######## div32x32 ########
div32x32/metal_stack.png
Only two layers are drawn.
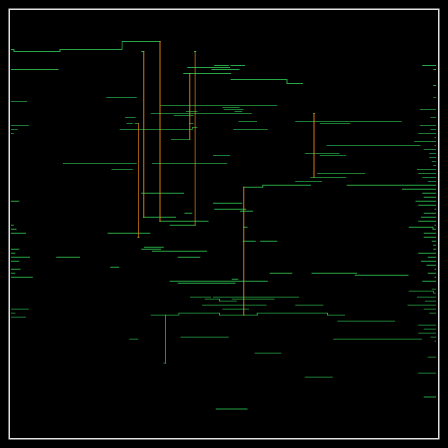

$ cat config.mk
export PLATFORM = sky130hd
export DESIGN_NAME = div32x32
export DESIGN_NICKNAME = d
export VERILOG_FILES = /design/src/rtl/div_pkg.sv /design/src/rtl/div32x32_arith.sv /design/src/rtl/div32x32.sv
export SDC_FILE = /design/constraint.sdc
export NUM_CORES = 1
export LEC_CHECK = 0
export CAP_MARGIN = 20
export CORE_UTILIZATION = 44
export CTS_CLUSTER_DIAMETER = 30
export DETAILED_ROUTE_END_ITERATION = 6
export PLACE_DENSITY = 0.67
export SETUP_SLACK_MARGIN = 0.05
export SLEW_MARGIN = 15
export SYNTH_ARGS = -nofsm -noshare
export SYNTH_HDL_FRONTEND = slang
export SYNTH_SLANG_ARGS = --single-unit
export TNS_END_PERCENT = 50
$ cat constraint.sdc
create_clock -name clk -period 6.27 [get_ports clk]
set_clock_uncertainty 0.05 [all_clocks]
set_input_delay 0.9405 -clock clk [delete_from_list [all_inputs] [get_ports clk]]
set_output_delay 0.9405 -clock clk [all_outputs]
set_load 0.02 [all_outputs]
$ cat src/rtl/div_pkg.sv
// Shared types and constants for the sequential restoring divider.
package div_pkg;

  typedef enum logic [1:0] {
    IDLE = 2'd0,
    RUN  = 2'd1,
    DONE = 2'd2
  } div_state_e;

  localparam int DIV_WIDTH = 32;

  // Quotient reported for a zero divisor.
  localparam logic [DIV_WIDTH-1:0] DBZ_QUOTIENT = {DIV_WIDTH{1'b1}};

  // Iteration counter width; wide enough to hold DIV_WIDTH itself.
  localparam int DIV_CNT_W = $clog2(DIV_WIDTH) + 1;

endpackage

$ cat src/rtl/div32x32_arith.sv
// Restoring-division datapath: partial remainder, quotient/dividend shift
// register and divisor, plus the one-bit-per-step trial subtractor.
module div32x32_arith
  import div_pkg::*;
#(
  parameter int WIDTH = DIV_WIDTH
) (
  input  logic             clk,
  input  logic             reset,
  input  logic             i_load,
  input  logic             i_step,
  input  logic [WIDTH-1:0] i_a,
  input  logic [WIDTH-1:0] i_b,
  output logic [WIDTH-1:0] o_quo_nxt,
  output logic [WIDTH-1:0] o_rem_nxt
);

  // The stored remainder is always below the divisor, so WIDTH bits suffice;
  // the shifted value can reach 2*b-1 and needs WIDTH+1 bits.
  logic [WIDTH-1:0] r_rem;
  logic [WIDTH-1:0] r_quo;
  logic [WIDTH-1:0] r_div;

  logic [WIDTH:0]   w_shift;
  logic [WIDTH:0]   w_trial;
  logic             w_neg;

  // Trial subtract: with w_shift < 2*b the WIDTH+1-bit result never wraps,
  // so its top bit is a clean sign (set = borrow, restore the remainder).
  always_comb begin
    w_shift   = {r_rem, r_quo[WIDTH-1]};
    w_trial   = w_shift - {1'b0, r_div};
    w_neg     = w_trial[WIDTH];
    o_rem_nxt = w_neg ? w_shift[WIDTH-1:0] : w_trial[WIDTH-1:0];
    o_quo_nxt = {r_quo[WIDTH-2:0], ~w_neg};
  end

  // Working registers: load operands on acceptance, advance one bit per step.
  always_ff @(posedge clk or negedge reset) begin
    if (!reset) begin
      r_rem <= '0;
      r_quo <= '0;
      r_div <= '0;
    end else if (i_load) begin
      r_rem <= '0;
      r_quo <= i_a;
      r_div <= i_b;
    end else if (i_step) begin
      r_rem <= o_rem_nxt;
      r_quo <= o_quo_nxt;
    end
  end

endmodule

$ cat src/rtl/div32x32.sv
// Sequential unsigned divider: start/done handshake, iteration control and
// result registers around the restoring-division datapath.
//
// state | meaning
// ------+--------------------------------------------------------------
// IDLE  | waiting for start; results hold the last completed operation
// RUN   | one quotient bit per clock, WIDTH iterations; start ignored
// DONE  | one-cycle done pulse; a start here begins the next operation
module div32x32
  import div_pkg::*;
#(
  // Must not exceed DIV_WIDTH: the counter and zero-divisor quotient are sized from it.
  parameter int WIDTH = DIV_WIDTH
) (
  input  logic             clk,
  input  logic             reset,
  input  logic             start,
  input  logic [WIDTH-1:0] a,
  input  logic [WIDTH-1:0] b,
  output logic             busy,
  output logic             done,
  output logic [WIDTH-1:0] quotient,
  output logic [WIDTH-1:0] remainder,
  output logic             div_by_zero
);

  div_state_e             r_state;
  div_state_e             w_state_nxt;
  logic [DIV_CNT_W-1:0]   r_cnt;

  logic                   w_accept;
  logic                   w_b_zero;
  logic                   w_load;
  logic                   w_step;
  logic                   w_last;
  logic [WIDTH-1:0]       w_quo_nxt;
  logic [WIDTH-1:0]       w_rem_nxt;

  assign w_b_zero = (b == '0);
  assign w_step   = (r_state == RUN);
  assign w_last   = w_step && (r_cnt == DIV_CNT_W'(WIDTH - 1));
  assign busy     = (r_state == RUN);
  assign done     = (r_state == DONE);

  // Next-state and handshake decode; IDLE and DONE both accept a new start.
  always_comb begin
    w_state_nxt = r_state;
    w_accept    = 1'b0;
    w_load      = 1'b0;
    case (r_state)
      IDLE, DONE: begin
        w_state_nxt = IDLE;
        if (start) begin
          w_accept    = 1'b1;
          w_load      = !w_b_zero;
          w_state_nxt = w_b_zero ? DONE : RUN;
        end
      end
      RUN: begin
        if (w_last) w_state_nxt = DONE;
      end
      default: w_state_nxt = IDLE;
    endcase
  end

  // State register.
  always_ff @(posedge clk or negedge reset) begin
    if (!reset) r_state <= IDLE;
    else        r_state <= w_state_nxt;
  end

  // Iteration counter: cleared on load, counts completed steps.
  always_ff @(posedge clk or negedge reset) begin
    if (!reset)      r_cnt <= '0;
    else if (w_load) r_cnt <= '0;
    else if (w_step) r_cnt <= r_cnt + 1'b1;
  end

  // Result registers: updated only on a completion edge (last step or zero divisor).
  always_ff @(posedge clk or negedge reset) begin
    if (!reset) begin
      quotient    <= '0;
      remainder   <= '0;
      div_by_zero <= 1'b0;
    end else if (w_accept && w_b_zero) begin
      quotient    <= DBZ_QUOTIENT[WIDTH-1:0];
      remainder   <= a;
      div_by_zero <= 1'b1;
    end else if (w_last) begin
      quotient    <= w_quo_nxt;
      remainder   <= w_rem_nxt;
      div_by_zero <= 1'b0;
    end
  end

  div32x32_arith #(.WIDTH(WIDTH)) u_arith (
    .clk       (clk),
    .reset     (reset),
    .i_load    (w_load),
    .i_step    (w_step),
    .i_a       (a),
    .i_b       (b),
    .o_quo_nxt (w_quo_nxt),
    .o_rem_nxt (w_rem_nxt)
  );

endmodule

######## v_hier_collect ########
--- config.mk ---
export PLATFORM = sky130hd
export DESIGN_NAME = v_hier_collect
export DESIGN_NICKNAME = d
export VERILOG_FILES = /design/src/rtl/v_hier_collect.sv
export SDC_FILE = /design/constraint.sdc
export NUM_CORES = 1
export LEC_CHECK = 0
export CAP_MARGIN = 20
export CORE_UTILIZATION = 25
export CTS_CLUSTER_DIAMETER = 120
export DETAILED_ROUTE_END_ITERATION = 10
export GPL_ROUTABILITY_DRIVEN = 0
export PLACE_DENSITY = 0.43
export SYNTH_ARGS = -nofsm -noshare
export SYNTH_HDL_FRONTEND = slang
export SYNTH_SLANG_ARGS = --single-unit
export TNS_END_PERCENT = 20
--- constraint.sdc ---
create_clock -name clk -period 2.9 [get_ports clk]
set_clock_uncertainty 0.2 [all_clocks]
set_input_delay 0.435 -clock clk [delete_from_list [all_inputs] [get_ports clk]]
set_output_delay 0.435 -clock clk [all_outputs]
set_load 0.05 [all_outputs]
--- src/rtl/v_hier_collect.sv ---
// Nibble collector: packs 4-bit nibbles LSB-first into NIBS-nibble words and
// queues finished words in a small circular FIFO toward a word consumer.
module v_hier_collect #(
  parameter int NIBS  = 4,
  parameter int DEPTH = 2,
  parameter int CW    = $clog2(NIBS + 1)
) (
  input  logic                clk,
  input  logic                reset,
  input  logic                in_valid,
  output logic                in_ready,
  input  logic [3:0]          in_nib,
  input  logic                in_last,
  output logic                out_valid,
  input  logic                out_ready,
  output logic [4*NIBS-1:0]   out_word,
  output logic [CW-1:0]       out_count,
  output logic                out_partial,
  output logic [7:0]          drop_cnt
);

  localparam int WW = 4 * NIBS;
  localparam int PW = (DEPTH > 1) ? $clog2(DEPTH) : 1;
  localparam int OW = $clog2(DEPTH + 1);

  localparam logic [0:0] IDLE = 1'b0;
  localparam logic [0:0] FILL = 1'b1;

  logic [0:0]    state_q, state_d;
  logic [CW-1:0] nib_cnt_q, nib_cnt_d;
  logic [WW-1:0] shift_q, shift_d;

  logic [WW-1:0] mem_word_q    [DEPTH];
  logic [CW-1:0] mem_count_q   [DEPTH];
  logic          mem_partial_q [DEPTH];

  logic [PW-1:0] wr_ptr_q, wr_ptr_d;
  logic [PW-1:0] rd_ptr_q, rd_ptr_d;
  logic [OW-1:0] occ_q, occ_d;

  logic [WW-1:0] hold_word_q;
  logic [CW-1:0] hold_count_q;
  logic          hold_partial_q;

  logic [7:0]    drop_q, drop_d;

  logic          fifo_full, fifo_empty;
  logic          accept, pop, push;
  logic [CW-1:0] cnt_inc;
  logic [WW-1:0] merged;
  logic          push_partial;

  function automatic logic [PW-1:0] nextPtr(input logic [PW-1:0] p);
    return (p == PW'(DEPTH - 1)) ? '0 : p + PW'(1);
  endfunction

  assign fifo_full  = (occ_q == OW'(DEPTH));
  assign fifo_empty = (occ_q == '0);

  // in_ready depends only on registered occupancy, so a pop frees space one edge later
  assign in_ready  = !fifo_full;
  assign out_valid = !fifo_empty;

  assign accept  = in_valid & in_ready;
  assign pop     = out_valid & out_ready;
  assign cnt_inc = nib_cnt_q + CW'(1);

  always_comb begin
    merged = shift_q;
    for (int s = 0; s < NIBS; s++) begin
      if (nib_cnt_q == CW'(s)) merged[4*s +: 4] = in_nib;
    end
  end

  assign push         = accept && ((cnt_inc == CW'(NIBS)) || in_last);
  assign push_partial = in_last && (cnt_inc != CW'(NIBS));

  always_comb begin
    state_d   = state_q;
    nib_cnt_d = nib_cnt_q;
    shift_d   = shift_q;
    case (state_q)
      IDLE, FILL: begin
        if (push) begin
          state_d   = IDLE;
          nib_cnt_d = '0;
          shift_d   = '0;
        end else if (accept) begin
          state_d   = FILL;
          nib_cnt_d = cnt_inc;
          shift_d   = merged;
        end
      end
      default: begin
        state_d   = IDLE;
        nib_cnt_d = '0;
        shift_d   = '0;
      end
    endcase
  end

  always_comb begin
    wr_ptr_d = push ? nextPtr(wr_ptr_q) : wr_ptr_q;
    rd_ptr_d = pop  ? nextPtr(rd_ptr_q) : rd_ptr_q;
    occ_d    = occ_q;
    if (push && !pop)      occ_d = occ_q + OW'(1);
    else if (pop && !push) occ_d = occ_q - OW'(1);
  end

  always_comb begin
    drop_d = drop_q;
    if (in_valid && !in_ready && (drop_q != 8'hFF)) drop_d = drop_q + 8'd1;
  end

  always_ff @(posedge clk) begin
    if (reset) begin
      state_q   <= IDLE;
      nib_cnt_q <= '0;
      shift_q   <= '0;
      wr_ptr_q  <= '0;
      rd_ptr_q  <= '0;
      occ_q     <= '0;
      drop_q    <= '0;
    end else begin
      state_q   <= state_d;
      nib_cnt_q <= nib_cnt_d;
      shift_q   <= shift_d;
      wr_ptr_q  <= wr_ptr_d;
      rd_ptr_q  <= rd_ptr_d;
      occ_q     <= occ_d;
      drop_q    <= drop_d;
    end
  end

  always_ff @(posedge clk) begin
    if (reset) begin
      for (int i = 0; i < DEPTH; i++) begin
        mem_word_q[i]    <= '0;
        mem_count_q[i]   <= '0;
        mem_partial_q[i] <= 1'b0;
      end
    end else if (push) begin
      mem_word_q[wr_ptr_q]    <= merged;
      mem_count_q[wr_ptr_q]   <= cnt_inc;
      mem_partial_q[wr_ptr_q] <= push_partial;
    end
  end

  // Snapshot of the head so the data outputs keep their last value once the FIFO drains
  always_ff @(posedge clk) begin
    if (reset) begin
      hold_word_q    <= '0;
      hold_count_q   <= '0;
      hold_partial_q <= 1'b0;
    end else if (!fifo_empty) begin
      hold_word_q    <= mem_word_q[rd_ptr_q];
      hold_count_q   <= mem_count_q[rd_ptr_q];
      hold_partial_q <= mem_partial_q[rd_ptr_q];
    end
  end

  assign out_word    = fifo_empty ? hold_word_q    : mem_word_q[rd_ptr_q];
  assign out_count   = fifo_empty ? hold_count_q   : mem_count_q[rd_ptr_q];
  assign out_partial = fifo_empty ? hold_partial_q : mem_partial_q[rd_ptr_q];
  assign drop_cnt    = drop_q;

endmodule

######## encryption_controller ########
**config.mk**
```make
export PLATFORM = sky130hd
export DESIGN_NAME = encryption_controller
export DESIGN_NICKNAME = d
export VERILOG_FILES = /design/src/rtl/aes_pkg.sv /design/src/rtl/encryption_round_counter.sv /design/src/rtl/encryption_controller.sv
export SDC_FILE = /design/constraint.sdc
export NUM_CORES = 1
export LEC_CHECK = 0
export CELL_PAD_IN_SITES_DETAIL_PLACEMENT = 1
export CELL_PAD_IN_SITES_GLOBAL_PLACEMENT = 2
export CORE_MARGIN = 10
export CORE_UTILIZATION = 23
export CTS_CLUSTER_SIZE = 28
export DETAILED_ROUTE_END_ITERATION = 16
export PLACE_DENSITY_LB_ADDON = 0.12
export REMOVE_ABC_BUFFERS = 1
export SYNTH_ARGS = -nofsm -noshare
export SYNTH_HDL_FRONTEND = slang
export SYNTH_SLANG_ARGS = --single-unit
```
**constraint.sdc**
```tcl
create_clock -name clk -period 1.8 [get_ports clk]
set_clock_uncertainty 0.1 [all_clocks]
set_input_delay 0.18 -clock clk [delete_from_list [all_inputs] [get_ports clk]]
set_output_delay 0.18 -clock clk [all_outputs]
set_load 0.01 [all_outputs]
```
**src/rtl/aes_pkg.sv**
```systemverilog
// aes_pkg: shared FSM state, mux select codes and round count for the AES-128 encryption path
package aes_pkg;
    typedef enum logic [2:0] {ST_IDLE, ST_ARK, ST_SB, ST_SR, ST_MC, ST_DONE} aes_state_t;
    localparam logic [1:0] SEL_ARK = 2'b00;
    localparam logic [1:0] SEL_SB  = 2'b01;
    localparam logic [1:0] SEL_MC  = 2'b10;
    localparam logic [1:0] SEL_SR  = 2'b11;
    localparam int AES_NUM_ROUNDS = 10;
endpackage

```
**src/rtl/encryption_round_counter.sv**
```systemverilog
// encryption_round_counter: 4-bit round index with clear, increment and terminal flag
module encryption_round_counter
    import aes_pkg::*;
#(
    parameter int NUM_ROUNDS = AES_NUM_ROUNDS
) (
    input  logic       clk,
    input  logic       n_rst,
    input  logic       clr,
    input  logic       inc,
    output logic [3:0] round_num,
    output logic       last
);
    // clear wins over increment; the FSM never increments past the final round
    always_ff @(posedge clk or negedge n_rst) begin
        if (!n_rst) round_num <= '0;
        else if (clr) round_num <= '0;
        else if (inc) round_num <= round_num + 4'd1;
    end
    assign last = round_num == 4'(NUM_ROUNDS);
endmodule

```
**src/rtl/encryption_controller.sv**
```systemverilog
// encryption_controller: sequences AES-128 round steps through the encryption mux and holds the state
module encryption_controller
    import aes_pkg::*;
#(
    parameter int NUM_ROUNDS = AES_NUM_ROUNDS
) (
    input  logic         clk,
    input  logic         n_rst,
    input  logic         start,
    input  logic [127:0] plaintext,
    input  logic [127:0] process_out_data,
    output logic [1:0]   process_output,
    output logic [127:0] cur_state_data,
    output logic [3:0]   round_num,
    output logic         busy,
    output logic         done,
    output logic [127:0] ciphertext
);
    aes_state_t state;
    logic last;
    encryption_round_counter #(.NUM_ROUNDS(NUM_ROUNDS)) u_round (
        .clk(clk),
        .n_rst(n_rst),
        .clr(state == ST_IDLE && start),
        .inc(state == ST_ARK && !last),
        .round_num(round_num),
        .last(last)
    );
    // step FSM; outputs are registered together with the next state so they decode from it
    always_ff @(posedge clk or negedge n_rst) begin
        if (!n_rst) begin
            state          <= ST_IDLE;
            cur_state_data <= '0;
            ciphertext     <= '0;
            process_output <= SEL_ARK;
            busy           <= 1'b0;
            done           <= 1'b0;
        end else begin
            case (state)
                ST_IDLE: if (start) begin
                    cur_state_data <= plaintext;
                    state          <= ST_ARK;
                    process_output <= SEL_ARK;
                    busy           <= 1'b1;
                end
                ST_ARK: begin
                    cur_state_data <= process_out_data;
                    if (last) begin
                        ciphertext     <= process_out_data;
                        state          <= ST_DONE;
                        process_output <= SEL_ARK;
                        done           <= 1'b1;
                    end else begin
                        state          <= ST_SB;
                        process_output <= SEL_SB;
                    end
                end
                ST_SB: begin
                    cur_state_data <= process_out_data;
                    state          <= ST_SR;
                    process_output <= SEL_SR;
                end
                ST_SR: begin
                    cur_state_data <= process_out_data;
                    state          <= last ? ST_ARK : ST_MC;
                    process_output <= last ? SEL_ARK : SEL_MC;
                end
                ST_MC: begin
                    cur_state_data <= process_out_data;
                    state          <= ST_ARK;
                    process_output <= SEL_ARK;
                end
                default: begin
                    state          <= ST_IDLE;
                    process_output <= SEL_ARK;
                    busy           <= 1'b0;
                    done           <= 1'b0;
                end
            endcase
        end
    end
endmodule
```
######## pc_gen ########
$ cat config.mk
export PLATFORM = sky130hd
export DESIGN_NAME = pc_gen
export DESIGN_NICKNAME = d
export VERILOG_FILES = /design/src/rtl/pc_gen_pkg.sv /design/src/rtl/pc_gen_npc_sel.sv /design/src/rtl/pc_gen.sv
export SDC_FILE = /design/constraint.sdc
export NUM_CORES = 1
export LEC_CHECK = 0
export ABC_AREA = 0
export CAP_MARGIN = 20
export CORE_MARGIN = 8
export CORE_UTILIZATION = 48
export DETAILED_ROUTE_END_ITERATION = 16
export MAX_ROUTING_LAYER = met4
export PLACE_DENSITY = 0.91
export SETUP_SLACK_MARGIN = 0.1
export SLEW_MARGIN = 10
export SYNTH_ARGS = -nofsm -noshare
export SYNTH_HDL_FRONTEND = slang
export SYNTH_HIERARCHICAL = 1
export SYNTH_SLANG_ARGS = --single-unit
$ cat constraint.sdc
create_clock -name clk -period 10.6 [get_ports clk]
set_input_delay 1.06 -clock clk [delete_from_list [all_inputs] [get_ports clk]]
set_output_delay 1.06 -clock clk [all_outputs]
set_load 0.01 [all_outputs]
$ cat src/rtl/pc_gen_pkg.sv
// Shared encodings and helpers for the fetch-stage PC generator.
// D-stage jump classes mirror the BR_* values long used by the single-cycle core.
package pc_gen_pkg;

  localparam logic [2:0] BR_pc4 = 3'd0;
  localparam logic [2:0] BR_j   = 3'd1;
  localparam logic [2:0] BR_jr  = 3'd2;
  localparam logic [2:0] BR_br  = 3'd3;

  localparam logic [31:0] DEF_RESET_PC = 32'h0000_3000;
  localparam logic [31:0] DEF_EXC_PC   = 32'h0000_4180;
  localparam logic [31:0] DEF_IM_BASE  = 32'h0000_3000;
  localparam logic [31:0] DEF_IM_BYTES = 32'h0000_4000;

  // Sign-extended word offset of a conditional branch, as a 32-bit byte offset.
  function automatic logic [31:0] branch_offset(input logic [15:0] imm16);
    return {{14{imm16[15]}}, imm16, 2'b00};
  endfunction

endpackage

$ cat src/rtl/pc_gen_npc_sel.sv
// Redirect target selection for the instruction in D (J/JAL, JR/JALR, branch).
// Purely combinational; the delay slot is the instruction fetched alongside.
module pc_gen_npc_sel
  import pc_gen_pkg::*;
#(
  parameter int unsigned ADDR_W = 32
) (
  input  logic [2:0]        br_sel,
  input  logic              br_taken,
  input  logic [ADDR_W-1:0] d_pc,
  input  logic [25:0]       imm26,
  input  logic [ADDR_W-1:0] rs_val,
  input  logic [ADDR_W-1:0] pc4,
  output logic [ADDR_W-1:0] target_c
);

  logic [31:0]       d_pc32;
  logic [ADDR_W-1:0] j_target;
  logic [ADDR_W-1:0] br_target;

  // Widen first so the region bits stay well-defined for any ADDR_W in 28..32.
  assign d_pc32    = 32'(d_pc);
  assign j_target  = ADDR_W'({d_pc32[31:28], imm26, 2'b00});
  assign br_target = d_pc + ADDR_W'(4) + ADDR_W'(branch_offset(imm26[15:0]));

  always_comb begin
    target_c = pc4;
    case (br_sel)
      BR_pc4:  target_c = pc4;
      BR_j:    target_c = j_target;
      BR_jr:   target_c = rs_val;
      BR_br:   target_c = br_taken ? br_target : pc4;
      default: target_c = pc4;
    endcase
  end

endmodule

$ cat src/rtl/pc_gen.sv
// Fetch-stage PC register with exception/ERET/stall priority and fetch
// address-error detection against the instruction-memory window.
module pc_gen
  import pc_gen_pkg::*;
#(
  parameter int unsigned ADDR_W   = 32,
  parameter logic [31:0] RESET_PC = DEF_RESET_PC,
  parameter logic [31:0] EXC_PC   = DEF_EXC_PC,
  parameter logic [31:0] IM_BASE  = DEF_IM_BASE,
  parameter logic [31:0] IM_BYTES = DEF_IM_BYTES
) (
  input  logic              clk,
  input  logic              reset,
  input  logic              stall,
  input  logic [2:0]        br_sel,
  input  logic              br_taken,
  input  logic [ADDR_W-1:0] d_pc,
  input  logic [25:0]       imm26,
  input  logic [ADDR_W-1:0] rs_val,
  input  logic              exc_req,
  input  logic              eret,
  input  logic [ADDR_W-1:0] epc,
  output logic [ADDR_W-1:0] pc,
  output logic [ADDR_W-1:0] pc4,
  output logic [ADDR_W-1:0] npc,
  output logic              pc_adel
);

  localparam logic [ADDR_W-1:0] RST_VAL = ADDR_W'(RESET_PC);
  localparam logic [ADDR_W-1:0] EXC_VAL = ADDR_W'(EXC_PC);
  // One extra bit so a window ending at 2^32 does not wrap.
  localparam logic [32:0] IM_LO = 33'(IM_BASE);
  localparam logic [32:0] IM_HI = 33'(IM_BASE) + 33'(IM_BYTES);

  logic [ADDR_W-1:0] redirect;
  logic [32:0]       pc_ext;

  assign pc4 = pc + ADDR_W'(4);

  pc_gen_npc_sel #(.ADDR_W(ADDR_W)) u_npc_sel (
    .br_sel   (br_sel),
    .br_taken (br_taken),
    .d_pc     (d_pc),
    .imm26    (imm26),
    .rs_val   (rs_val),
    .pc4      (pc4),
    .target_c (redirect)
  );

  // Priority: reset > exception > eret > stall > redirect.
  always_comb begin
    npc = redirect;
    if (reset)        npc = RST_VAL;
    else if (exc_req) npc = EXC_VAL;
    else if (eret)    npc = epc;
    else if (stall)   npc = pc;
  end

  always_ff @(posedge clk) begin
    if (reset) pc <= RST_VAL;
    else       pc <= npc;
  end

  assign pc_ext  = 33'(pc);
  assign pc_adel = (pc[1:0] != 2'b00) || (pc_ext < IM_LO) || (pc_ext >= IM_HI);

endmodule


==> gallery <==
Signal wires by layer.
Only two layers are drawn.
(a)
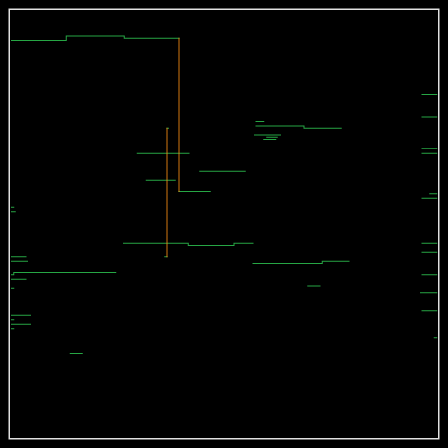
(b)
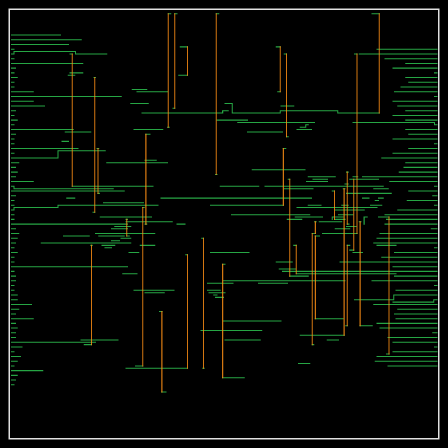
(c)
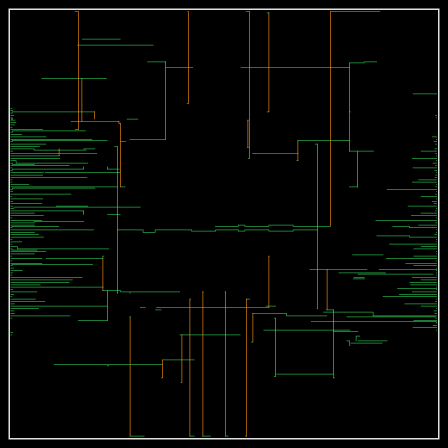
The one with the least wire is (a).
(b) comes from pc_gen.
(c) comes from encryption_controller.
(a) comes from v_hier_collect.

pc_gen/cell_classes.png
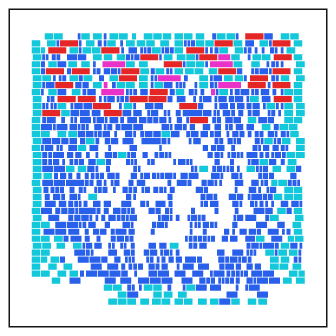
clock drivers and dummy loads -> magenta  # cells 8, share of their area 1.9%
other buffers and delay cells -> cyan  # cells 231, share of their area 30%
all other logic -> blue  # cells 731, share of their area 60%
flip-flops -> red  # cells 32, share of their area 8.2%
core occupancy in the finished layout: 70.20%
placeable core region: 0.01132 mm²
sequential share of cell area: 8.060%
number of cell rows: 39
final std cell area, no fill: 0.007948 mm²

==> flow report, pc_gen <==
RUN STATUS
------------------------------------------------------------------------------
Result of the run                                                 complete, no violations

POWER
------------------------------------------------------------------------------
Total power                                                        0.0006424 W
Sequential Power                                                    0.000137 W
Int Power                                                          0.0003881 W
Switching fraction of total power                                       39.59%
LEAKAGE                                                               3.319 nW

CLOCK TREE
------------------------------------------------------------------------------
Post-CTS Resized                                                             0
Number of sinks on the clock net                                            32
Clock insertion delay at the later pin of the skew report              0.28 ns

YOSYS
------------------------------------------------------------------------------
Portion of netlist area occupied by mux cells                           7.153%
Cell taking the most area after synthesis                                 ha_1

TIMING
------------------------------------------------------------------------------
Setup repair after global routing missed its margin                         no
Clock period minus final worst setup slack                            6.533 ns
Number of hold violations in the final report                                0
Number of pins with negative max-slew slack in the final report              0
Period Utilization, post-route                                          61.63%

CELLS AND AREA
------------------------------------------------------------------------------
FF/Latch Area                                                        640.6 µm²
Count of clock-net buffers in the final layout                               6
Number of multi-input logic gates                                          706
Top Registers                                                     pc: 32 flops
Register with the most flip-flops                                           pc

ROUTE
------------------------------------------------------------------------------
Post-detailed-route via-to-cell ratio                                    6.036
Routed metal-1 wire length                                             9048 µm

PLACEMENT
------------------------------------------------------------------------------
Pre-CTS WS                                                            4.090 ns
Half-perimeter wire length after placement                            18400 µm

WORST SETUP PATH
------------------------------------------------------------------------------
R2r endpoint                                                            pc[20]
CP arrival                                                             5.47 ns

GLOBAL ROUTING
------------------------------------------------------------------------------
Met2 Use GR                                                             50.90%

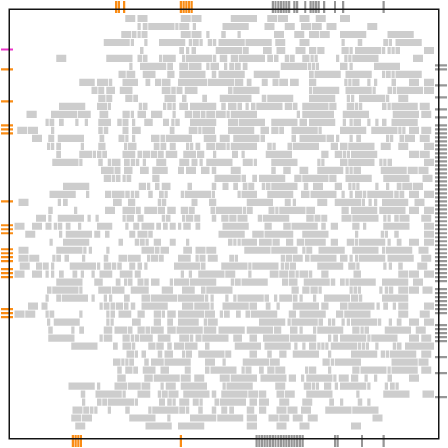
div32x32/pins.png
Pins as bars across the die edge, other pins in gray.
b -> orange  # pins 32, direction input, edge 19 west, 8 north, 5 south
clk -> magenta  # pins 1, direction input, edge west
all pins by edge = 61 east, 27 south, 26 north, 20 west
floorplan die width: 145.7 µm
port bufs: 133
die boundary height: 145.7 µm

## Picture notes: div32x32/metal_stack.png
met4 -> orange  # wire length 320 µm
met3 -> green  # wire length 1350 µm
vias: 7771
routed len/inst: 17.86 µm
final wirelength: 24680 µm
global-route usage over all layers: 24.01%

==> flow report, div32x32 <==
RUN STATUS
-----------------------------------------------------------------------------------------------
Result of the run                                                                  complete, no violations

TIMING
-----------------------------------------------------------------------------------------------
Period Utilization, post-route                                                           60.32%
Final-layout setup total negative slack                                                    0 ns

YOSYS
-----------------------------------------------------------------------------------------------
Syn avg cell area                                                                     9.077 µm²
Netlist area before placement                                                      0.009086 mm²
Synth top cell by count                                                                 nand2_1
Share of synthesized cell area in and, or, nand and nor gates                            15.82%
FFs w/ async S/R, synth                                                                  100.0%
Largest combinational cell category by area                                        AND-OR/OR-AND gates
Cell types occupying the most area after synthesis                                 dfrtp_1 47%, nand2_1 8.9%, o21ai_0 5.7%

CELLS AND AREA
-----------------------------------------------------------------------------------------------
Logic area                                                                         0.004417 mm²
Commonest cells after routing, fill and taps aside                                 214 x nand2_1, 169 x dfrtp_1, 132 x clkdlybuf4s50_1, 104 x o21ai_0, 60 x a22oi_1
Fraction of layout cells with a size suffix above 1                                      6.475%
Nets                                                                                       1200
Core occupancy in the finished layout                                                    55.44%
Number of sequential storage elements                                                       169
Top cell category                                                                  multi-input combinational cells

GLOBAL ROUTING
-----------------------------------------------------------------------------------------------
Most heavily used metal layer in global routing                                            met1
Grt met3 use                                                                             3.981%
Vias in the first global route                                                             7239

CLOCK TREE
-----------------------------------------------------------------------------------------------
Clock input transition at the sequential cells of the worst setup and hold paths        0.07 ns
Clock Tree Buf Depth                                                                          2
Clock insertion delay at the later pin of the skew report                               0.43 ns

WORST SETUP PATH
-----------------------------------------------------------------------------------------------
Flop2flop setup slack                                                                   2.49 ns
CP arrival                                                                              4.02 ns
Data required time at the worst endpoint                                                6.51 ns
CP top delay family                                                                AND-OR/OR-AND gates
Worst r2r path cells                                                                         12
Crit path max-delay cell type                                                           nand3_2
Setup crit start kind                                                                 flip-flop
Endpoint of the worst setup timing path                                            u_arith.r_rem[15]

ROUTE
-----------------------------------------------------------------------------------------------
Highest routed metal layer                                                                 met4
Post-DRT Antenna Nets                                                                         0

POWER
-----------------------------------------------------------------------------------------------
Switching fraction of total power                                                        46.02%
Logic gate share of total power                                                           60.5%
Clock network power share                                                                 13.5%
Total power                                                                          0.007892 W
Sequential Power                                                                      0.00205 W
Clock group power                                                                     0.00107 W

DIE
-----------------------------------------------------------------------------------------------
Placeable core region                                                               0.02023 mm²

PLACEMENT
-----------------------------------------------------------------------------------------------
Half-perimeter wire length after placement                                             17540 µm

encryption_controller/clock_map.png
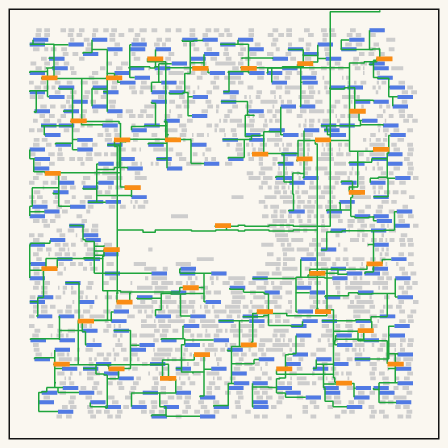
flip-flops -> blue  # count 267
cells driving clock nets -> orange  # count 37
clock wires -> green  # length 4830 µm
routed clock nets = 38
clock network power share: 15.7%
clock group power: 0.00710 W
clock insertion delay at the later pin of the skew report: 0.53 ns

==> flow report, encryption_controller <==
RUN STATUS
------------------------------------------------------------------
Result of the run                                     finished with violations
Violations in the final reports                       negative setup slack

CELLS AND AREA
------------------------------------------------------------------
Fraction of layout cells with a size suffix above 1         31.73%
Multi-input gate share of total cell area                   24.07%
Number of sequential storage elements                          267
Cell Count, Final, Fillers Out                                2320

YOSYS
------------------------------------------------------------------
Ys cells                                                       975
XOR/XNOR share of the synthesized area                    0.07586%
Cell taking the most area after synthesis                  dfrtp_1
Sequential area share after synthesis                       57.87%

TIMING
------------------------------------------------------------------
Final worst setup slack                                 -0.1488 ns
Setup-violating endpoint count in the final report             242
Maximum frequency from static timing analysis           0.5131 GHz

DIE
------------------------------------------------------------------
Floorplan die width                                       244.1 µm

JOB
------------------------------------------------------------------
Total of max-cap violations                                      0

PLACEMENT
------------------------------------------------------------------
Final Wtd Congestion                                        0.7525

HOLD PATH
------------------------------------------------------------------
Class of the tightest hold or removal check               in2async

WORST SETUP PATH
------------------------------------------------------------------
Data required time at the worst endpoint                   2.11 ns
CP arrival                                                 2.26 ns

CLOCK TREE
------------------------------------------------------------------
Postcts setup bufs                                              17
Library cell used as clock root buffer                   clkbuf_16

ROUTE
------------------------------------------------------------------
DRC violation count after routing                                0
Met2 routed wirelength                                    34330 µm
WL met3                                                    3862 µm

POWER
------------------------------------------------------------------
LEAKAGE                                                   9.376 nW

v_hier_collect/cell_classes.png
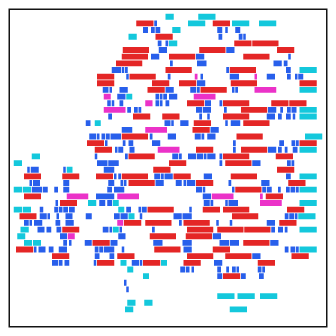
other buffers and delay cells -> cyan  # cells 49, share of their area 14%
flip-flops -> red  # cells 92, share of their area 46%
clock drivers and dummy loads -> magenta  # cells 16, share of their area 5.6%
all other logic -> blue  # cells 258, share of their area 34%
sequential share of cell area: 43.88%
core occupancy in the finished layout: 32.28%
final std cell area, no fill: 0.005110 mm²

v_hier_collect/pins.png
Pins as bars across the die edge, other pins in gray.
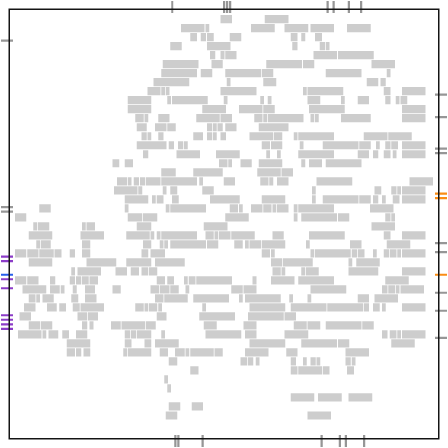
out_count -> orange  # pins 3, direction output, edge east
drop_cnt -> purple  # pins 8, direction output, edge west
in_last -> blue  # pins 1, direction input, edge west
all pins by edge = 12 west, 12 east, 8 north, 7 south
floorplan die width: 129.2 µm
die boundary height: 129.2 µm
port bufs: 38

==> flow report, v_hier_collect <==
ROUTE
----------------------------------------------------------------------------
Met2 routed wirelength                                               4066 µm
Routed metal-1 wire length                                           4022 µm

WORST SETUP PATH
----------------------------------------------------------------------------
Critical setup path kind                                             reg2out
Crit path max-delay cell type                                   clkdlybuf4s50_1
Worst r2r path cells                                                       6
CP Buf/Inv Count                                                           1

POWER
----------------------------------------------------------------------------
Sequential cell fraction of total power                                34.0%
Switching fraction of total power                                     38.12%
Switching power summed over all nets                              0.001840 W

TIMING
----------------------------------------------------------------------------
Maximum frequency from static timing analysis                     0.3713 GHz
Worst hold slack across all endpoints                              0.2651 ns
Number of hold violations in the final report                              0

YOSYS
----------------------------------------------------------------------------
Cell types occupying the most area after synthesis              edfxtp_1 30%, dfxtp_1 26%, mux2i_1 9.4%
Syn avg cell area                                                  10.79 µm²
Sequential area share after synthesis                                 55.39%
FFs w/ async S/R, synth                                                   0%
Synth top cell by count                                               nor2_1
Share of synthesized cell area in and, or, nand and nor gates         18.39%

CELLS AND AREA
----------------------------------------------------------------------------
Commonest cells after routing, fill and taps aside              54 x nor2_1, 52 x dfxtp_1, 40 x edfxtp_1, 38 x mux2i_1, 27 x nand2_1
Top Registers                                                   mem_word_q: 32 flops, hold_word_q: 16 flops, shift_q: 16 flops

PLACEMENT
----------------------------------------------------------------------------
Pre-CTS WS                                                         0.3432 ns

DIE
----------------------------------------------------------------------------
Number of cell rows                                                       46

CLOCK TREE
----------------------------------------------------------------------------
Library cell used as clock root buffer                             clkbuf_16
Number of sinks on the clock net                                          92

RUN STATUS
----------------------------------------------------------------------------
Result of the run                                               complete, no violations


######## aib_deskew_cal_fsm ########
aib_deskew_cal_fsm/metal_stack.png
Only two layers are drawn.
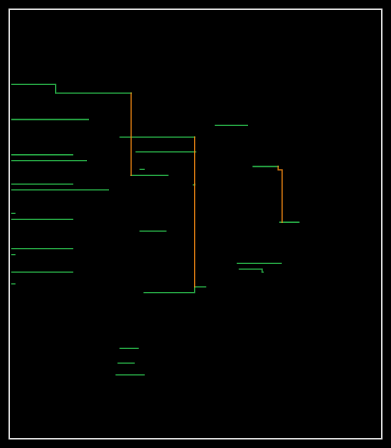

## config.mk

```make
export PLATFORM = sky130hd
export DESIGN_NAME = aib_deskew_cal_fsm
export DESIGN_NICKNAME = d
export VERILOG_FILES = /design/src/rtl/aib_deskew_cal_fsm.sv
export SDC_FILE = /design/constraint.sdc
export NUM_CORES = 1
export LEC_CHECK = 0
export CORE_ASPECT_RATIO = 1.2
export CORE_MARGIN = 10
export CORE_UTILIZATION = 55
export DETAILED_ROUTE_END_ITERATION = 8
export GPL_TIMING_DRIVEN = 0
export PLACE_DENSITY = 0.75
export SYNTH_ARGS = -nofsm -noshare
export SYNTH_HDL_FRONTEND = slang
export SYNTH_SLANG_ARGS = --single-unit
```

## constraint.sdc

```tcl
create_clock -name clk -period 8 [get_ports clk]
set_clock_uncertainty 0.05 [all_clocks]
set_input_delay 0.8 -clock clk [delete_from_list [all_inputs] [get_ports clk]]
set_output_delay 0.8 -clock clk [all_outputs]
set_load 0.03 [all_outputs]
```

## src/rtl/aib_deskew_cal_fsm.sv

```systemverilog
// rtl/aib_deskew_cal_fsm.sv - AIB deskew code sweep calibration FSM; optional pass_map port via AIB_DESKEW_CAL_PASSMAP_EN
module aib_deskew_cal_fsm #(
  parameter int SETTLE_CYC = 8,
  parameter int WIN_CYC    = 16
) (
  input  logic        clk,
  input  logic        rst,
  input  logic        cal_start,
  input  logic        cal_abort,
  input  logic        chk_valid,
  input  logic        chk_pass,
  output logic        deskew_ovrd,
  output logic [3:0]  deskew_data,
  output logic        deskew_en,
  output logic        cal_busy,
  output logic        cal_done,
  output logic        cal_fail,
  output logic [3:0]  best_code
`ifdef AIB_DESKEW_CAL_PASSMAP_EN
  ,
  output logic [15:0] pass_map
`endif
);

  typedef enum logic [2:0] {
    S_IDLE,
    S_SETTLE,
    S_SAMPLE,
    S_DONE,
    S_FAIL
  } state_t;

  localparam logic [7:0] SETTLE_LAST = 8'(SETTLE_CYC - 1);
  localparam logic [7:0] WIN_LAST    = 8'(WIN_CYC - 1);

  state_t     state_q;
  logic [3:0] code_q;
  logic [7:0] cnt_q;

  // Window accumulators: any valid compare seen, any failing compare seen
  logic       seen_valid_q;
  logic       seen_bad_q;

  // Current pass run and best run found so far (length 0 = none)
  logic [3:0] cur_start_q;
  logic [4:0] cur_len_q;
  logic [3:0] best_start_q;
  logic [4:0] best_len_q;

  // Registered outputs
  logic       ovrd_q;
  logic [3:0] data_q;
  logic       en_q;
  logic       busy_q;
  logic       done_q;
  logic       fail_q;
  logic [3:0] best_code_q;

  logic       win_last_d;
  logic       verdict_d;
  logic [4:0] run_len_d;
  logic [3:0] run_start_d;
  logic       run_upd_d;
  logic [4:0] fin_len_d;
  logic [3:0] fin_start_d;
  logic [3:0] fin_code_d;
  logic       start_go_d;
  logic       eval_d;

  // Verdict of the current window (including this cycle) and the resulting run/best update
  always_comb begin
    win_last_d  = (cnt_q == WIN_LAST);
    verdict_d   = (seen_valid_q | chk_valid) & ~(seen_bad_q | (chk_valid & ~chk_pass));
    run_len_d   = verdict_d ? (cur_len_q + 5'd1) : 5'd0;
    run_start_d = (cur_len_q == 5'd0) ? code_q : cur_start_q;
    // Strictly longer only, so an equal-length later run never displaces an earlier one
    run_upd_d   = verdict_d && (run_len_d > best_len_q);
    fin_len_d   = run_upd_d ? run_len_d : best_len_q;
    fin_start_d = run_upd_d ? run_start_d : best_start_q;
    fin_code_d  = fin_start_d + 4'((fin_len_d - 5'd1) >> 1);
    start_go_d  = ~cal_abort & cal_start &
                  ((state_q == S_IDLE) | (state_q == S_DONE) | (state_q == S_FAIL));
    eval_d      = ~cal_abort & (state_q == S_SAMPLE) & win_last_d;
  end

  // Sweep state machine with registered outputs; abort behaves like a synchronous reset
  always_ff @(posedge clk or posedge rst) begin
    if (rst) begin
      state_q      <= S_IDLE;
      code_q       <= 4'd0;
      cnt_q        <= 8'd0;
      seen_valid_q <= 1'b0;
      seen_bad_q   <= 1'b0;
      cur_start_q  <= 4'd0;
      cur_len_q    <= 5'd0;
      best_start_q <= 4'd0;
      best_len_q   <= 5'd0;
      ovrd_q       <= 1'b0;
      data_q       <= 4'd0;
      en_q         <= 1'b0;
      busy_q       <= 1'b0;
      done_q       <= 1'b0;
      fail_q       <= 1'b0;
      best_code_q  <= 4'd0;
    end else if (cal_abort) begin
      state_q      <= S_IDLE;
      code_q       <= 4'd0;
      cnt_q        <= 8'd0;
      seen_valid_q <= 1'b0;
      seen_bad_q   <= 1'b0;
      cur_start_q  <= 4'd0;
      cur_len_q    <= 5'd0;
      best_start_q <= 4'd0;
      best_len_q   <= 5'd0;
      ovrd_q       <= 1'b0;
      data_q       <= 4'd0;
      en_q         <= 1'b0;
      busy_q       <= 1'b0;
      done_q       <= 1'b0;
      fail_q       <= 1'b0;
      best_code_q  <= 4'd0;
    end else begin
      case (state_q)
        S_IDLE, S_DONE, S_FAIL: begin
          if (cal_start) begin
            state_q      <= S_SETTLE;
            code_q       <= 4'd0;
            cnt_q        <= 8'd0;
            seen_valid_q <= 1'b0;
            seen_bad_q   <= 1'b0;
            cur_start_q  <= 4'd0;
            cur_len_q    <= 5'd0;
            best_start_q <= 4'd0;
            best_len_q   <= 5'd0;
            ovrd_q       <= 1'b1;
            data_q       <= 4'd0;
            en_q         <= 1'b0;
            busy_q       <= 1'b1;
            done_q       <= 1'b0;
            fail_q       <= 1'b0;
            best_code_q  <= 4'd0;
          end
        end
        S_SETTLE: begin
          if (cnt_q == SETTLE_LAST) begin
            state_q <= S_SAMPLE;
            cnt_q   <= 8'd0;
          end else begin
            cnt_q   <= cnt_q + 8'd1;
          end
        end
        S_SAMPLE: begin
          if (win_last_d) begin
            cnt_q        <= 8'd0;
            seen_valid_q <= 1'b0;
            seen_bad_q   <= 1'b0;
            cur_len_q    <= run_len_d;
            cur_start_q  <= run_start_d;
            best_len_q   <= fin_len_d;
            best_start_q <= fin_start_d;
            if (code_q != 4'd15) begin
              state_q <= S_SETTLE;
              code_q  <= code_q + 4'd1;
              data_q  <= code_q + 4'd1;
            end else if (fin_len_d != 5'd0) begin
              state_q     <= S_DONE;
              ovrd_q      <= 1'b1;
              data_q      <= fin_code_d;
              en_q        <= 1'b0;
              busy_q      <= 1'b0;
              done_q      <= 1'b1;
              fail_q      <= 1'b0;
              best_code_q <= fin_code_d;
            end else begin
              state_q     <= S_FAIL;
              ovrd_q      <= 1'b0;
              data_q      <= 4'd0;
              en_q        <= 1'b1;
              busy_q      <= 1'b0;
              done_q      <= 1'b0;
              fail_q      <= 1'b1;
              best_code_q <= 4'd0;
            end
          end else begin
            cnt_q        <= cnt_q + 8'd1;
            seen_valid_q <= seen_valid_q | chk_valid;
            seen_bad_q   <= seen_bad_q | (chk_valid & ~chk_pass);
          end
        end
        default: state_q <= S_IDLE;
      endcase
    end
  end

  assign deskew_ovrd = ovrd_q;
  assign deskew_data = data_q;
  assign deskew_en   = en_q;
  assign cal_busy    = busy_q;
  assign cal_done    = done_q;
  assign cal_fail    = fail_q;
  assign best_code   = best_code_q;

`ifdef AIB_DESKEW_CAL_PASSMAP_EN
  logic [15:0] pass_map_q;

  // Per-code verdict bitmap; cleared on start/abort, held through DONE and FAIL
  always_ff @(posedge clk or posedge rst) begin
    if (rst) begin
      pass_map_q <= 16'h0000;
    end else if (cal_abort || start_go_d) begin
      pass_map_q <= 16'h0000;
    end else if (eval_d) begin
      pass_map_q[code_q] <= verdict_d;
    end
  end

  assign pass_map = pass_map_q;
`else
  logic unused_d;
  assign unused_d = start_go_d ^ eval_d;
`endif

endmodule

```

######## fetch_unit ########
**config.mk**
```make
export PLATFORM = sky130hd
export DESIGN_NAME = fetch_unit
export DESIGN_NICKNAME = d
export VERILOG_FILES = /design/src/rtl/fetch_unit.sv
export SDC_FILE = /design/constraint.sdc
export NUM_CORES = 1
export LEC_CHECK = 0
export ABC_AREA = 1
export CAP_MARGIN = 20
export CORE_MARGIN = 2
export CORE_UTILIZATION = 57
export CTS_CLUSTER_DIAMETER = 60
export CTS_CLUSTER_SIZE = 40
export DETAILED_ROUTE_END_ITERATION = 10
export PLACE_DENSITY_LB_ADDON = 0.05
export SLEW_MARGIN = 30
export SYNTH_ARGS = -nofsm -noshare
export SYNTH_HDL_FRONTEND = slang
export SYNTH_SLANG_ARGS = --single-unit
```
**constraint.sdc**
```tcl
create_clock -name clk -period 10.75 [get_ports clk]
set_input_delay 3.225 -clock clk [delete_from_list [all_inputs] [get_ports clk]]
set_output_delay 3.225 -clock clk [all_outputs]
set_load 0.02 [all_outputs]
```
**src/rtl/fetch_unit.sv**
```systemverilog
`default_nettype none
// +--------------------------------------------------------------------------+
// | Module      : fetch_unit                                                 |
// | Description : Instruction-fetch front end. Drives the synchronous        |
// |               instruction memory, tracks its one-cycle read latency and  |
// |               queues returned words with their PCs for decode.           |
// |               Optional macro FETCH_PERF_CNT_EN adds perf_fetched and     |
// |               perf_redirects event counters.                             |
// | Revision    : 1.0 - initial release                                      |
// +--------------------------------------------------------------------------+
module fetch_unit #(
  parameter int                    ADDR_WIDTH  = 32,
  parameter int                    INST_WIDTH  = 32,
  parameter logic [ADDR_WIDTH-1:0] RESET_PC    = '0,
  parameter int                    QUEUE_DEPTH = 4
) (
  input  logic                  clk,
  input  logic                  rst,
  input  logic                  redirect_valid,
  input  logic [ADDR_WIDTH-1:0] redirect_pc,
  output logic [ADDR_WIDTH-1:0] imem_pc,
  output logic                  imem_stall,
  input  logic [INST_WIDTH-1:0] imem_inst,
  output logic                  out_valid,
  output logic [INST_WIDTH-1:0] out_inst,
  output logic [ADDR_WIDTH-1:0] out_pc,
  input  logic                  out_ready
`ifdef FETCH_PERF_CNT_EN
  ,
  output logic [31:0]           perf_fetched,
  output logic [31:0]           perf_redirects
`endif
);

  localparam int c_ptr_w = (QUEUE_DEPTH > 1) ? $clog2(QUEUE_DEPTH) : 1;
  localparam int c_cnt_w = $clog2(QUEUE_DEPTH + 1);
  localparam int c_occ_w = c_cnt_w + 1;

  localparam logic [ADDR_WIDTH-1:0] c_pc_step  = ADDR_WIDTH'(4);
  localparam logic [c_ptr_w-1:0]    c_ptr_one  = c_ptr_w'(1);
  localparam logic [c_cnt_w-1:0]    c_cnt_one  = c_cnt_w'(1);
  localparam logic [c_cnt_w-1:0]    c_cnt_full = c_cnt_w'(QUEUE_DEPTH);
  localparam logic [c_occ_w-1:0]    c_occ_lim  = c_occ_w'(QUEUE_DEPTH);

  // Fetch / in-flight request state
  logic [ADDR_WIDTH-1:0] r_fetch_pc;
  logic                  r_req_valid;
  logic [ADDR_WIDTH-1:0] r_req_pc;

  // Queue state
  logic [INST_WIDTH-1:0] r_inst_q [QUEUE_DEPTH];
  logic [ADDR_WIDTH-1:0] r_pc_q   [QUEUE_DEPTH];
  logic [c_ptr_w-1:0]    r_rd_ptr;
  logic [c_ptr_w-1:0]    r_wr_ptr;
  logic [c_cnt_w-1:0]    r_count;

  logic [c_occ_w-1:0]    w_occupancy;
  logic                  w_issue;
  logic                  w_enq;
  logic                  w_deq;
  logic [ADDR_WIDTH-1:0] w_next_pc;

  // A slot is reserved for the in-flight word; a same-cycle dequeue is not credited.
  assign w_occupancy = {1'b0, r_count} + c_occ_w'(r_req_valid);
  assign w_issue     = redirect_valid | (w_occupancy < c_occ_lim);

  assign imem_pc     = redirect_valid ? redirect_pc : r_fetch_pc;
  assign imem_stall  = ~w_issue;
  assign w_next_pc   = imem_pc + c_pc_step;

  assign w_enq       = r_req_valid & ~redirect_valid;
  assign w_deq       = out_valid & out_ready;

  assign out_valid   = (r_count != '0);
  assign out_inst    = r_inst_q[r_rd_ptr];
  assign out_pc      = r_pc_q[r_rd_ptr];

  always_ff @(posedge clk) begin
    if (rst) begin
      r_fetch_pc  <= RESET_PC;
      r_req_valid <= 1'b0;
      r_req_pc    <= '0;
    end else if (w_issue) begin
      r_fetch_pc  <= w_next_pc;
      r_req_valid <= 1'b1;
      r_req_pc    <= imem_pc;
    end else begin
      r_req_valid <= 1'b0;
    end
  end

  always_ff @(posedge clk) begin
    if (rst) begin
      r_rd_ptr <= '0;
      r_wr_ptr <= '0;
      r_count  <= '0;
    end else if (redirect_valid) begin
      r_rd_ptr <= '0;
      r_wr_ptr <= '0;
      r_count  <= '0;
    end else begin
      if (w_enq) begin
        r_wr_ptr <= r_wr_ptr + c_ptr_one;
      end
      if (w_deq) begin
        r_rd_ptr <= r_rd_ptr + c_ptr_one;
      end
      case ({w_enq, w_deq})
        2'b10:   r_count <= r_count + c_cnt_one;
        2'b01:   r_count <= r_count - c_cnt_one;
        default: r_count <= r_count;
      endcase
    end
  end

  // Storage is cleared on reset only, so the head reads zero out of reset.
  always_ff @(posedge clk) begin
    if (rst) begin
      for (int i = 0; i < QUEUE_DEPTH; i++) begin
        r_inst_q[i] <= '0;
        r_pc_q[i]   <= '0;
      end
    end else if (w_enq) begin
      r_inst_q[r_wr_ptr] <= imem_inst;
      r_pc_q[r_wr_ptr]   <= r_req_pc;
    end
  end

`ifdef FETCH_PERF_CNT_EN
  logic [31:0] r_perf_fetched;
  logic [31:0] r_perf_redirects;

  always_ff @(posedge clk) begin
    if (rst) begin
      r_perf_fetched   <= '0;
      r_perf_redirects <= '0;
    end else begin
      if (w_enq) begin
        r_perf_fetched <= r_perf_fetched + 32'd1;
      end
      if (redirect_valid) begin
        r_perf_redirects <= r_perf_redirects + 32'd1;
      end
    end
  end

  assign perf_fetched   = r_perf_fetched;
  assign perf_redirects = r_perf_redirects;
`endif

`ifndef SYNTHESIS
  a_no_overflow: assert property (@(posedge clk) disable iff (rst)
    !(w_enq && !w_deq && (r_count == c_cnt_full)));
`endif

endmodule
`default_nettype wire

```
######## sal_cmd_sched ########
--- config.mk ---
export PLATFORM = sky130hd
export DESIGN_NAME = sal_cmd_sched
export DESIGN_NICKNAME = d
export VERILOG_FILES = /design/src/rtl/sal_cmd_sched_pkg.sv /design/src/rtl/sal_cmd_sched_rr_arb.sv /design/src/rtl/sal_timing_cntr.sv /design/src/rtl/sal_cmd_sched.sv
export SDC_FILE = /design/constraint.sdc
export NUM_CORES = 1
export LEC_CHECK = 0
export CAP_MARGIN = 5
export CORE_MARGIN = 4
export CORE_UTILIZATION = 40
export DETAILED_ROUTE_END_ITERATION = 10
export SLEW_MARGIN = 10
export SYNTH_ARGS = -nofsm -noshare
export SYNTH_HDL_FRONTEND = slang
export SYNTH_SLANG_ARGS = --single-unit
--- constraint.sdc ---
create_clock -name clk -period 9 [get_ports clk]
set_input_delay 1.35 -clock clk [delete_from_list [all_inputs] [get_ports clk]]
set_output_delay 1.35 -clock clk [all_outputs]
set_load 0.02 [all_outputs]
--- src/rtl/sal_cmd_sched_pkg.sv ---
// Shared DDR scheduler definitions: command encodings and timer widths.
package sal_cmd_sched_pkg;

    typedef enum logic [2:0] {
        CMD_NOP = 3'd0,
        CMD_ACT = 3'd1,
        CMD_RD  = 3'd2,
        CMD_WR  = 3'd3,
        CMD_PRE = 3'd4,
        CMD_REF = 3'd5
    } sched_cmd_t;

    localparam int unsigned T_WIDTH   = 5;
    localparam int unsigned FAW_WIDTH = 6;
    localparam int unsigned FAW_DEPTH = 4;

endpackage

--- src/rtl/sal_cmd_sched_rr_arb.sv ---
// Round-robin arbiter: search starts at ptr_q, which moves past the winner only when upd_i is set.
module sal_rr_arb #(
    parameter int unsigned N  = 4,
    parameter int unsigned IW = $clog2(N)
) (
    input  logic          clk,
    input  logic          rst_n,
    input  logic [N-1:0]  req_i,
    input  logic          upd_i,
    output logic [N-1:0]  gnt_o,
    output logic [IW-1:0] idx_o,
    output logic          any_o
);

    localparam logic [IW-1:0] ONE = {{(IW-1){1'b0}}, 1'b1};

    logic [IW-1:0] ptr_q, ptr_d;
    logic [IW-1:0] cand;

    // N is a power of two, so IW-bit addition wraps the search naturally.
    always_comb begin
        gnt_o = '0;
        idx_o = '0;
        any_o = 1'b0;
        cand  = '0;
        for (int unsigned k = 0; k < N; k++) begin
            cand = ptr_q + IW'(k);
            if (!any_o && req_i[cand]) begin
                any_o       = 1'b1;
                idx_o       = cand;
                gnt_o[cand] = 1'b1;
            end
        end
    end

    always_comb begin
        ptr_d = ptr_q;
        if (upd_i && any_o) begin
            ptr_d = idx_o + ONE;
        end
    end

    always_ff @(posedge clk) begin
        if (!rst_n) begin
            ptr_q <= '0;
        end else begin
            ptr_q <= ptr_d;
        end
    end

endmodule

--- src/rtl/sal_timing_cntr.sv ---
// Down-counter for inter-command timing; met_o is high once the count has expired.
module sal_timing_cntr #(
    parameter int unsigned WIDTH = 5
) (
    input  logic             clk,
    input  logic             rst_n,
    input  logic             load_i,
    input  logic [WIDTH-1:0] load_val_i,
    output logic             met_o
);

    localparam logic [WIDTH-1:0] ONE = {{(WIDTH-1){1'b0}}, 1'b1};

    logic [WIDTH-1:0] cnt_q, cnt_d;

    // A load wins over the decrement, including the cycle the count hits zero.
    always_comb begin
        cnt_d = cnt_q;
        if (load_i) begin
            cnt_d = load_val_i;
        end else if (cnt_q != '0) begin
            cnt_d = cnt_q - ONE;
        end
    end

    always_ff @(posedge clk) begin
        if (!rst_n) begin
            cnt_q <= '0;
        end else begin
            cnt_q <= cnt_d;
        end
    end

    assign met_o = (cnt_q == '0);

endmodule

--- src/rtl/sal_cmd_sched.sv ---
// Inter-bank command scheduler: one grant per cycle, CAS > PRE > ACT > REF, RR within a class.
// Optional tFAW window enabled by defining SAL_TFAW_EN. RD is preferred over WR on the same bank.
module sal_cmd_sched
    import sal_cmd_sched_pkg::*;
#(
    parameter int unsigned NUM_BANKS = 4,
    parameter int unsigned BA_WIDTH  = $clog2(NUM_BANKS)
) (
    input  logic                 clk,
    input  logic                 rst_n,
    input  logic [NUM_BANKS-1:0] act_req_i,
    input  logic [NUM_BANKS-1:0] rd_req_i,
    input  logic [NUM_BANKS-1:0] wr_req_i,
    input  logic [NUM_BANKS-1:0] pre_req_i,
    input  logic [NUM_BANKS-1:0] ref_req_i,
    output logic [NUM_BANKS-1:0] act_gnt_o,
    output logic [NUM_BANKS-1:0] rd_gnt_o,
    output logic [NUM_BANKS-1:0] wr_gnt_o,
    output logic [NUM_BANKS-1:0] pre_gnt_o,
    output logic [NUM_BANKS-1:0] ref_gnt_o,
    input  logic [T_WIDTH-1:0]   t_rrd_m1,
    input  logic [T_WIDTH-1:0]   t_ccd_m1,
    input  logic [T_WIDTH-1:0]   t_wtr_m1,
    input  logic [T_WIDTH-1:0]   t_rtw_m1,
    input  logic [FAW_WIDTH-1:0] t_faw_m1,
    output logic                 cmd_valid_o,
    output sched_cmd_t           cmd_o,
    output logic [BA_WIDTH-1:0]  cmd_ba_o
);

    logic rrd_met, ccd_met, wtr_met, rtw_met, faw_met;
    logic act_ok, rd_ok, wr_ok;
    logic [NUM_BANKS-1:0] rd_elig, wr_elig, cas_req, act_elig;
    logic [NUM_BANKS-1:0] cas_gnt, pre_gnt, act_gnt, ref_gnt;
    logic [BA_WIDTH-1:0]  cas_idx, pre_idx, act_idx, ref_idx;
    logic cas_any, pre_any, act_any, ref_any;
    sched_cmd_t cmd_sel;
    logic [BA_WIDTH-1:0] sel_ba;
    logic act_fire, cas_fire, rd_fire, wr_fire;

    logic                cmd_valid_q, cmd_valid_d;
    sched_cmd_t          cmd_q, cmd_d;
    logic [BA_WIDTH-1:0] cmd_ba_q, cmd_ba_d;

    assign act_ok   = rrd_met && faw_met;
    assign rd_ok    = ccd_met && wtr_met;
    assign wr_ok    = ccd_met && rtw_met;
    assign rd_elig  = rd_req_i & {NUM_BANKS{rd_ok}};
    assign wr_elig  = wr_req_i & {NUM_BANKS{wr_ok}};
    assign cas_req  = rd_elig | wr_elig;
    assign act_elig = act_req_i & {NUM_BANKS{act_ok}};

    assign rd_fire  = (cmd_sel == CMD_RD);
    assign wr_fire  = (cmd_sel == CMD_WR);
    assign cas_fire = rd_fire || wr_fire;
    assign act_fire = (cmd_sel == CMD_ACT);

    sal_rr_arb #(.N(NUM_BANKS), .IW(BA_WIDTH)) u_cas_arb (
        .clk(clk), .rst_n(rst_n), .req_i(cas_req), .upd_i(cas_fire),
        .gnt_o(cas_gnt), .idx_o(cas_idx), .any_o(cas_any));
    sal_rr_arb #(.N(NUM_BANKS), .IW(BA_WIDTH)) u_pre_arb (
        .clk(clk), .rst_n(rst_n), .req_i(pre_req_i), .upd_i(cmd_sel == CMD_PRE),
        .gnt_o(pre_gnt), .idx_o(pre_idx), .any_o(pre_any));
    sal_rr_arb #(.N(NUM_BANKS), .IW(BA_WIDTH)) u_act_arb (
        .clk(clk), .rst_n(rst_n), .req_i(act_elig), .upd_i(act_fire),
        .gnt_o(act_gnt), .idx_o(act_idx), .any_o(act_any));
    sal_rr_arb #(.N(NUM_BANKS), .IW(BA_WIDTH)) u_ref_arb (
        .clk(clk), .rst_n(rst_n), .req_i(ref_req_i), .upd_i(cmd_sel == CMD_REF),
        .gnt_o(ref_gnt), .idx_o(ref_idx), .any_o(ref_any));

    sal_timing_cntr #(.WIDTH(T_WIDTH)) u_rrd (
        .clk(clk), .rst_n(rst_n), .load_i(act_fire), .load_val_i(t_rrd_m1), .met_o(rrd_met));
    sal_timing_cntr #(.WIDTH(T_WIDTH)) u_ccd (
        .clk(clk), .rst_n(rst_n), .load_i(cas_fire), .load_val_i(t_ccd_m1), .met_o(ccd_met));
    sal_timing_cntr #(.WIDTH(T_WIDTH)) u_wtr (
        .clk(clk), .rst_n(rst_n), .load_i(wr_fire), .load_val_i(t_wtr_m1), .met_o(wtr_met));
    sal_timing_cntr #(.WIDTH(T_WIDTH)) u_rtw (
        .clk(clk), .rst_n(rst_n), .load_i(rd_fire), .load_val_i(t_rtw_m1), .met_o(rtw_met));

`ifdef SAL_TFAW_EN
    // One timer per history slot; the slot about to be overwritten holds the oldest of the last four ACTs.
    logic [1:0]           faw_wp_q, faw_wp_d;
    logic [FAW_DEPTH-1:0] faw_slot_met;

    for (genvar g = 0; g < FAW_DEPTH; g++) begin : g_faw
        sal_timing_cntr #(.WIDTH(FAW_WIDTH)) u_faw (
            .clk(clk), .rst_n(rst_n), .load_i(act_fire && (faw_wp_q == 2'(g))),
            .load_val_i(t_faw_m1), .met_o(faw_slot_met[g]));
    end

    always_comb begin
        faw_wp_d = faw_wp_q;
        if (act_fire) begin
            faw_wp_d = faw_wp_q + 2'd1;
        end
    end

    always_ff @(posedge clk) begin
        if (!rst_n) begin
            faw_wp_q <= '0;
        end else begin
            faw_wp_q <= faw_wp_d;
        end
    end

    assign faw_met = faw_slot_met[faw_wp_q];
`else
    logic unused_faw;
    assign unused_faw = ^t_faw_m1;
    assign faw_met    = 1'b1;
`endif

    always_comb begin
        cmd_sel = CMD_NOP;
        sel_ba  = '0;
        if (rst_n) begin
            if (cas_any) begin
                sel_ba  = cas_idx;
                cmd_sel = (|(cas_gnt & rd_elig)) ? CMD_RD : CMD_WR;
            end else if (pre_any) begin
                sel_ba  = pre_idx;
                cmd_sel = CMD_PRE;
            end else if (act_any) begin
                sel_ba  = act_idx;
                cmd_sel = CMD_ACT;
            end else if (ref_any) begin
                sel_ba  = ref_idx;
                cmd_sel = CMD_REF;
            end
        end
    end

    assign rd_gnt_o  = rd_fire  ? cas_gnt : '0;
    assign wr_gnt_o  = wr_fire  ? cas_gnt : '0;
    assign pre_gnt_o = (cmd_sel == CMD_PRE) ? pre_gnt : '0;
    assign act_gnt_o = act_fire ? act_gnt : '0;
    assign ref_gnt_o = (cmd_sel == CMD_REF) ? ref_gnt : '0;

    always_comb begin
        cmd_valid_d = (cmd_sel != CMD_NOP);
        cmd_d       = cmd_sel;
        cmd_ba_d    = sel_ba;
    end

    always_ff @(posedge clk) begin
        if (!rst_n) begin
            cmd_valid_q <= 1'b0;
            cmd_q       <= CMD_NOP;
            cmd_ba_q    <= '0;
        end else begin
            cmd_valid_q <= cmd_valid_d;
            cmd_q       <= cmd_d;
            cmd_ba_q    <= cmd_ba_d;
        end
    end

    assign cmd_valid_o = cmd_valid_q;
    assign cmd_o       = cmd_q;
    assign cmd_ba_o    = cmd_ba_q;

endmodule

######## wallace_mac_pipe ########
--- src/rtl/wallace_mac_pipe.sv ---
// Three-stage Baugh-Wooley / Wallace-tree multiply-accumulate with a global-stall valid/ready pipeline.
// S1 forms and partially reduces the partial products, S2 finishes the carry-save tree, S3 adds and accumulates.
module wallace_mac_pipe #(
   parameter int WIDTH     = 8,
   parameter int ACC_WIDTH = 24,
   parameter bit SATURATE  = 1'b1
) (
   input  logic                 clk,
   input  logic                 rst,
   input  logic                 in_valid,
   output logic                 in_ready,
   input  logic [WIDTH-1:0]     a,
   input  logic [WIDTH-1:0]     b,
   input  logic                 signed_in,
   input  logic                 acc_in,
   output logic                 out_valid,
   input  logic                 out_ready,
   output logic [ACC_WIDTH-1:0] out_data,
   output logic                 out_ovf
);

   localparam int PW  = 2 * WIDTH;
   localparam int AW1 = ACC_WIDTH + 1;
   localparam int R0  = WIDTH + 1;
   localparam int R1  = 2 * (R0 / 3) + (R0 % 3);

   function automatic int rows_after(input int start, input int layers);
      int n;
      n = start;
      for (int l = 0; l < layers; l++) begin
         if (n > 2) n = 2 * (n / 3) + (n % 3);
      end
      return n;
   endfunction

   function automatic int layers_to_two(input int start);
      int n;
      int l;
      n = start;
      l = 0;
      while (n > 2) begin
         n = 2 * (n / 3) + (n % 3);
         l = l + 1;
      end
      return l;
   endfunction

   function automatic logic [PW-1:0] maj_shift(input logic [PW-1:0] x, input logic [PW-1:0] y,
                                               input logic [PW-1:0] z);
      return ((x & y) | (x & z) | (y & z)) << 1;
   endfunction

   localparam int NL = layers_to_two(R1);

   logic                 adv;
   logic                 s1_valid_q, s1_signed_q, s1_acc_q;
   logic [PW-1:0]        s1_rows_q [R1];
   logic [PW-1:0]        s1_rows_d [R1];
   logic                 s2_valid_q, s2_signed_q, s2_acc_q;
   logic [PW-1:0]        s2_sum_q, s2_carry_q;
   logic [PW-1:0]        s2_sum_d, s2_carry_d;
   logic                 out_valid_q, ovf_q;
   logic [ACC_WIDTH-1:0] acc_q;

   // Valid/ready: a beat enters on in_valid & in_ready and leaves on out_valid & out_ready. The whole pipe
   // advances together whenever the output register is empty or being drained, so bubbles are kept in place.
   assign adv       = !out_valid_q | out_ready;
   assign in_ready  = adv;
   assign out_valid = out_valid_q;
   assign out_data  = acc_q;
   assign out_ovf   = ovf_q;

   // Row WIDTH carries the Baugh-Wooley correction ones at columns WIDTH and 2*WIDTH-1.
   logic [PW-1:0] pp [R0];
   always_comb begin
      for (int i = 0; i < R0; i++) pp[i] = '0;
      for (int i = 0; i < WIDTH; i++) begin
         for (int j = 0; j < WIDTH; j++) begin
            pp[i][i+j] = (a[j] & b[i]) ^ (signed_in & ((i == WIDTH - 1) != (j == WIDTH - 1)));
         end
      end
      if (signed_in) begin
         pp[WIDTH][WIDTH] = 1'b1;
         pp[WIDTH][PW-1]  = 1'b1;
      end
   end

   always_comb begin
      for (int i = 0; i < R1; i++) s1_rows_d[i] = '0;
      for (int g = 0; g < R0 / 3; g++) begin
         s1_rows_d[2*g]   = pp[3*g] ^ pp[3*g+1] ^ pp[3*g+2];
         s1_rows_d[2*g+1] = maj_shift(pp[3*g], pp[3*g+1], pp[3*g+2]);
      end
      for (int k = 0; k < R0 % 3; k++) s1_rows_d[2*(R0/3)+k] = pp[3*(R0/3)+k];
   end

   // Remaining 3:2 layers; each layer's row count is fixed by the parameters.
   logic [PW-1:0] lay [NL+1][R1];
   for (genvar r = 0; r < R1; r++) begin : g_lay0
      assign lay[0][r] = s1_rows_q[r];
   end
   for (genvar l = 0; l < NL; l++) begin : g_layer
      localparam int N  = rows_after(R1, l);
      localparam int G  = N / 3;
      localparam int NN = 2 * G + (N % 3);
      for (genvar g = 0; g < G; g++) begin : g_csa
         assign lay[l+1][2*g]   = lay[l][3*g] ^ lay[l][3*g+1] ^ lay[l][3*g+2];
         assign lay[l+1][2*g+1] = maj_shift(lay[l][3*g], lay[l][3*g+1], lay[l][3*g+2]);
      end
      for (genvar k = 0; k < N % 3; k++) begin : g_pass
         assign lay[l+1][2*G+k] = lay[l][3*G+k];
      end
      for (genvar r = NN; r < R1; r++) begin : g_zero
         assign lay[l+1][r] = '0;
      end
   end
   assign s2_sum_d   = lay[NL][0];
   assign s2_carry_d = lay[NL][1];

   logic [PW-1:0]        prod;
   logic [AW1-1:0]       prod_x, acc_x, sum;
   logic                 ovf_d;
   logic [ACC_WIDTH-1:0] sat_val, acc_d;
   always_comb begin
      prod    = s2_sum_q + s2_carry_q;
      prod_x  = {{(AW1 - PW){s2_signed_q & prod[PW-1]}}, prod};
      acc_x   = {s2_signed_q & acc_q[ACC_WIDTH-1], acc_q};
      sum     = prod_x + (s2_acc_q ? acc_x : '0);
      ovf_d   = s2_signed_q ? (sum[ACC_WIDTH] ^ sum[ACC_WIDTH-1]) : sum[ACC_WIDTH];
      sat_val = s2_signed_q ? {sum[ACC_WIDTH], {(ACC_WIDTH - 1){~sum[ACC_WIDTH]}}} : {ACC_WIDTH{1'b1}};
      acc_d   = (SATURATE && ovf_d) ? sat_val : sum[ACC_WIDTH-1:0];
   end

   always_ff @(posedge clk or posedge rst) begin
      if (rst) begin
         s1_valid_q  <= 1'b0;
         s1_signed_q <= 1'b0;
         s1_acc_q    <= 1'b0;
         for (int i = 0; i < R1; i++) s1_rows_q[i] <= '0;
         s2_valid_q  <= 1'b0;
         s2_signed_q <= 1'b0;
         s2_acc_q    <= 1'b0;
         s2_sum_q    <= '0;
         s2_carry_q  <= '0;
         out_valid_q <= 1'b0;
         ovf_q       <= 1'b0;
         acc_q       <= '0;
      end else if (adv) begin
         s1_valid_q  <= in_valid;
         s1_signed_q <= signed_in;
         s1_acc_q    <= acc_in;
         s1_rows_q   <= s1_rows_d;
         s2_valid_q  <= s1_valid_q;
         s2_signed_q <= s1_signed_q;
         s2_acc_q    <= s1_acc_q;
         s2_sum_q    <= s2_sum_d;
         s2_carry_q  <= s2_carry_d;
         out_valid_q <= s2_valid_q;
         // Only a real beat entering S3 touches the accumulator.
         if (s2_valid_q) begin
            acc_q <= acc_d;
            ovf_q <= ovf_d;
         end
      end
   end

endmodule

--- config.mk ---
export PLATFORM = sky130hd
export DESIGN_NAME = wallace_mac_pipe
export DESIGN_NICKNAME = d
export VERILOG_FILES = /design/src/rtl/wallace_mac_pipe.sv
export SDC_FILE = /design/constraint.sdc
export NUM_CORES = 1
export LEC_CHECK = 0
export CORE_MARGIN = 5
export CORE_UTILIZATION = 40
export DETAILED_ROUTE_END_ITERATION = 7
export GPL_ROUTABILITY_DRIVEN = 1
export PLACE_DENSITY_LB_ADDON = 0.3
export SKIP_CTS_REPAIR_TIMING = 1
export SLEW_MARGIN = 20
export SYNTH_ARGS = -nofsm -noshare
export SYNTH_HDL_FRONTEND = slang
export SYNTH_SLANG_ARGS = --single-unit
--- constraint.sdc ---
create_clock -name clk -period 4.7 [get_ports clk]
set_input_delay 0.705 -clock clk [delete_from_list [all_inputs] [get_ports clk]]
set_output_delay 0.705 -clock clk [all_outputs]
set_load 0.03 [all_outputs]
aib_deskew_cal_fsm/clock_map.png
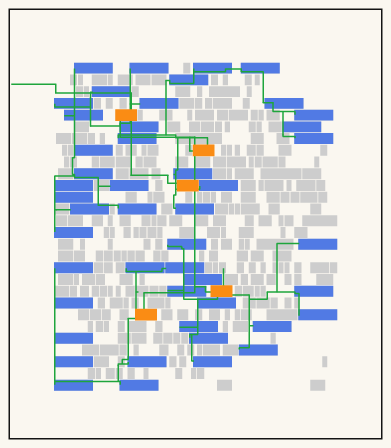
clock wires -> green  # length 581 µm
flip-flops -> blue  # count 47
cells driving clock nets -> orange  # count 5
routed clock nets = 6
flops lie = all over the die
clock group power: 0.000177 W
clock network power share: 26.6%
clock insertion delay at the later pin of the skew report: 0.30 ns

## Picture notes: aib_deskew_cal_fsm/metal_stack.png
met3 -> green  # wire length 269 µm
met4 -> orange  # wire length 67.6 µm
routed len/inst: 15.88 µm
vias: 2381

==> flow report, aib_deskew_cal_fsm <==
GLOBAL ROUTING
--------------------------------------------------------------------------------
Met2 Use GR                                                               25.67%
Number of antenna violations at the first check in global routing              0

YOSYS
--------------------------------------------------------------------------------
Area fraction in full adders, half adders and majority gates              6.362%
Ys cells                                                                     308
Portion of netlist area occupied by mux cells                             2.440%
FFs w/ async S/R, synth                                                   100.0%

WORST SETUP PATH
--------------------------------------------------------------------------------
Flop2flop setup slack                                                    3.26 ns
Maximum fanout along the worst path                                           10

CELLS AND AREA
--------------------------------------------------------------------------------
Area delta synth->final                                                   13.51%
Non-clock buffer total of the final layout                                    31
Number of inverters outside the clock class in the layout                     13
Register with the most flip-flops                                          cnt_q
Number of sequential storage elements                                         47

TIMING
--------------------------------------------------------------------------------
Final-layout setup total negative slack                                     0 ns

ROUTE
--------------------------------------------------------------------------------
Highest routed metal layer                                                  met4

RUN STATUS
--------------------------------------------------------------------------------
Result of the run                                                   complete, no violations

DIE
--------------------------------------------------------------------------------
Floorplan die width                                                     85.96 µm

CLOCK TREE
--------------------------------------------------------------------------------
Postcts setup bufs                                                             0
Post-CTS Resized                                                               0

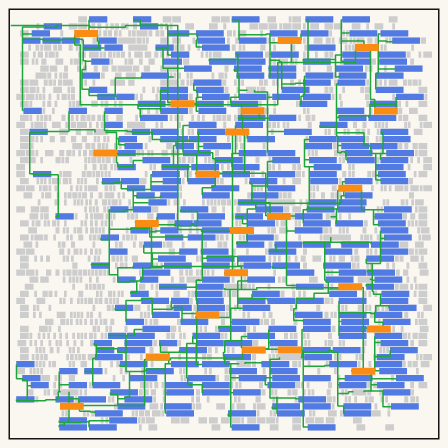
fetch_unit/clock_map.png
clock wires -> green  # length 3350 µm
cells driving clock nets -> orange  # count 22
flip-flops -> blue  # count 328
flops lie = all over the die
routed clock nets = 23
final worst clock skew: 0.02739 ns
clock network power share: 35.1%
clock group power: 0.000942 W
clock insertion delay at the later pin of the skew report: 0.55 ns

fetch_unit/final_congestion.png
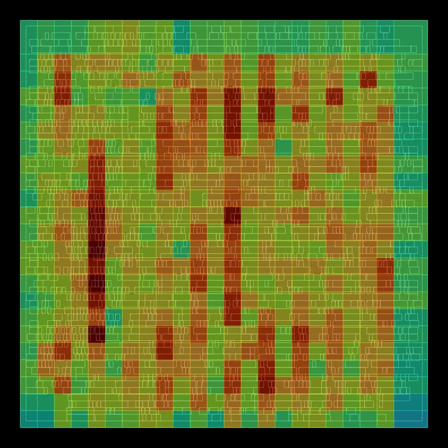
global-route usage over all layers: 25.93%
most heavily used metal layer in global routing: met2
core occupancy in the finished layout: 67.90%
met2 Use GR: 41.95%

==> flow report, fetch_unit <==
TIMING
--------------------------------------------------------------------------------
Number of pins with negative max-slew slack in the final report                0
Clock period minus final worst setup slack                              9.419 ns
Rel. slew slack                                                           37.19%

DIE
--------------------------------------------------------------------------------
Well tap count                                                               335
Total die area                                                       0.02738 mm²
Die boundary height                                                     165.5 µm
Fp util                                                                   57.53%
Floorplan die width                                                     165.5 µm

YOSYS
--------------------------------------------------------------------------------
Yosys warnings                                                                 0
Syn avg cell area                                                      9.107 µm²
FFs w/ async S/R, synth                                                       0%
Largest combinational cell category by area                         simple AND/OR/NAND/NOR gates
Flip-flop and latch count after synthesis                                    328
Ys cells                                                                    1632
Portion of netlist area occupied by mux cells                                 0%
XOR/XNOR share of the synthesized area                                  0.05893%

CELLS AND AREA
--------------------------------------------------------------------------------
Area delta synth->final                                                   18.04%
Dominant logic cell type in the layout                                    nor2_1
Top Registers                                                       r_inst_q: 128 flops, r_pc_q: 128 flops, r_fetch_pc: 32 flops
Number of inverters outside the clock class in the layout                    176
Diode insertion count for antenna repair                                       0
Sequential share of cell area                                             52.06%

ROUTE
--------------------------------------------------------------------------------
Routed len/inst                                                         16.90 µm

PLACEMENT
--------------------------------------------------------------------------------
Placed Cells                                                                2051
Total cell area at the placement stage                               0.01669 mm²
Port bufs                                                                    165

WORST SETUP PATH
--------------------------------------------------------------------------------
Worst r2r path cells                                                          10
Maximum fanout along the worst path                                           91
Flop2flop setup slack                                                    8.30 ns

GLOBAL ROUTING
--------------------------------------------------------------------------------
First-pass GRT wire length                                              55190 µm
Number of antenna violations at the first check in global routing              0

POWER
--------------------------------------------------------------------------------
Switching fraction of total power                                         25.91%
Sequential Power                                                       0.00144 W
Total combinational power                                             0.000298 W

RUN STATUS
--------------------------------------------------------------------------------
Result of the run                                                   complete, no violations

CLOCK TREE
--------------------------------------------------------------------------------
Clock Tree Buf Depth                                                           3

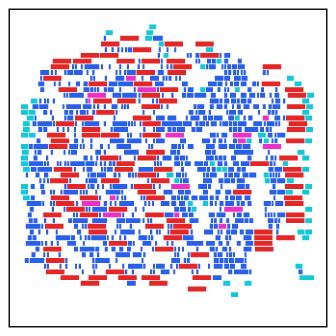
wallace_mac_pipe/cell_classes.png
all other logic -> blue  # cells 752, share of their area 58%
clock drivers and dummy loads -> magenta  # cells 16, share of their area 3.3%
other buffers and delay cells -> cyan  # cells 69, share of their area 7.5%
flip-flops -> red  # cells 111, share of their area 32%
number of cell rows: 51
final std cell area, no fill: 0.009106 mm²
placeable core region: 0.01953 mm²
core occupancy in the finished layout: 46.64%

==> flow report, wallace_mac_pipe <==
GLOBAL ROUTING
----------------------------------------------------------------------------------
Met2 Use GR                                                                 25.21%
Grt met3 use                                                                3.291%

YOSYS
----------------------------------------------------------------------------------
XOR/XNOR share of the synthesized area                                      5.390%
Area fraction in full adders, half adders and majority gates                19.01%
Cell taking the most area after synthesis                                  dfrtp_1
Fraction of the mapped netlist area in compound gates                       11.57%

JOB
----------------------------------------------------------------------------------
Tool warnings                                                                   28

TIMING
----------------------------------------------------------------------------------
Clock period minus final worst setup slack                                4.430 ns
Final worst setup slack                                                  0.2701 ns
Rel. slew slack                                                             38.55%

DIE
----------------------------------------------------------------------------------
Fp util                                                                     40.66%
Die boundary height                                                       150.9 µm
Floorplan die width                                                       150.9 µm

CELLS AND AREA
----------------------------------------------------------------------------------
Flip-flop count of the largest register, all copies and words added             53
Number of multi-input logic gates                                              715
Number of sequential storage elements                                          111
Clock-cell share of area                                                    3.188%

PLACEMENT
----------------------------------------------------------------------------------
Final Wtd Congestion                                                        0.8584
Half-perimeter wire length after placement                                12670 µm

HOLD PATH
----------------------------------------------------------------------------------
Worst Hold End                                                          s1_valid_q

CLOCK TREE
----------------------------------------------------------------------------------
H-Tree Level Count                                                               3

ROUTE
----------------------------------------------------------------------------------
Highest routed metal layer                                                    met4

RUN STATUS
----------------------------------------------------------------------------------
Result of the run                                                     complete, no violations

POWER
----------------------------------------------------------------------------------
Top power group                                                       combinational cells
Clock network power share                                                    11.9%

sal_cmd_sched/cell_classes.png
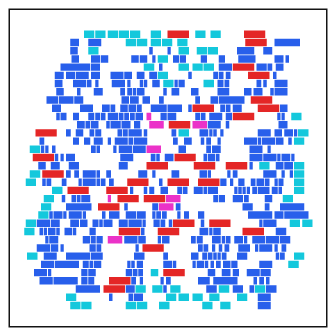
flip-flops -> red  # cells 34, share of their area 15%
other buffers and delay cells -> cyan  # cells 68, share of their area 15%
clock drivers and dummy loads -> magenta  # cells 8, share of their area 2.1%
all other logic -> blue  # cells 410, share of their area 67%
placeable core region: 0.008891 mm²
number of cell rows: 34
sequential share of cell area: 14.95%

==> flow report, sal_cmd_sched <==
WORST SETUP PATH
-----------------------------------------------------------------------
Startpoint of the worst register-to-register path          u_wtr.cnt_q[0]
CP cell instances                                          clkdlybuf4s50_1 > a22oi_2 > a2111oi_4 > nor2_1 > mux2i_1 > o21ai_0 > nand4b_2 > nand2_1 > and2_1 > clkdlybuf4s50_1
Top cell by count, worst path                              clkdlybuf4s50_1

HOLD PATH
-----------------------------------------------------------------------
Instance count along the most critical hold path                      2
Class of the tightest hold or removal check                     reg2reg

TIMING
-----------------------------------------------------------------------
Final worst setup slack                                        2.879 ns
Clock period minus final worst setup slack                     6.121 ns
Slew at the pin closest to its max-slew limit                  1.028 ns

POWER
-----------------------------------------------------------------------
Logic gate share of total power                                   71.7%

DIE
-----------------------------------------------------------------------
Floorplan die width                                            104.6 µm

YOSYS
-----------------------------------------------------------------------
Synthesized instance count                                          462
Flip-flop and latch count after synthesis                            34

CELLS AND AREA
-----------------------------------------------------------------------
Multi-input gate share of total cell area                        63.54%
Final std cell area, no fill                               0.004554 mm²
Proportion of final cell area spent on non-clock buffers         14.89%
Layout fillers                                                      883
Core occupancy in the finished layout                            51.22%

RUN STATUS
-----------------------------------------------------------------------
Result of the run                                          complete, no violations

GLOBAL ROUTING
-----------------------------------------------------------------------
Met2 Use GR                                                      30.40%

PLACEMENT
-----------------------------------------------------------------------
Total cell area at the placement stage                     0.004463 mm²


==> screenshots <==
Pin placement.
Pins as bars across the die edge, other pins in gray.
image #1
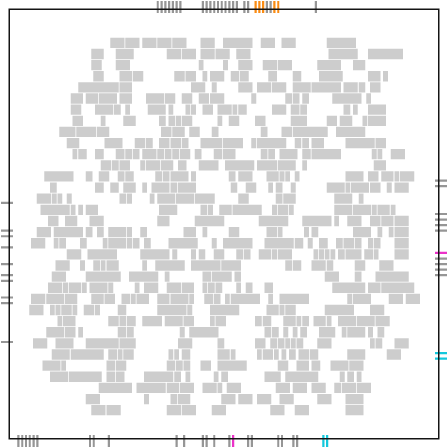
image #2
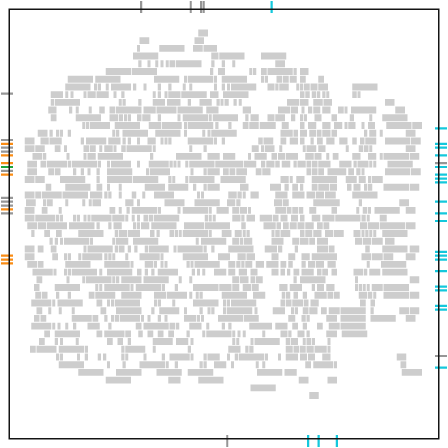
image #3
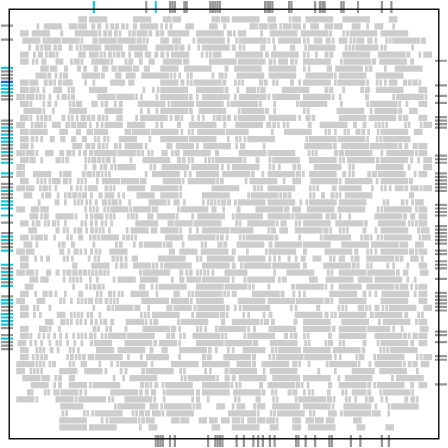
image #4
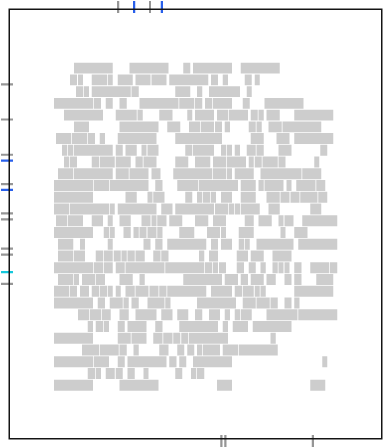
- image #4 = aib_deskew_cal_fsm
- image #1 = sal_cmd_sched
- image #3 = fetch_unit
- image #2 = wallace_mac_pipe


######## tlb_ctrl_flat ########
tlb_ctrl_flat/pins.png
Pins as bars across the die edge, other pins in gray.
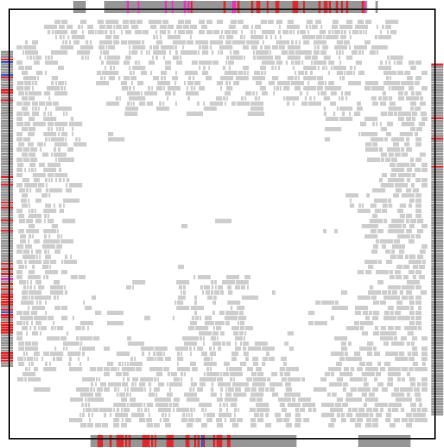

--- src/rtl/tlb_ctrl_if.sv ---
// TLB entry type and the maintenance-op / response bundle shared by tlb_ctrl and its requester.
package tlb_ctrl_pkg;
   typedef struct packed {
      logic [18:0] vppn;
      logic [5:0]  ps;
      logic        g;
      logic [9:0]  asid;
      logic        e;
      logic [19:0] ppn0;
      logic [1:0]  plv0;
      logic [1:0]  mat0;
      logic        d0;
      logic        v0;
      logic [19:0] ppn1;
      logic [1:0]  plv1;
      logic [1:0]  mat1;
      logic        d1;
      logic        v1;
   } tlb_entry_t;

   localparam logic [2:0] OP_SRCH = 3'd0;
   localparam logic [2:0] OP_RD   = 3'd1;
   localparam logic [2:0] OP_WR   = 3'd2;
   localparam logic [2:0] OP_FILL = 3'd3;
   localparam logic [2:0] OP_INV  = 3'd4;
endpackage

interface tlb_ctrl_if #(parameter int IDW = 4) ();
   import tlb_ctrl_pkg::*;

   logic             op_valid;
   logic             op_ready;
   logic [2:0]       op_type;
   logic [IDW-1:0]   op_index;
   tlb_entry_t       op_entry;
   logic [18:0]      op_vppn;
   logic [9:0]       op_asid;
   logic [4:0]       op_inv_op;
   logic [9:0]       op_inv_asid;
   logic [31:0]      op_inv_va;
   logic             resp_valid;
   logic             resp_ready;
   logic             resp_found;
   logic [IDW-1:0]   resp_index;
   tlb_entry_t       resp_entry;

   modport master (
      output op_valid, op_type, op_index, op_entry, op_vppn, op_asid,
             op_inv_op, op_inv_asid, op_inv_va, resp_ready,
      input  op_ready, resp_valid, resp_found, resp_index, resp_entry
   );

   modport slave (
      input  op_valid, op_type, op_index, op_entry, op_vppn, op_asid,
             op_inv_op, op_inv_asid, op_inv_va, resp_ready,
      output op_ready, resp_valid, resp_found, resp_index, resp_entry
   );
endinterface

--- src/rtl/tlb_ctrl.sv ---
// TLB maintenance sequencer: runs one SRCH/RD/WR/FILL/INV op at a time against the TLB ports.
// Optional macro TLB_FILL_LFSR_EN selects an LFSR fill index instead of the round-robin counter.
module tlb_ctrl
   import tlb_ctrl_pkg::*;
#(
   parameter int TLBNUM   = 16,
   parameter int TLBIDLEN = $clog2(TLBNUM)
) (
   input  logic                clk,
   input  logic                reset,
   tlb_ctrl_if.slave           op,
   input  logic [18:0]         lsu_vppn,
   input  logic [9:0]          lsu_asid,
   output logic                lsu_stall,
   output logic [18:0]         s1_vppn,
   output logic [9:0]          s1_asid,
   input  logic                s1_found,
   input  logic [TLBIDLEN-1:0] s1_index,
   output logic                we,
   output logic [TLBIDLEN-1:0] w_index,
   output tlb_entry_t          w_entry,
   output logic [TLBIDLEN-1:0] r_index,
   input  tlb_entry_t          r_entry,
   output logic                invtlb_valid,
   output logic [4:0]          invtlb_op,
   output logic [9:0]          invtlb_asid,
   output logic [31:0]         invtlb_va
);

   typedef enum logic [1:0] {
      ST_IDLE  = 2'd0,
      ST_EXEC  = 2'd1,
      ST_SRCH1 = 2'd2,
      ST_RESP  = 2'd3
   } state_t;

   typedef struct packed {
      logic [2:0]          op_type;
      logic [TLBIDLEN-1:0] index;
      tlb_entry_t          entry;
      logic [18:0]         vppn;
      logic [9:0]          asid;
      logic [4:0]          inv_op;
      logic [9:0]          inv_asid;
      logic [31:0]         inv_va;
   } op_lat_t;

   state_t              state_q, state_d;
   op_lat_t             lat_q, lat_d;
   logic                resp_found_q, resp_found_d;
   logic [TLBIDLEN-1:0] resp_index_q, resp_index_d;
   tlb_entry_t          resp_entry_q, resp_entry_d;
   logic [TLBIDLEN-1:0] fill_idx_s;
   logic                fill_adv_s;
   logic                we_s, inv_valid_s, stall_s;
   logic [TLBIDLEN-1:0] w_index_s;
   logic [18:0]         s1_vppn_s;
   logic [9:0]          s1_asid_s;

   // Next-state, response capture and TLB port strobes
   always_comb begin
      state_d      = state_q;
      lat_d        = lat_q;
      resp_found_d = resp_found_q;
      resp_index_d = resp_index_q;
      resp_entry_d = resp_entry_q;
      fill_adv_s   = 1'b0;
      we_s         = 1'b0;
      inv_valid_s  = 1'b0;
      stall_s      = 1'b0;
      w_index_s    = lat_q.index;
      s1_vppn_s    = lsu_vppn;
      s1_asid_s    = lsu_asid;
      case (state_q)
         ST_IDLE: begin
            if (op.op_valid) begin
               lat_d   = '{op_type:  op.op_type,   index:    op.op_index,
                           entry:    op.op_entry,  vppn:     op.op_vppn,
                           asid:     op.op_asid,   inv_op:   op.op_inv_op,
                           inv_asid: op.op_inv_asid, inv_va: op.op_inv_va};
               state_d = ST_EXEC;
            end else begin
               state_d = ST_IDLE;
            end
         end
         ST_EXEC: begin
            state_d      = ST_RESP;
            resp_found_d = 1'b0;
            resp_index_d = '0;
            resp_entry_d = '0;
            case (lat_q.op_type)
               OP_SRCH: begin
                  s1_vppn_s    = lat_q.vppn;
                  s1_asid_s    = lat_q.asid;
                  stall_s      = 1'b1;
                  resp_found_d = s1_found;
                  state_d      = ST_SRCH1;
               end
               OP_RD: begin
                  resp_entry_d = r_entry;
                  resp_index_d = lat_q.index;
               end
               OP_WR: begin
                  we_s         = 1'b1;
                  resp_index_d = lat_q.index;
               end
               OP_FILL: begin
                  we_s         = 1'b1;
                  w_index_s    = fill_idx_s;
                  resp_index_d = fill_idx_s;
                  fill_adv_s   = 1'b1;
               end
               OP_INV: begin
                  inv_valid_s = 1'b1;
               end
               default: begin
                  state_d = ST_RESP;
               end
            endcase
         end
         ST_SRCH1: begin
            // TLB match index is registered, so it lands one cycle after s1_found
            resp_index_d = s1_index;
            state_d      = ST_RESP;
         end
         ST_RESP: begin
            if (op.resp_ready) begin
               state_d = ST_IDLE;
            end else begin
               state_d = ST_RESP;
            end
         end
         default: begin
            state_d = ST_IDLE;
         end
      endcase
   end

   // FSM, latched op and response registers
   always_ff @(posedge clk) begin
      if (reset) begin
         state_q      <= ST_IDLE;
         lat_q        <= '0;
         resp_found_q <= 1'b0;
         resp_index_q <= '0;
         resp_entry_q <= '0;
      end else begin
         state_q      <= state_d;
         lat_q        <= lat_d;
         resp_found_q <= resp_found_d;
         resp_index_q <= resp_index_d;
         resp_entry_q <= resp_entry_d;
      end
   end

`ifdef TLB_FILL_LFSR_EN
   logic [15:0] lfsr_q, lfsr_d;

   // Fibonacci LFSR x^16+x^14+x^13+x^11+1, free-running
   always_comb begin
      lfsr_d = {lfsr_q[14:0], lfsr_q[15] ^ lfsr_q[13] ^ lfsr_q[12] ^ lfsr_q[10]};
   end

   // LFSR state register
   always_ff @(posedge clk) begin
      if (reset) begin
         lfsr_q <= 16'h0001;
      end else begin
         lfsr_q <= lfsr_d;
      end
   end

   assign fill_idx_s = lfsr_q[TLBIDLEN-1:0];
`else
   logic [TLBIDLEN-1:0] fill_cnt_q, fill_cnt_d;

   // Round-robin fill pointer; wraps naturally because TLBNUM is a power of two
   always_comb begin
      if (fill_adv_s) begin
         fill_cnt_d = fill_cnt_q + TLBIDLEN'(1);
      end else begin
         fill_cnt_d = fill_cnt_q;
      end
   end

   // Fill pointer register
   always_ff @(posedge clk) begin
      if (reset) begin
         fill_cnt_q <= '0;
      end else begin
         fill_cnt_q <= fill_cnt_d;
      end
   end

   assign fill_idx_s = fill_cnt_q;
`endif

   // Reset masks strobes immediately, even while the FSM still sits in EXEC
   assign we           = we_s & ~reset;
   assign invtlb_valid = inv_valid_s & ~reset;
   assign lsu_stall    = stall_s & ~reset;
   assign w_index      = w_index_s;
   assign w_entry      = lat_q.entry;
   assign r_index      = lat_q.index;
   assign s1_vppn      = s1_vppn_s;
   assign s1_asid      = s1_asid_s;
   assign invtlb_op    = lat_q.inv_op;
   assign invtlb_asid  = lat_q.inv_asid;
   assign invtlb_va    = lat_q.inv_va;

   assign op.op_ready   = (state_q == ST_IDLE) & ~reset;
   assign op.resp_valid = (state_q == ST_RESP) & ~reset;
   assign op.resp_found = resp_found_q & ~reset;
   assign op.resp_index = reset ? '0 : resp_index_q;
   assign op.resp_entry = reset ? '0 : resp_entry_q;

endmodule
--- src/flat_wrapper.sv ---
// flat-port wrapper written by rule: the top's interface ports become plain ports
module tlb_ctrl_flat import tlb_ctrl_pkg::*;
#(
   parameter int TLBNUM   = 16,
   parameter int TLBIDLEN = $clog2(TLBNUM)
)
  (clk, reset, lsu_vppn, lsu_asid, lsu_stall, s1_vppn, s1_asid, s1_found, s1_index, we, w_index, w_entry, r_index, r_entry, invtlb_valid, invtlb_op, invtlb_asid, invtlb_va, op_op_valid, op_op_type, op_op_index, op_op_entry, op_op_vppn, op_op_asid, op_op_inv_op, op_op_inv_asid, op_op_inv_va, op_resp_ready, op_op_ready, op_resp_valid, op_resp_found, op_resp_index, op_resp_entry);
  tlb_ctrl_if op_i ();
  input  logic clk;
  input  logic reset;
  input  logic [18:0] lsu_vppn;
  input  logic [9:0] lsu_asid;
  output logic lsu_stall;
  output logic [18:0] s1_vppn;
  output logic [9:0] s1_asid;
  input  logic s1_found;
  input  logic [TLBIDLEN-1:0] s1_index;
  output logic we;
  output logic [TLBIDLEN-1:0] w_index;
  output tlb_entry_t w_entry;
  output logic [TLBIDLEN-1:0] r_index;
  input  tlb_entry_t r_entry;
  output logic invtlb_valid;
  output logic [4:0] invtlb_op;
  output logic [9:0] invtlb_asid;
  output logic [31:0] invtlb_va;
  input wire logic [$bits(op_i.op_valid)-1:0] op_op_valid;
  input wire logic [$bits(op_i.op_type)-1:0] op_op_type;
  input wire logic [$bits(op_i.op_index)-1:0] op_op_index;
  input wire logic [$bits(op_i.op_entry)-1:0] op_op_entry;
  input wire logic [$bits(op_i.op_vppn)-1:0] op_op_vppn;
  input wire logic [$bits(op_i.op_asid)-1:0] op_op_asid;
  input wire logic [$bits(op_i.op_inv_op)-1:0] op_op_inv_op;
  input wire logic [$bits(op_i.op_inv_asid)-1:0] op_op_inv_asid;
  input wire logic [$bits(op_i.op_inv_va)-1:0] op_op_inv_va;
  input wire logic [$bits(op_i.resp_ready)-1:0] op_resp_ready;
  output wire logic [$bits(op_i.op_ready)-1:0] op_op_ready;
  output wire logic [$bits(op_i.resp_valid)-1:0] op_resp_valid;
  output wire logic [$bits(op_i.resp_found)-1:0] op_resp_found;
  output wire logic [$bits(op_i.resp_index)-1:0] op_resp_index;
  output wire logic [$bits(op_i.resp_entry)-1:0] op_resp_entry;
  assign op_i.op_valid = op_op_valid;
  assign op_i.op_type = op_op_type;
  assign op_i.op_index = op_op_index;
  assign op_i.op_entry = op_op_entry;
  assign op_i.op_vppn = op_op_vppn;
  assign op_i.op_asid = op_op_asid;
  assign op_i.op_inv_op = op_op_inv_op;
  assign op_i.op_inv_asid = op_op_inv_asid;
  assign op_i.op_inv_va = op_op_inv_va;
  assign op_i.resp_ready = op_resp_ready;
  assign op_op_ready = op_i.op_ready;
  assign op_resp_valid = op_i.resp_valid;
  assign op_resp_found = op_i.resp_found;
  assign op_resp_index = op_i.resp_index;
  assign op_resp_entry = op_i.resp_entry;
  tlb_ctrl #(.TLBNUM(TLBNUM), .TLBIDLEN(TLBIDLEN)) u_core (.clk(clk), .reset(reset), .op(op_i), .lsu_vppn(lsu_vppn), .lsu_asid(lsu_asid), .lsu_stall(lsu_stall), .s1_vppn(s1_vppn), .s1_asid(s1_asid), .s1_found(s1_found), .s1_index(s1_index), .we(we), .w_index(w_index), .w_entry(w_entry), .r_index(r_index), .r_entry(r_entry), .invtlb_valid(invtlb_valid), .invtlb_op(invtlb_op), .invtlb_asid(invtlb_asid), .invtlb_va(invtlb_va));
endmodule
--- config.mk ---
export PLATFORM = sky130hd
export DESIGN_NAME = tlb_ctrl_flat
export DESIGN_NICKNAME = d
export VERILOG_FILES = /design/src/rtl/tlb_ctrl_if.sv /design/src/rtl/tlb_ctrl.sv /design/src/flat_wrapper.sv
export SDC_FILE = /design/constraint.sdc
export NUM_CORES = 1
export LEC_CHECK = 0
export CAP_MARGIN = 20
export CORE_AREA = 3 3 223 225
export CTS_CLUSTER_SIZE = 8
export DETAILED_ROUTE_END_ITERATION = 16
export DIE_AREA = 0 0 226 228
export GPL_ROUTABILITY_DRIVEN = 0
export SYNTH_ARGS = -nofsm -noshare
export SYNTH_HDL_FRONTEND = slang
export SYNTH_SLANG_ARGS = --single-unit
--- constraint.sdc ---
create_clock -name clk -period 4.45 [get_ports clk]
set_clock_uncertainty 0.05 [all_clocks]
set_input_delay 0.6675 -clock clk [delete_from_list [all_inputs] [get_ports clk]]
set_output_delay 0.6675 -clock clk [all_outputs]
set_load 0.03 [all_outputs]
######## camera_ray_gen ########
## src/rtl/camera_ray_gen.sv

```systemverilog
`default_nettype none
// ============================================================================
// camera_ray_gen : pinhole primary-ray generator, raster order, add-only stepping
// Rev 1.0
// ============================================================================
module camera_ray_gen #(
    parameter int D_BITS = 32,
    parameter int Q_BITS = 10,
    parameter int WIDTH  = 64,
    parameter int HEIGHT = 64,
    parameter int X_BITS = $clog2(WIDTH),
    parameter int Y_BITS = $clog2(HEIGHT)
) (
    input  logic                  clock,
    input  logic                  reset,
    input  logic                  start,
    input  logic                  abort,
    input  logic [3*D_BITS-1:0]   cam_origin,
    input  logic [D_BITS-1:0]     pixel_pitch,
    input  logic [D_BITS-1:0]     focal,
    input  logic                  out_full,
    output logic                  out_wr_en,
    output logic [6*D_BITS-1:0]   ray_out,
    output logic [X_BITS-1:0]     pixel_x,
    output logic [Y_BITS-1:0]     pixel_y,
    output logic                  busy,
    output logic                  done
);

    localparam int              C_X_SHIFT = $clog2(WIDTH / 2);
    localparam int              C_Y_SHIFT = $clog2(HEIGHT / 2);
    localparam logic [X_BITS-1:0] C_X_LAST = X_BITS'(WIDTH - 1);
    localparam logic [Y_BITS-1:0] C_Y_LAST = Y_BITS'(HEIGHT - 1);

    generate
        if ((WIDTH < 2) || ((WIDTH & (WIDTH - 1)) != 0)) begin : g_bad_width
            $error("camera_ray_gen: WIDTH must be a power of two >= 2");
        end
        if ((HEIGHT < 2) || ((HEIGHT & (HEIGHT - 1)) != 0)) begin : g_bad_height
            $error("camera_ray_gen: HEIGHT must be a power of two >= 2");
        end
        if ((Q_BITS < 0) || (Q_BITS >= D_BITS)) begin : g_bad_q
            $error("camera_ray_gen: Q_BITS must lie in [0, D_BITS)");
        end
    endgenerate

    typedef enum logic [1:0] {
        S_IDLE = 2'd0,
        S_INIT = 2'd1,
        S_RUN  = 2'd2,
        S_DONE = 2'd3
    } state_t;

    state_t              r_state;
    logic [D_BITS-1:0]   r_org_x;
    logic [D_BITS-1:0]   r_org_y;
    logic [D_BITS-1:0]   r_org_z;
    logic [D_BITS-1:0]   r_pitch;
    logic [D_BITS-1:0]   r_focal;
    logic [D_BITS-1:0]   r_row_x0;
    logic [D_BITS-1:0]   r_dir_x;
    logic [D_BITS-1:0]   r_dir_y;
    logic [D_BITS-1:0]   r_dir_z;
    logic [X_BITS-1:0]   r_x;
    logic [Y_BITS-1:0]   r_y;
    logic                r_busy;
    logic                r_done;
    logic [D_BITS-1:0]   w_row_start;

    // Leftmost column offset; also reloaded into dir_x at every row wrap.
    assign w_row_start = -(r_pitch << C_X_SHIFT);

    assign out_wr_en = (r_state == S_RUN) && !out_full && !abort;

    always_ff @(posedge clock or negedge reset) begin
        if (!reset) begin
            r_state  <= S_IDLE;
            r_org_x  <= '0;
            r_org_y  <= '0;
            r_org_z  <= '0;
            r_pitch  <= '0;
            r_focal  <= '0;
            r_row_x0 <= '0;
            r_dir_x  <= '0;
            r_dir_y  <= '0;
            r_dir_z  <= '0;
            r_x      <= '0;
            r_y      <= '0;
            r_busy   <= 1'b0;
            r_done   <= 1'b0;
        end else begin
            r_done <= 1'b0;
            case (r_state)
                S_IDLE: begin
                    if (start) begin
                        r_org_x <= cam_origin[0*D_BITS +: D_BITS];
                        r_org_y <= cam_origin[1*D_BITS +: D_BITS];
                        r_org_z <= cam_origin[2*D_BITS +: D_BITS];
                        r_pitch <= pixel_pitch;
                        r_focal <= focal;
                        r_busy  <= 1'b1;
                        r_state <= S_INIT;
                    end
                end
                S_INIT: begin
                    if (abort) begin
                        r_busy  <= 1'b0;
                        r_state <= S_IDLE;
                    end else begin
                        r_dir_x  <= w_row_start;
                        r_row_x0 <= w_row_start;
                        r_dir_y  <= r_pitch << C_Y_SHIFT;
                        r_dir_z  <= r_focal;
                        r_x      <= '0;
                        r_y      <= '0;
                        r_state  <= S_RUN;
                    end
                end
                S_RUN: begin
                    if (abort) begin
                        r_busy  <= 1'b0;
                        r_state <= S_IDLE;
                    end else if (!out_full) begin
                        if (r_x != C_X_LAST) begin
                            r_x     <= r_x + X_BITS'(1);
                            r_dir_x <= r_dir_x + r_pitch;
                        end else if (r_y != C_Y_LAST) begin
                            r_x     <= '0;
                            r_y     <= r_y + Y_BITS'(1);
                            r_dir_x <= r_row_x0;
                            r_dir_y <= r_dir_y - r_pitch;
                        end else begin
                            r_busy  <= 1'b0;
                            r_done  <= 1'b1;
                            r_state <= S_DONE;
                        end
                    end
                end
                default: begin
                    r_state <= S_IDLE;
                end
            endcase
        end
    end

    assign ray_out = {r_dir_z, r_dir_y, r_dir_x, r_org_z, r_org_y, r_org_x};
    assign pixel_x = r_x;
    assign pixel_y = r_y;
    assign busy    = r_busy;
    assign done    = r_done;

endmodule
`default_nettype wire

```

## config.mk

```make
export PLATFORM = sky130hd
export DESIGN_NAME = camera_ray_gen
export DESIGN_NICKNAME = d
export VERILOG_FILES = /design/src/rtl/camera_ray_gen.sv
export SDC_FILE = /design/constraint.sdc
export NUM_CORES = 1
export LEC_CHECK = 0
export CAP_MARGIN = 25
export CORE_MARGIN = 5
export CORE_UTILIZATION = 56
export CTS_BUF_LIST = sky130_fd_sc_hd__clkbuf_8
export CTS_CLUSTER_DIAMETER = 50
export CTS_CLUSTER_SIZE = 16
export DETAILED_ROUTE_END_ITERATION = 7
export HOLD_SLACK_MARGIN = 0.03
export PLACE_DENSITY = 0.89
export SYNTH_ARGS = -nofsm -noshare
export SYNTH_HDL_FRONTEND = slang
export SYNTH_SLANG_ARGS = --single-unit
export TNS_END_PERCENT = 1
```

## constraint.sdc

```tcl
create_clock -name clock -period 4.4 [get_ports clock]
set_clock_uncertainty 0.05 [all_clocks]
set_input_delay 0.88 -clock clock [delete_from_list [all_inputs] [get_ports clock]]
set_output_delay 0.88 -clock clock [all_outputs]
set_load 0.1 [all_outputs]
```

tlb_ctrl_flat/cell_classes.png
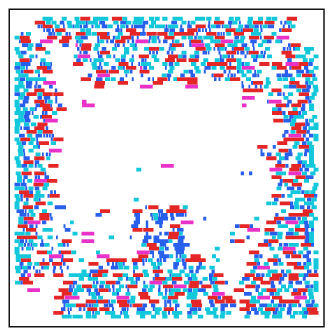
flip-flops -> red  # cells 272, share of their area 33%
clock drivers and dummy loads -> magenta  # cells 47, share of their area 6.3%
all other logic -> blue  # cells 798, share of their area 26%
other buffers and delay cells -> cyan  # cells 587, share of their area 35%
core occupancy in the finished layout: 36.65%
sequential share of cell area: 31.12%
placeable core region: 0.04775 mm²
number of cell rows: 80

## Picture notes: tlb_ctrl_flat/pins.png
op_op_entry -> red  # pins 89, direction input, edge 33 west, 31 south, 21 north, 4 east
s1_asid -> magenta  # pins 10, direction output, edge 9 north, 1 west
r_index -> blue  # pins 4, direction output, edge 3 west, 1 south
port bufs: 570
die boundary height: 228 µm
floorplan die width: 226 µm

==> flow report, tlb_ctrl_flat <==
HOLD PATH
------------------------------------------------------------------------------
Class of the tightest hold or removal check                            reg2reg
Instance count along the most critical hold path                             2

CELLS AND AREA
------------------------------------------------------------------------------
Cell Count, Final, Fillers Out                                            2319
Number of sequential storage elements                                      272
Area delta synth->final                                                 55.82%
Layout fillers                                                            4830
Multi-input gate share of total cell area                               24.77%
Fraction of layout cells with a size suffix above 1                     5.927%

WORST SETUP PATH
------------------------------------------------------------------------------
Crit path largest cell delay                                           0.59 ns
Source of the critical timing path                                u_core.state_q[1]
Crit path max-delay cell type                                     clkdlybuf4s50_1
Endpoint of the worst setup timing path                             s1_asid[6]

JOB
------------------------------------------------------------------------------
Tool warnings                                                               32

YOSYS
------------------------------------------------------------------------------
Yosys warnings                                                               0
Largest combinational cell category by area                       simple AND/OR/NAND/NOR gates
Ys cells                                                                  1303
Netlist area before placement                                      0.01123 mm²
FFs w/ async S/R, synth                                                     0%
Area fraction in full adders, half adders and majority gates           0.6684%
Flip-flop and latch count after synthesis                                  272

GLOBAL ROUTING
------------------------------------------------------------------------------
Vias in the first global route                                            9999

TIMING
------------------------------------------------------------------------------
Setup repair after global routing missed its margin                         no
Clock period minus final worst setup slack                            3.808 ns
Worst hold slack across all endpoints                                0.3991 ns
Number of pins with negative max-slew slack in the final report              0
Period Utilization, post-route                                          85.58%

CLOCK TREE
------------------------------------------------------------------------------
Postcts setup bufs                                                           0
H-Tree Level Count                                                           2

RUN STATUS
------------------------------------------------------------------------------
Result of the run                                                 complete, no violations

DIE
------------------------------------------------------------------------------
Fp util                                                                 23.52%

ROUTE
------------------------------------------------------------------------------
DR iter-0 viols                                                            366
Highest routed metal layer                                                met5

camera_ray_gen/metal_stack.png
Only two layers are drawn.
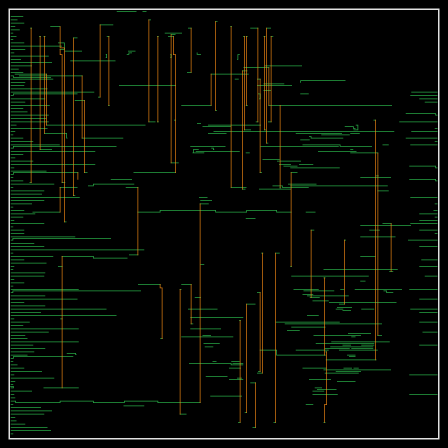
met3 -> green  # wire length 3750 µm
met4 -> orange  # wire length 2050 µm
final wirelength: 47230 µm
vias: 12830

==> flow report, camera_ray_gen <==
RUN STATUS
-----------------------------------------------------------------------------------------------
Result of the run                                                                  complete, no violations

DIE
-----------------------------------------------------------------------------------------------
Placeable core region                                                               0.02771 mm²
Floorplan die width                                                                    177.2 µm
Count of pins on the block boundary                                                         372

GLOBAL ROUTING
-----------------------------------------------------------------------------------------------
Vias in the first global route                                                            13520
Maximum number of pins on one net before global-route repair                                106
Total global routing overflow                                                                 0
Number of antenna violations at the first check in global routing                             2

CLOCK TREE
-----------------------------------------------------------------------------------------------
Clock Tree Buf Depth                                                                          3
Library cell used as clock root buffer                                                 clkbuf_8
Clock input transition at the sequential cells of the worst setup and hold paths        0.08 ns
Inserted Clock Buffers                                                                       35

ROUTE
-----------------------------------------------------------------------------------------------
Total iterations of the first detailed-routing run                                            5
WL met3                                                                                 3748 µm
DRC violation count after routing                                                             0

YOSYS
-----------------------------------------------------------------------------------------------
Share of synthesized cell area in and, or, nand and nor gates                            10.96%
FFs w/ async S/R, synth                                                                  100.0%
Unique masters post-synth                                                                    76
Top cell type's share of synthesized area                                                47.81%
Top cell types by occurrence after synthesis                                       299 x dfrtp_1, 196 x mux2_2, 153 x nand2_1, 117 x o21ai_0, 79 x a21oi_1
Area fraction in full adders, half adders and majority gates                             5.772%

PLACEMENT
-----------------------------------------------------------------------------------------------
Final Wtd Congestion                                                                     0.9950

CELLS AND AREA
-----------------------------------------------------------------------------------------------
Number of sequential storage elements                                                       299
Proportion of final cell area spent on non-clock buffers                                 19.30%
Layout fillers                                                                             1889
Top cell category                                                                  multi-input combinational cells
Count of clock-net buffers in the final layout                                               38

WORST SETUP PATH
-----------------------------------------------------------------------------------------------
Maximum fanout along the worst path                                                           7
CP Buf/Inv Count                                                                              1
Top cell by count, worst path                                                           a31oi_1
Data required time at the worst endpoint                                                4.73 ns

TIMING
-----------------------------------------------------------------------------------------------
Period Utilization, post-route                                                           77.03%
Setup repair after global routing missed its margin                                          no


==> gallery <==
Clock wires, drivers and flops.
panel A
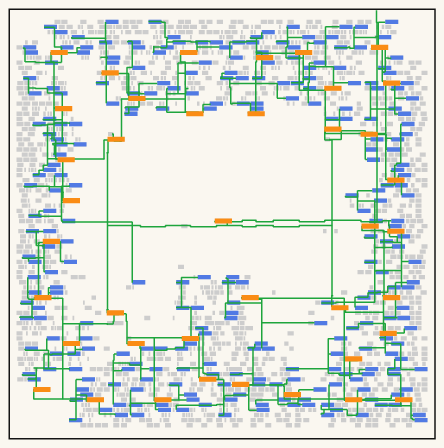
panel B
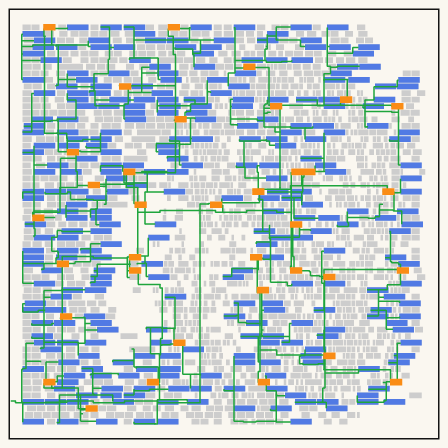
| picture | from |
|---|---|
| panel A | tlb_ctrl_flat |
| panel B | camera_ray_gen |

Key to panel B:
cells driving clock nets -> orange  # count 35
flip-flops -> blue  # count 299
clock wires -> green  # length 3830 µm
flops lie = all over the die


######## div_line ########
==> config.mk <==
export PLATFORM = sky130hd
export DESIGN_NAME = div_line
export DESIGN_NICKNAME = d
export VERILOG_FILES = /design/src/rtl/div_line.sv
export SDC_FILE = /design/constraint.sdc
export NUM_CORES = 1
export LEC_CHECK = 0
export CORE_MARGIN = 2
export CORE_UTILIZATION = 30
export CTS_CLUSTER_DIAMETER = 200
export DETAILED_ROUTE_END_ITERATION = 8
export GPL_TIMING_DRIVEN = 0
export RECOVER_POWER = 50
export SLEW_MARGIN = 40
export SYNTH_ARGS = -nofsm -noshare
export SYNTH_HDL_FRONTEND = slang
export SYNTH_SLANG_ARGS = --single-unit
==> constraint.sdc <==
create_clock -name clk -period 6.67 [get_ports clk]
set_input_delay 1.334 -clock clk [delete_from_list [all_inputs] [get_ports clk]]
set_output_delay 1.334 -clock clk [all_outputs]
set_load 0.005 [all_outputs]
==> src/rtl/div_line.sv <==
// div_line: pipelined unsigned restoring divider, one quotient bit per stage,
// MSB first. Accepts one dividend/divisor pair per clock (qualified by rdy) and
// returns quotient/remainder DIVLEN_1 cycles later, flagged by valid.
// Optional feature: define DIV_LINE_DBZ_EN to add the div_zero output, a
// divide-by-zero flag carried alongside the valid chain.
// A zero divisor is not special-cased: it naturally yields an all-ones quotient
// and a remainder equal to the low DIVLEN_2 dividend bits.
module div_line #(
    parameter int DIVLEN_1 = 8,
    parameter int DIVLEN_2 = 8
) (
    input  logic                clk,
    input  logic                rst,
    input  logic                rdy,
    input  logic [DIVLEN_1-1:0] dividend,
    input  logic [DIVLEN_2-1:0] divisor,
    output logic [DIVLEN_1-1:0] quotient,
    output logic [DIVLEN_2-1:0] remainder,
    output logic                valid
`ifdef DIV_LINE_DBZ_EN
    ,
    output logic                div_zero
`endif
);

    // One restoring step: shift in the next dividend bit, subtract the divisor
    // when it fits. Returns {quotient_bit, new_partial_remainder}.
    // While the incoming remainder is below the divisor, the shifted value is
    // below twice the divisor, so the difference always fits in DIVLEN_2 bits
    // and modular DIVLEN_2-bit subtraction is exact.
    function automatic logic [DIVLEN_2:0] div_step(
        input logic [DIVLEN_2-1:0] rem,
        input logic                nbit,
        input logic [DIVLEN_2-1:0] dsr
    );
        logic [DIVLEN_2:0]   sh;
        logic                ge;
        logic [DIVLEN_2-1:0] nrem;
        sh   = {rem, nbit};
        ge   = (sh >= {1'b0, dsr});
        nrem = sh[DIVLEN_2-1:0] - (ge ? dsr : '0);
        return {ge, nrem};
    endfunction

    for (genvar k = 0; k < DIVLEN_1; k++) begin : g_stage
        // Dividend bits still to be consumed when entering this stage.
        localparam int IW = DIVLEN_1 - k;

        logic [IW-1:0]       s_dvd;
        logic [DIVLEN_2-1:0] s_dsr;
        logic [DIVLEN_2-1:0] s_rem;
        logic                s_vld;
        logic [DIVLEN_2:0]   step;
        logic [k:0]          nquo;

        // Stage registers: quotient grows by one bit per stage.
        logic [k:0]          quo_p;
        logic [DIVLEN_2-1:0] rem_p;
        logic                vld_p;
`ifdef DIV_LINE_DBZ_EN
        logic                s_dbz;
        logic                dbz_p;
`endif

        if (k == 0) begin : g_head
            assign s_dvd = dividend;
            assign s_dsr = divisor;
            assign s_rem = '0;
            assign s_vld = rdy;
            assign nquo  = step[DIVLEN_2];
`ifdef DIV_LINE_DBZ_EN
            assign s_dbz = rdy && (divisor == '0);
`endif
        end else begin : g_body
            assign s_dvd = g_stage[k-1].g_fwd.dvd_p;
            assign s_dsr = g_stage[k-1].g_fwd.dsr_p;
            assign s_rem = g_stage[k-1].rem_p;
            assign s_vld = g_stage[k-1].vld_p;
            assign nquo  = {g_stage[k-1].quo_p, step[DIVLEN_2]};
`ifdef DIV_LINE_DBZ_EN
            assign s_dbz = g_stage[k-1].dbz_p;
`endif
        end

        assign step = div_step(s_rem, s_dvd[IW-1], s_dsr);

        // Stage k: valid always advances; result data loads only for a valid slot.
        always_ff @(posedge clk or posedge rst) begin
            if (rst) begin
                vld_p <= 1'b0;
                quo_p <= '0;
                rem_p <= '0;
            end else begin
                vld_p <= s_vld;
                if (s_vld) begin
                    quo_p <= nquo;
                    rem_p <= step[DIVLEN_2-1:0];
                end
            end
        end

`ifdef DIV_LINE_DBZ_EN
        // Divide-by-zero flag rides the valid chain, so it is 0 in bubbles.
        always_ff @(posedge clk or posedge rst) begin
            if (rst) begin
                dbz_p <= 1'b0;
            end else begin
                dbz_p <= s_dbz;
            end
        end
`endif

        // Operands forwarded to the next stage; the last stage needs none.
        if (k < DIVLEN_1 - 1) begin : g_fwd
            logic [IW-2:0]       dvd_p;
            logic [DIVLEN_2-1:0] dsr_p;

            // Stage k operand carry: unconsumed dividend bits and the divisor.
            always_ff @(posedge clk or posedge rst) begin
                if (rst) begin
                    dvd_p <= '0;
                    dsr_p <= '0;
                end else if (s_vld) begin
                    dvd_p <= s_dvd[IW-2:0];
                    dsr_p <= s_dsr;
                end
            end
        end
    end

    assign quotient  = g_stage[DIVLEN_1-1].quo_p;
    assign remainder = g_stage[DIVLEN_1-1].rem_p;
    assign valid     = g_stage[DIVLEN_1-1].vld_p;
`ifdef DIV_LINE_DBZ_EN
    assign div_zero  = g_stage[DIVLEN_1-1].dbz_p;
`endif

endmodule

div_line/metal_stack.png
Only two layers are drawn.
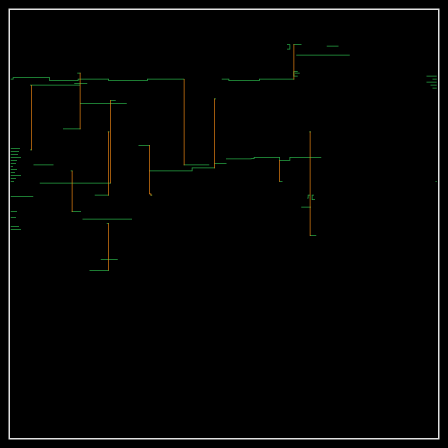
met3 -> green  # wire length 491 µm
met4 -> orange  # wire length 325 µm
routed len/inst: 13.72 µm
global-route usage over all layers: 12.27%
vias: 7550

div_line/pins.png
Pins as bars across the die edge, other pins in gray.
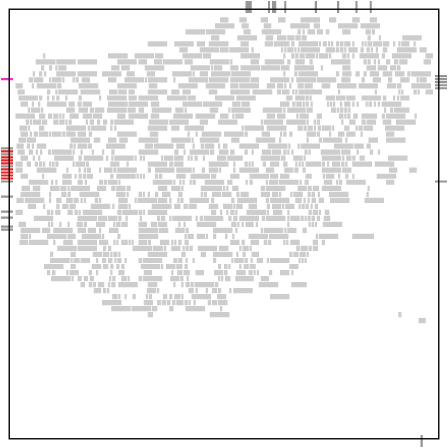
divisor -> red  # pins 8, direction input, edge west
clk -> magenta  # pins 1, direction input, edge west
all pins by edge = 18 west, 11 north, 6 east, 1 south
die boundary height: 193.5 µm
port bufs: 35
floorplan die width: 193.5 µm

==> flow report <==
RUN STATUS
--------------------------------------------------------------------------------
Violations in the final reports                                     max-capacitance violations, max-slew violations
Result of the run                                                   finished with violations

HOLD PATH
--------------------------------------------------------------------------------
Hold path start                                                     g_stage[2].vld_p

TIMING
--------------------------------------------------------------------------------
Final worst clock skew                                                0.01306 ns
Number of pins with negative max-slew slack in the final report               63
Rel. slew slack                                                          -101.8%
Slew at the pin closest to its max-slew limit                           3.010 ns
Maximum frequency from static timing analysis                         0.2657 GHz

POWER
--------------------------------------------------------------------------------
Total combinational power                                              0.00228 W
LEAKAGE                                                                 5.492 nW

JOB
--------------------------------------------------------------------------------
Total of max-cap violations                                                    1

GLOBAL ROUTING
--------------------------------------------------------------------------------
Met2 Use GR                                                               21.72%
Maximum number of pins on one net before global-route repair                  67
Number of antenna violations at the first check in global routing              0

CLOCK TREE
--------------------------------------------------------------------------------
Clock Tree Buf Depth                                                           2
Number of buffers inserted by hold repair at cts                               0

YOSYS
--------------------------------------------------------------------------------
Cell types occupying the most area after synthesis                  dfrtp_1 45%, ha_1 13%, mux2_2 8.9%
Synth top cell by count                                                  dfrtp_1

PLACEMENT
--------------------------------------------------------------------------------
Final Wtd Congestion                                                      0.8274

CELLS AND AREA
--------------------------------------------------------------------------------
Number of sequential storage elements                                        192
Dominant logic cell type in the layout                                   dfrtp_1

WORST SETUP PATH
--------------------------------------------------------------------------------
CP arrival                                                               4.09 ns

ROUTE
--------------------------------------------------------------------------------
Total iterations of the first detailed-routing run                             4

div_line/cell_classes.png
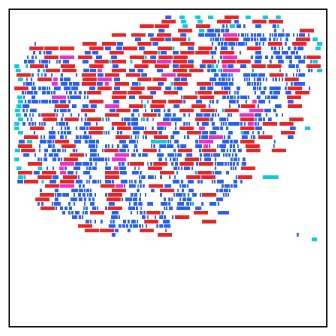
all other logic -> blue  # cells 840, share of their area 50%
flip-flops -> red  # cells 192, share of their area 41%
clock drivers and dummy loads -> magenta  # cells 31, share of their area 5.0%
other buffers and delay cells -> cyan  # cells 65, share of their area 4.4%
sequential share of cell area: 38.95%
placeable core region: 0.03548 mm²



==> layout pictures side by side <==
Routing congestion map.
picture 1
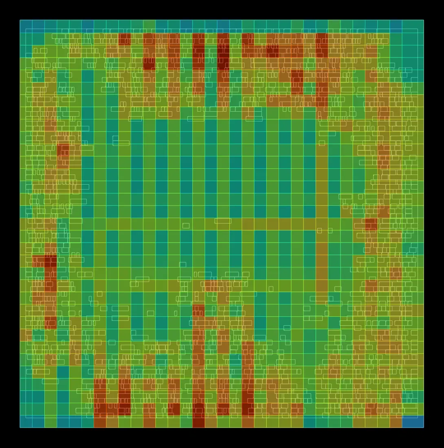
picture 2
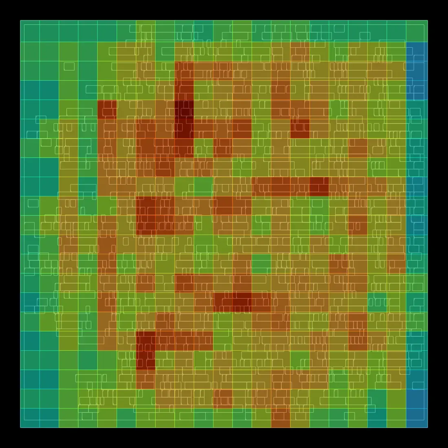
picture 3
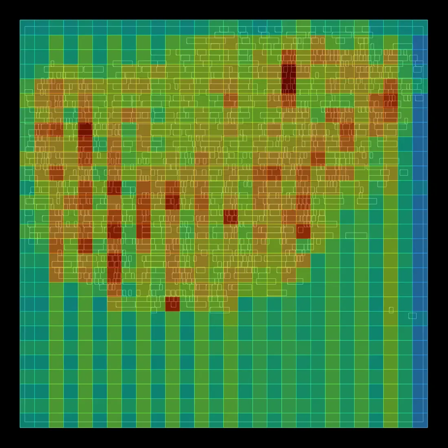
picture 4
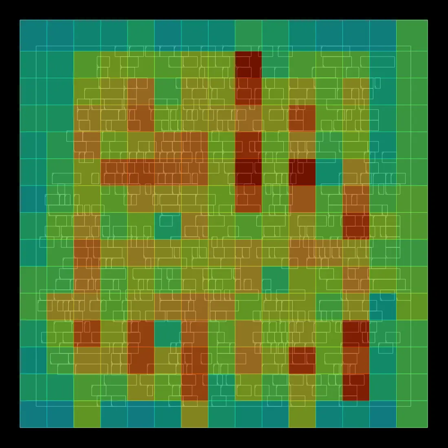
picture 5
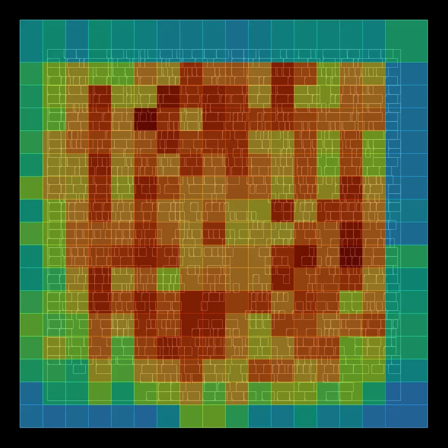
picture 6
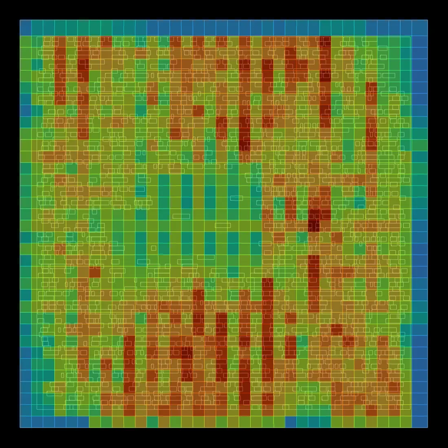
div32x32: picture 2
encryption_controller: picture 6
div_line: picture 3
sal_cmd_sched: picture 4
tlb_ctrl_flat: picture 1
pc_gen: picture 5
The one with the highest track usage is picture 5.
The one with the most wire per cell is picture 6.


==> layout pictures side by side <==
Clock wires, drivers and flops.
shot_01.png
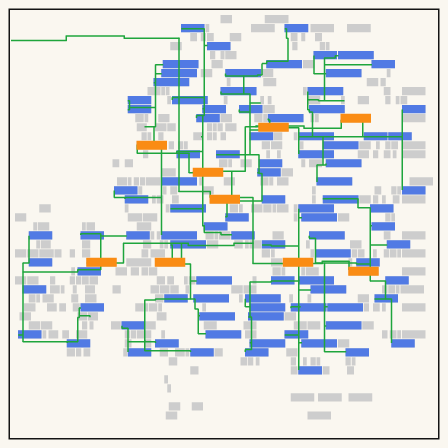
shot_02.png
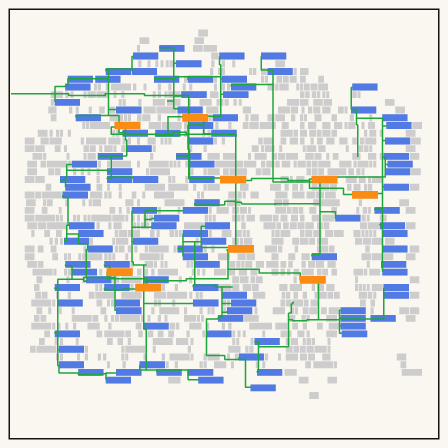
shot_03.png
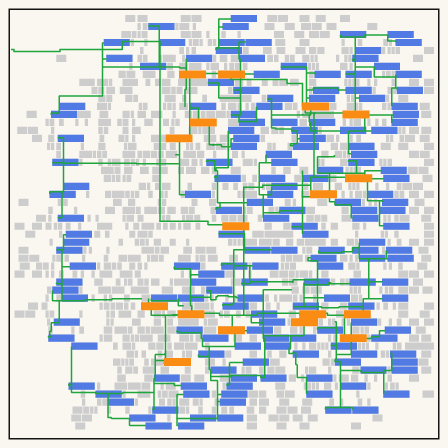
shot_04.png
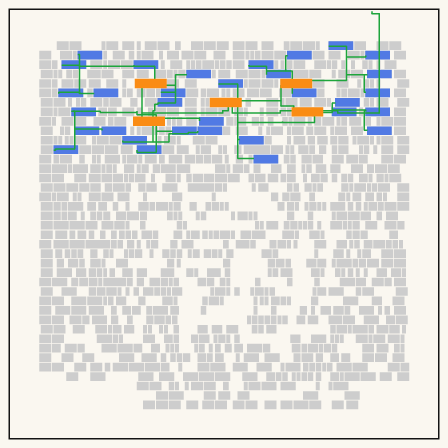
shot_05.png
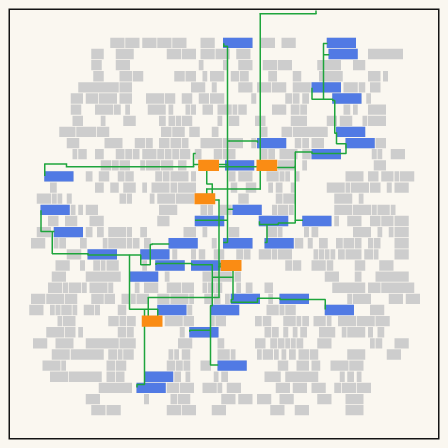
shot_06.png
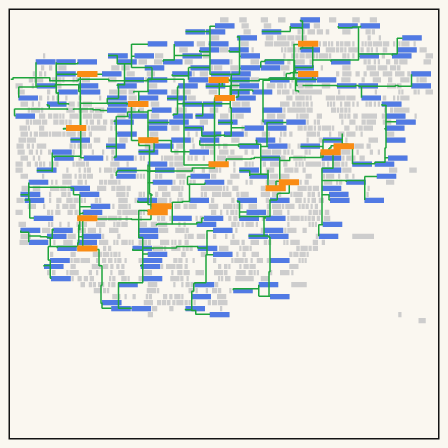
shot_04.png: pc_gen
shot_03.png: div32x32
shot_02.png: wallace_mac_pipe
shot_01.png: v_hier_collect
shot_06.png: div_line
shot_05.png: sal_cmd_sched

Power is estimated from default activity; no workload was simulated.
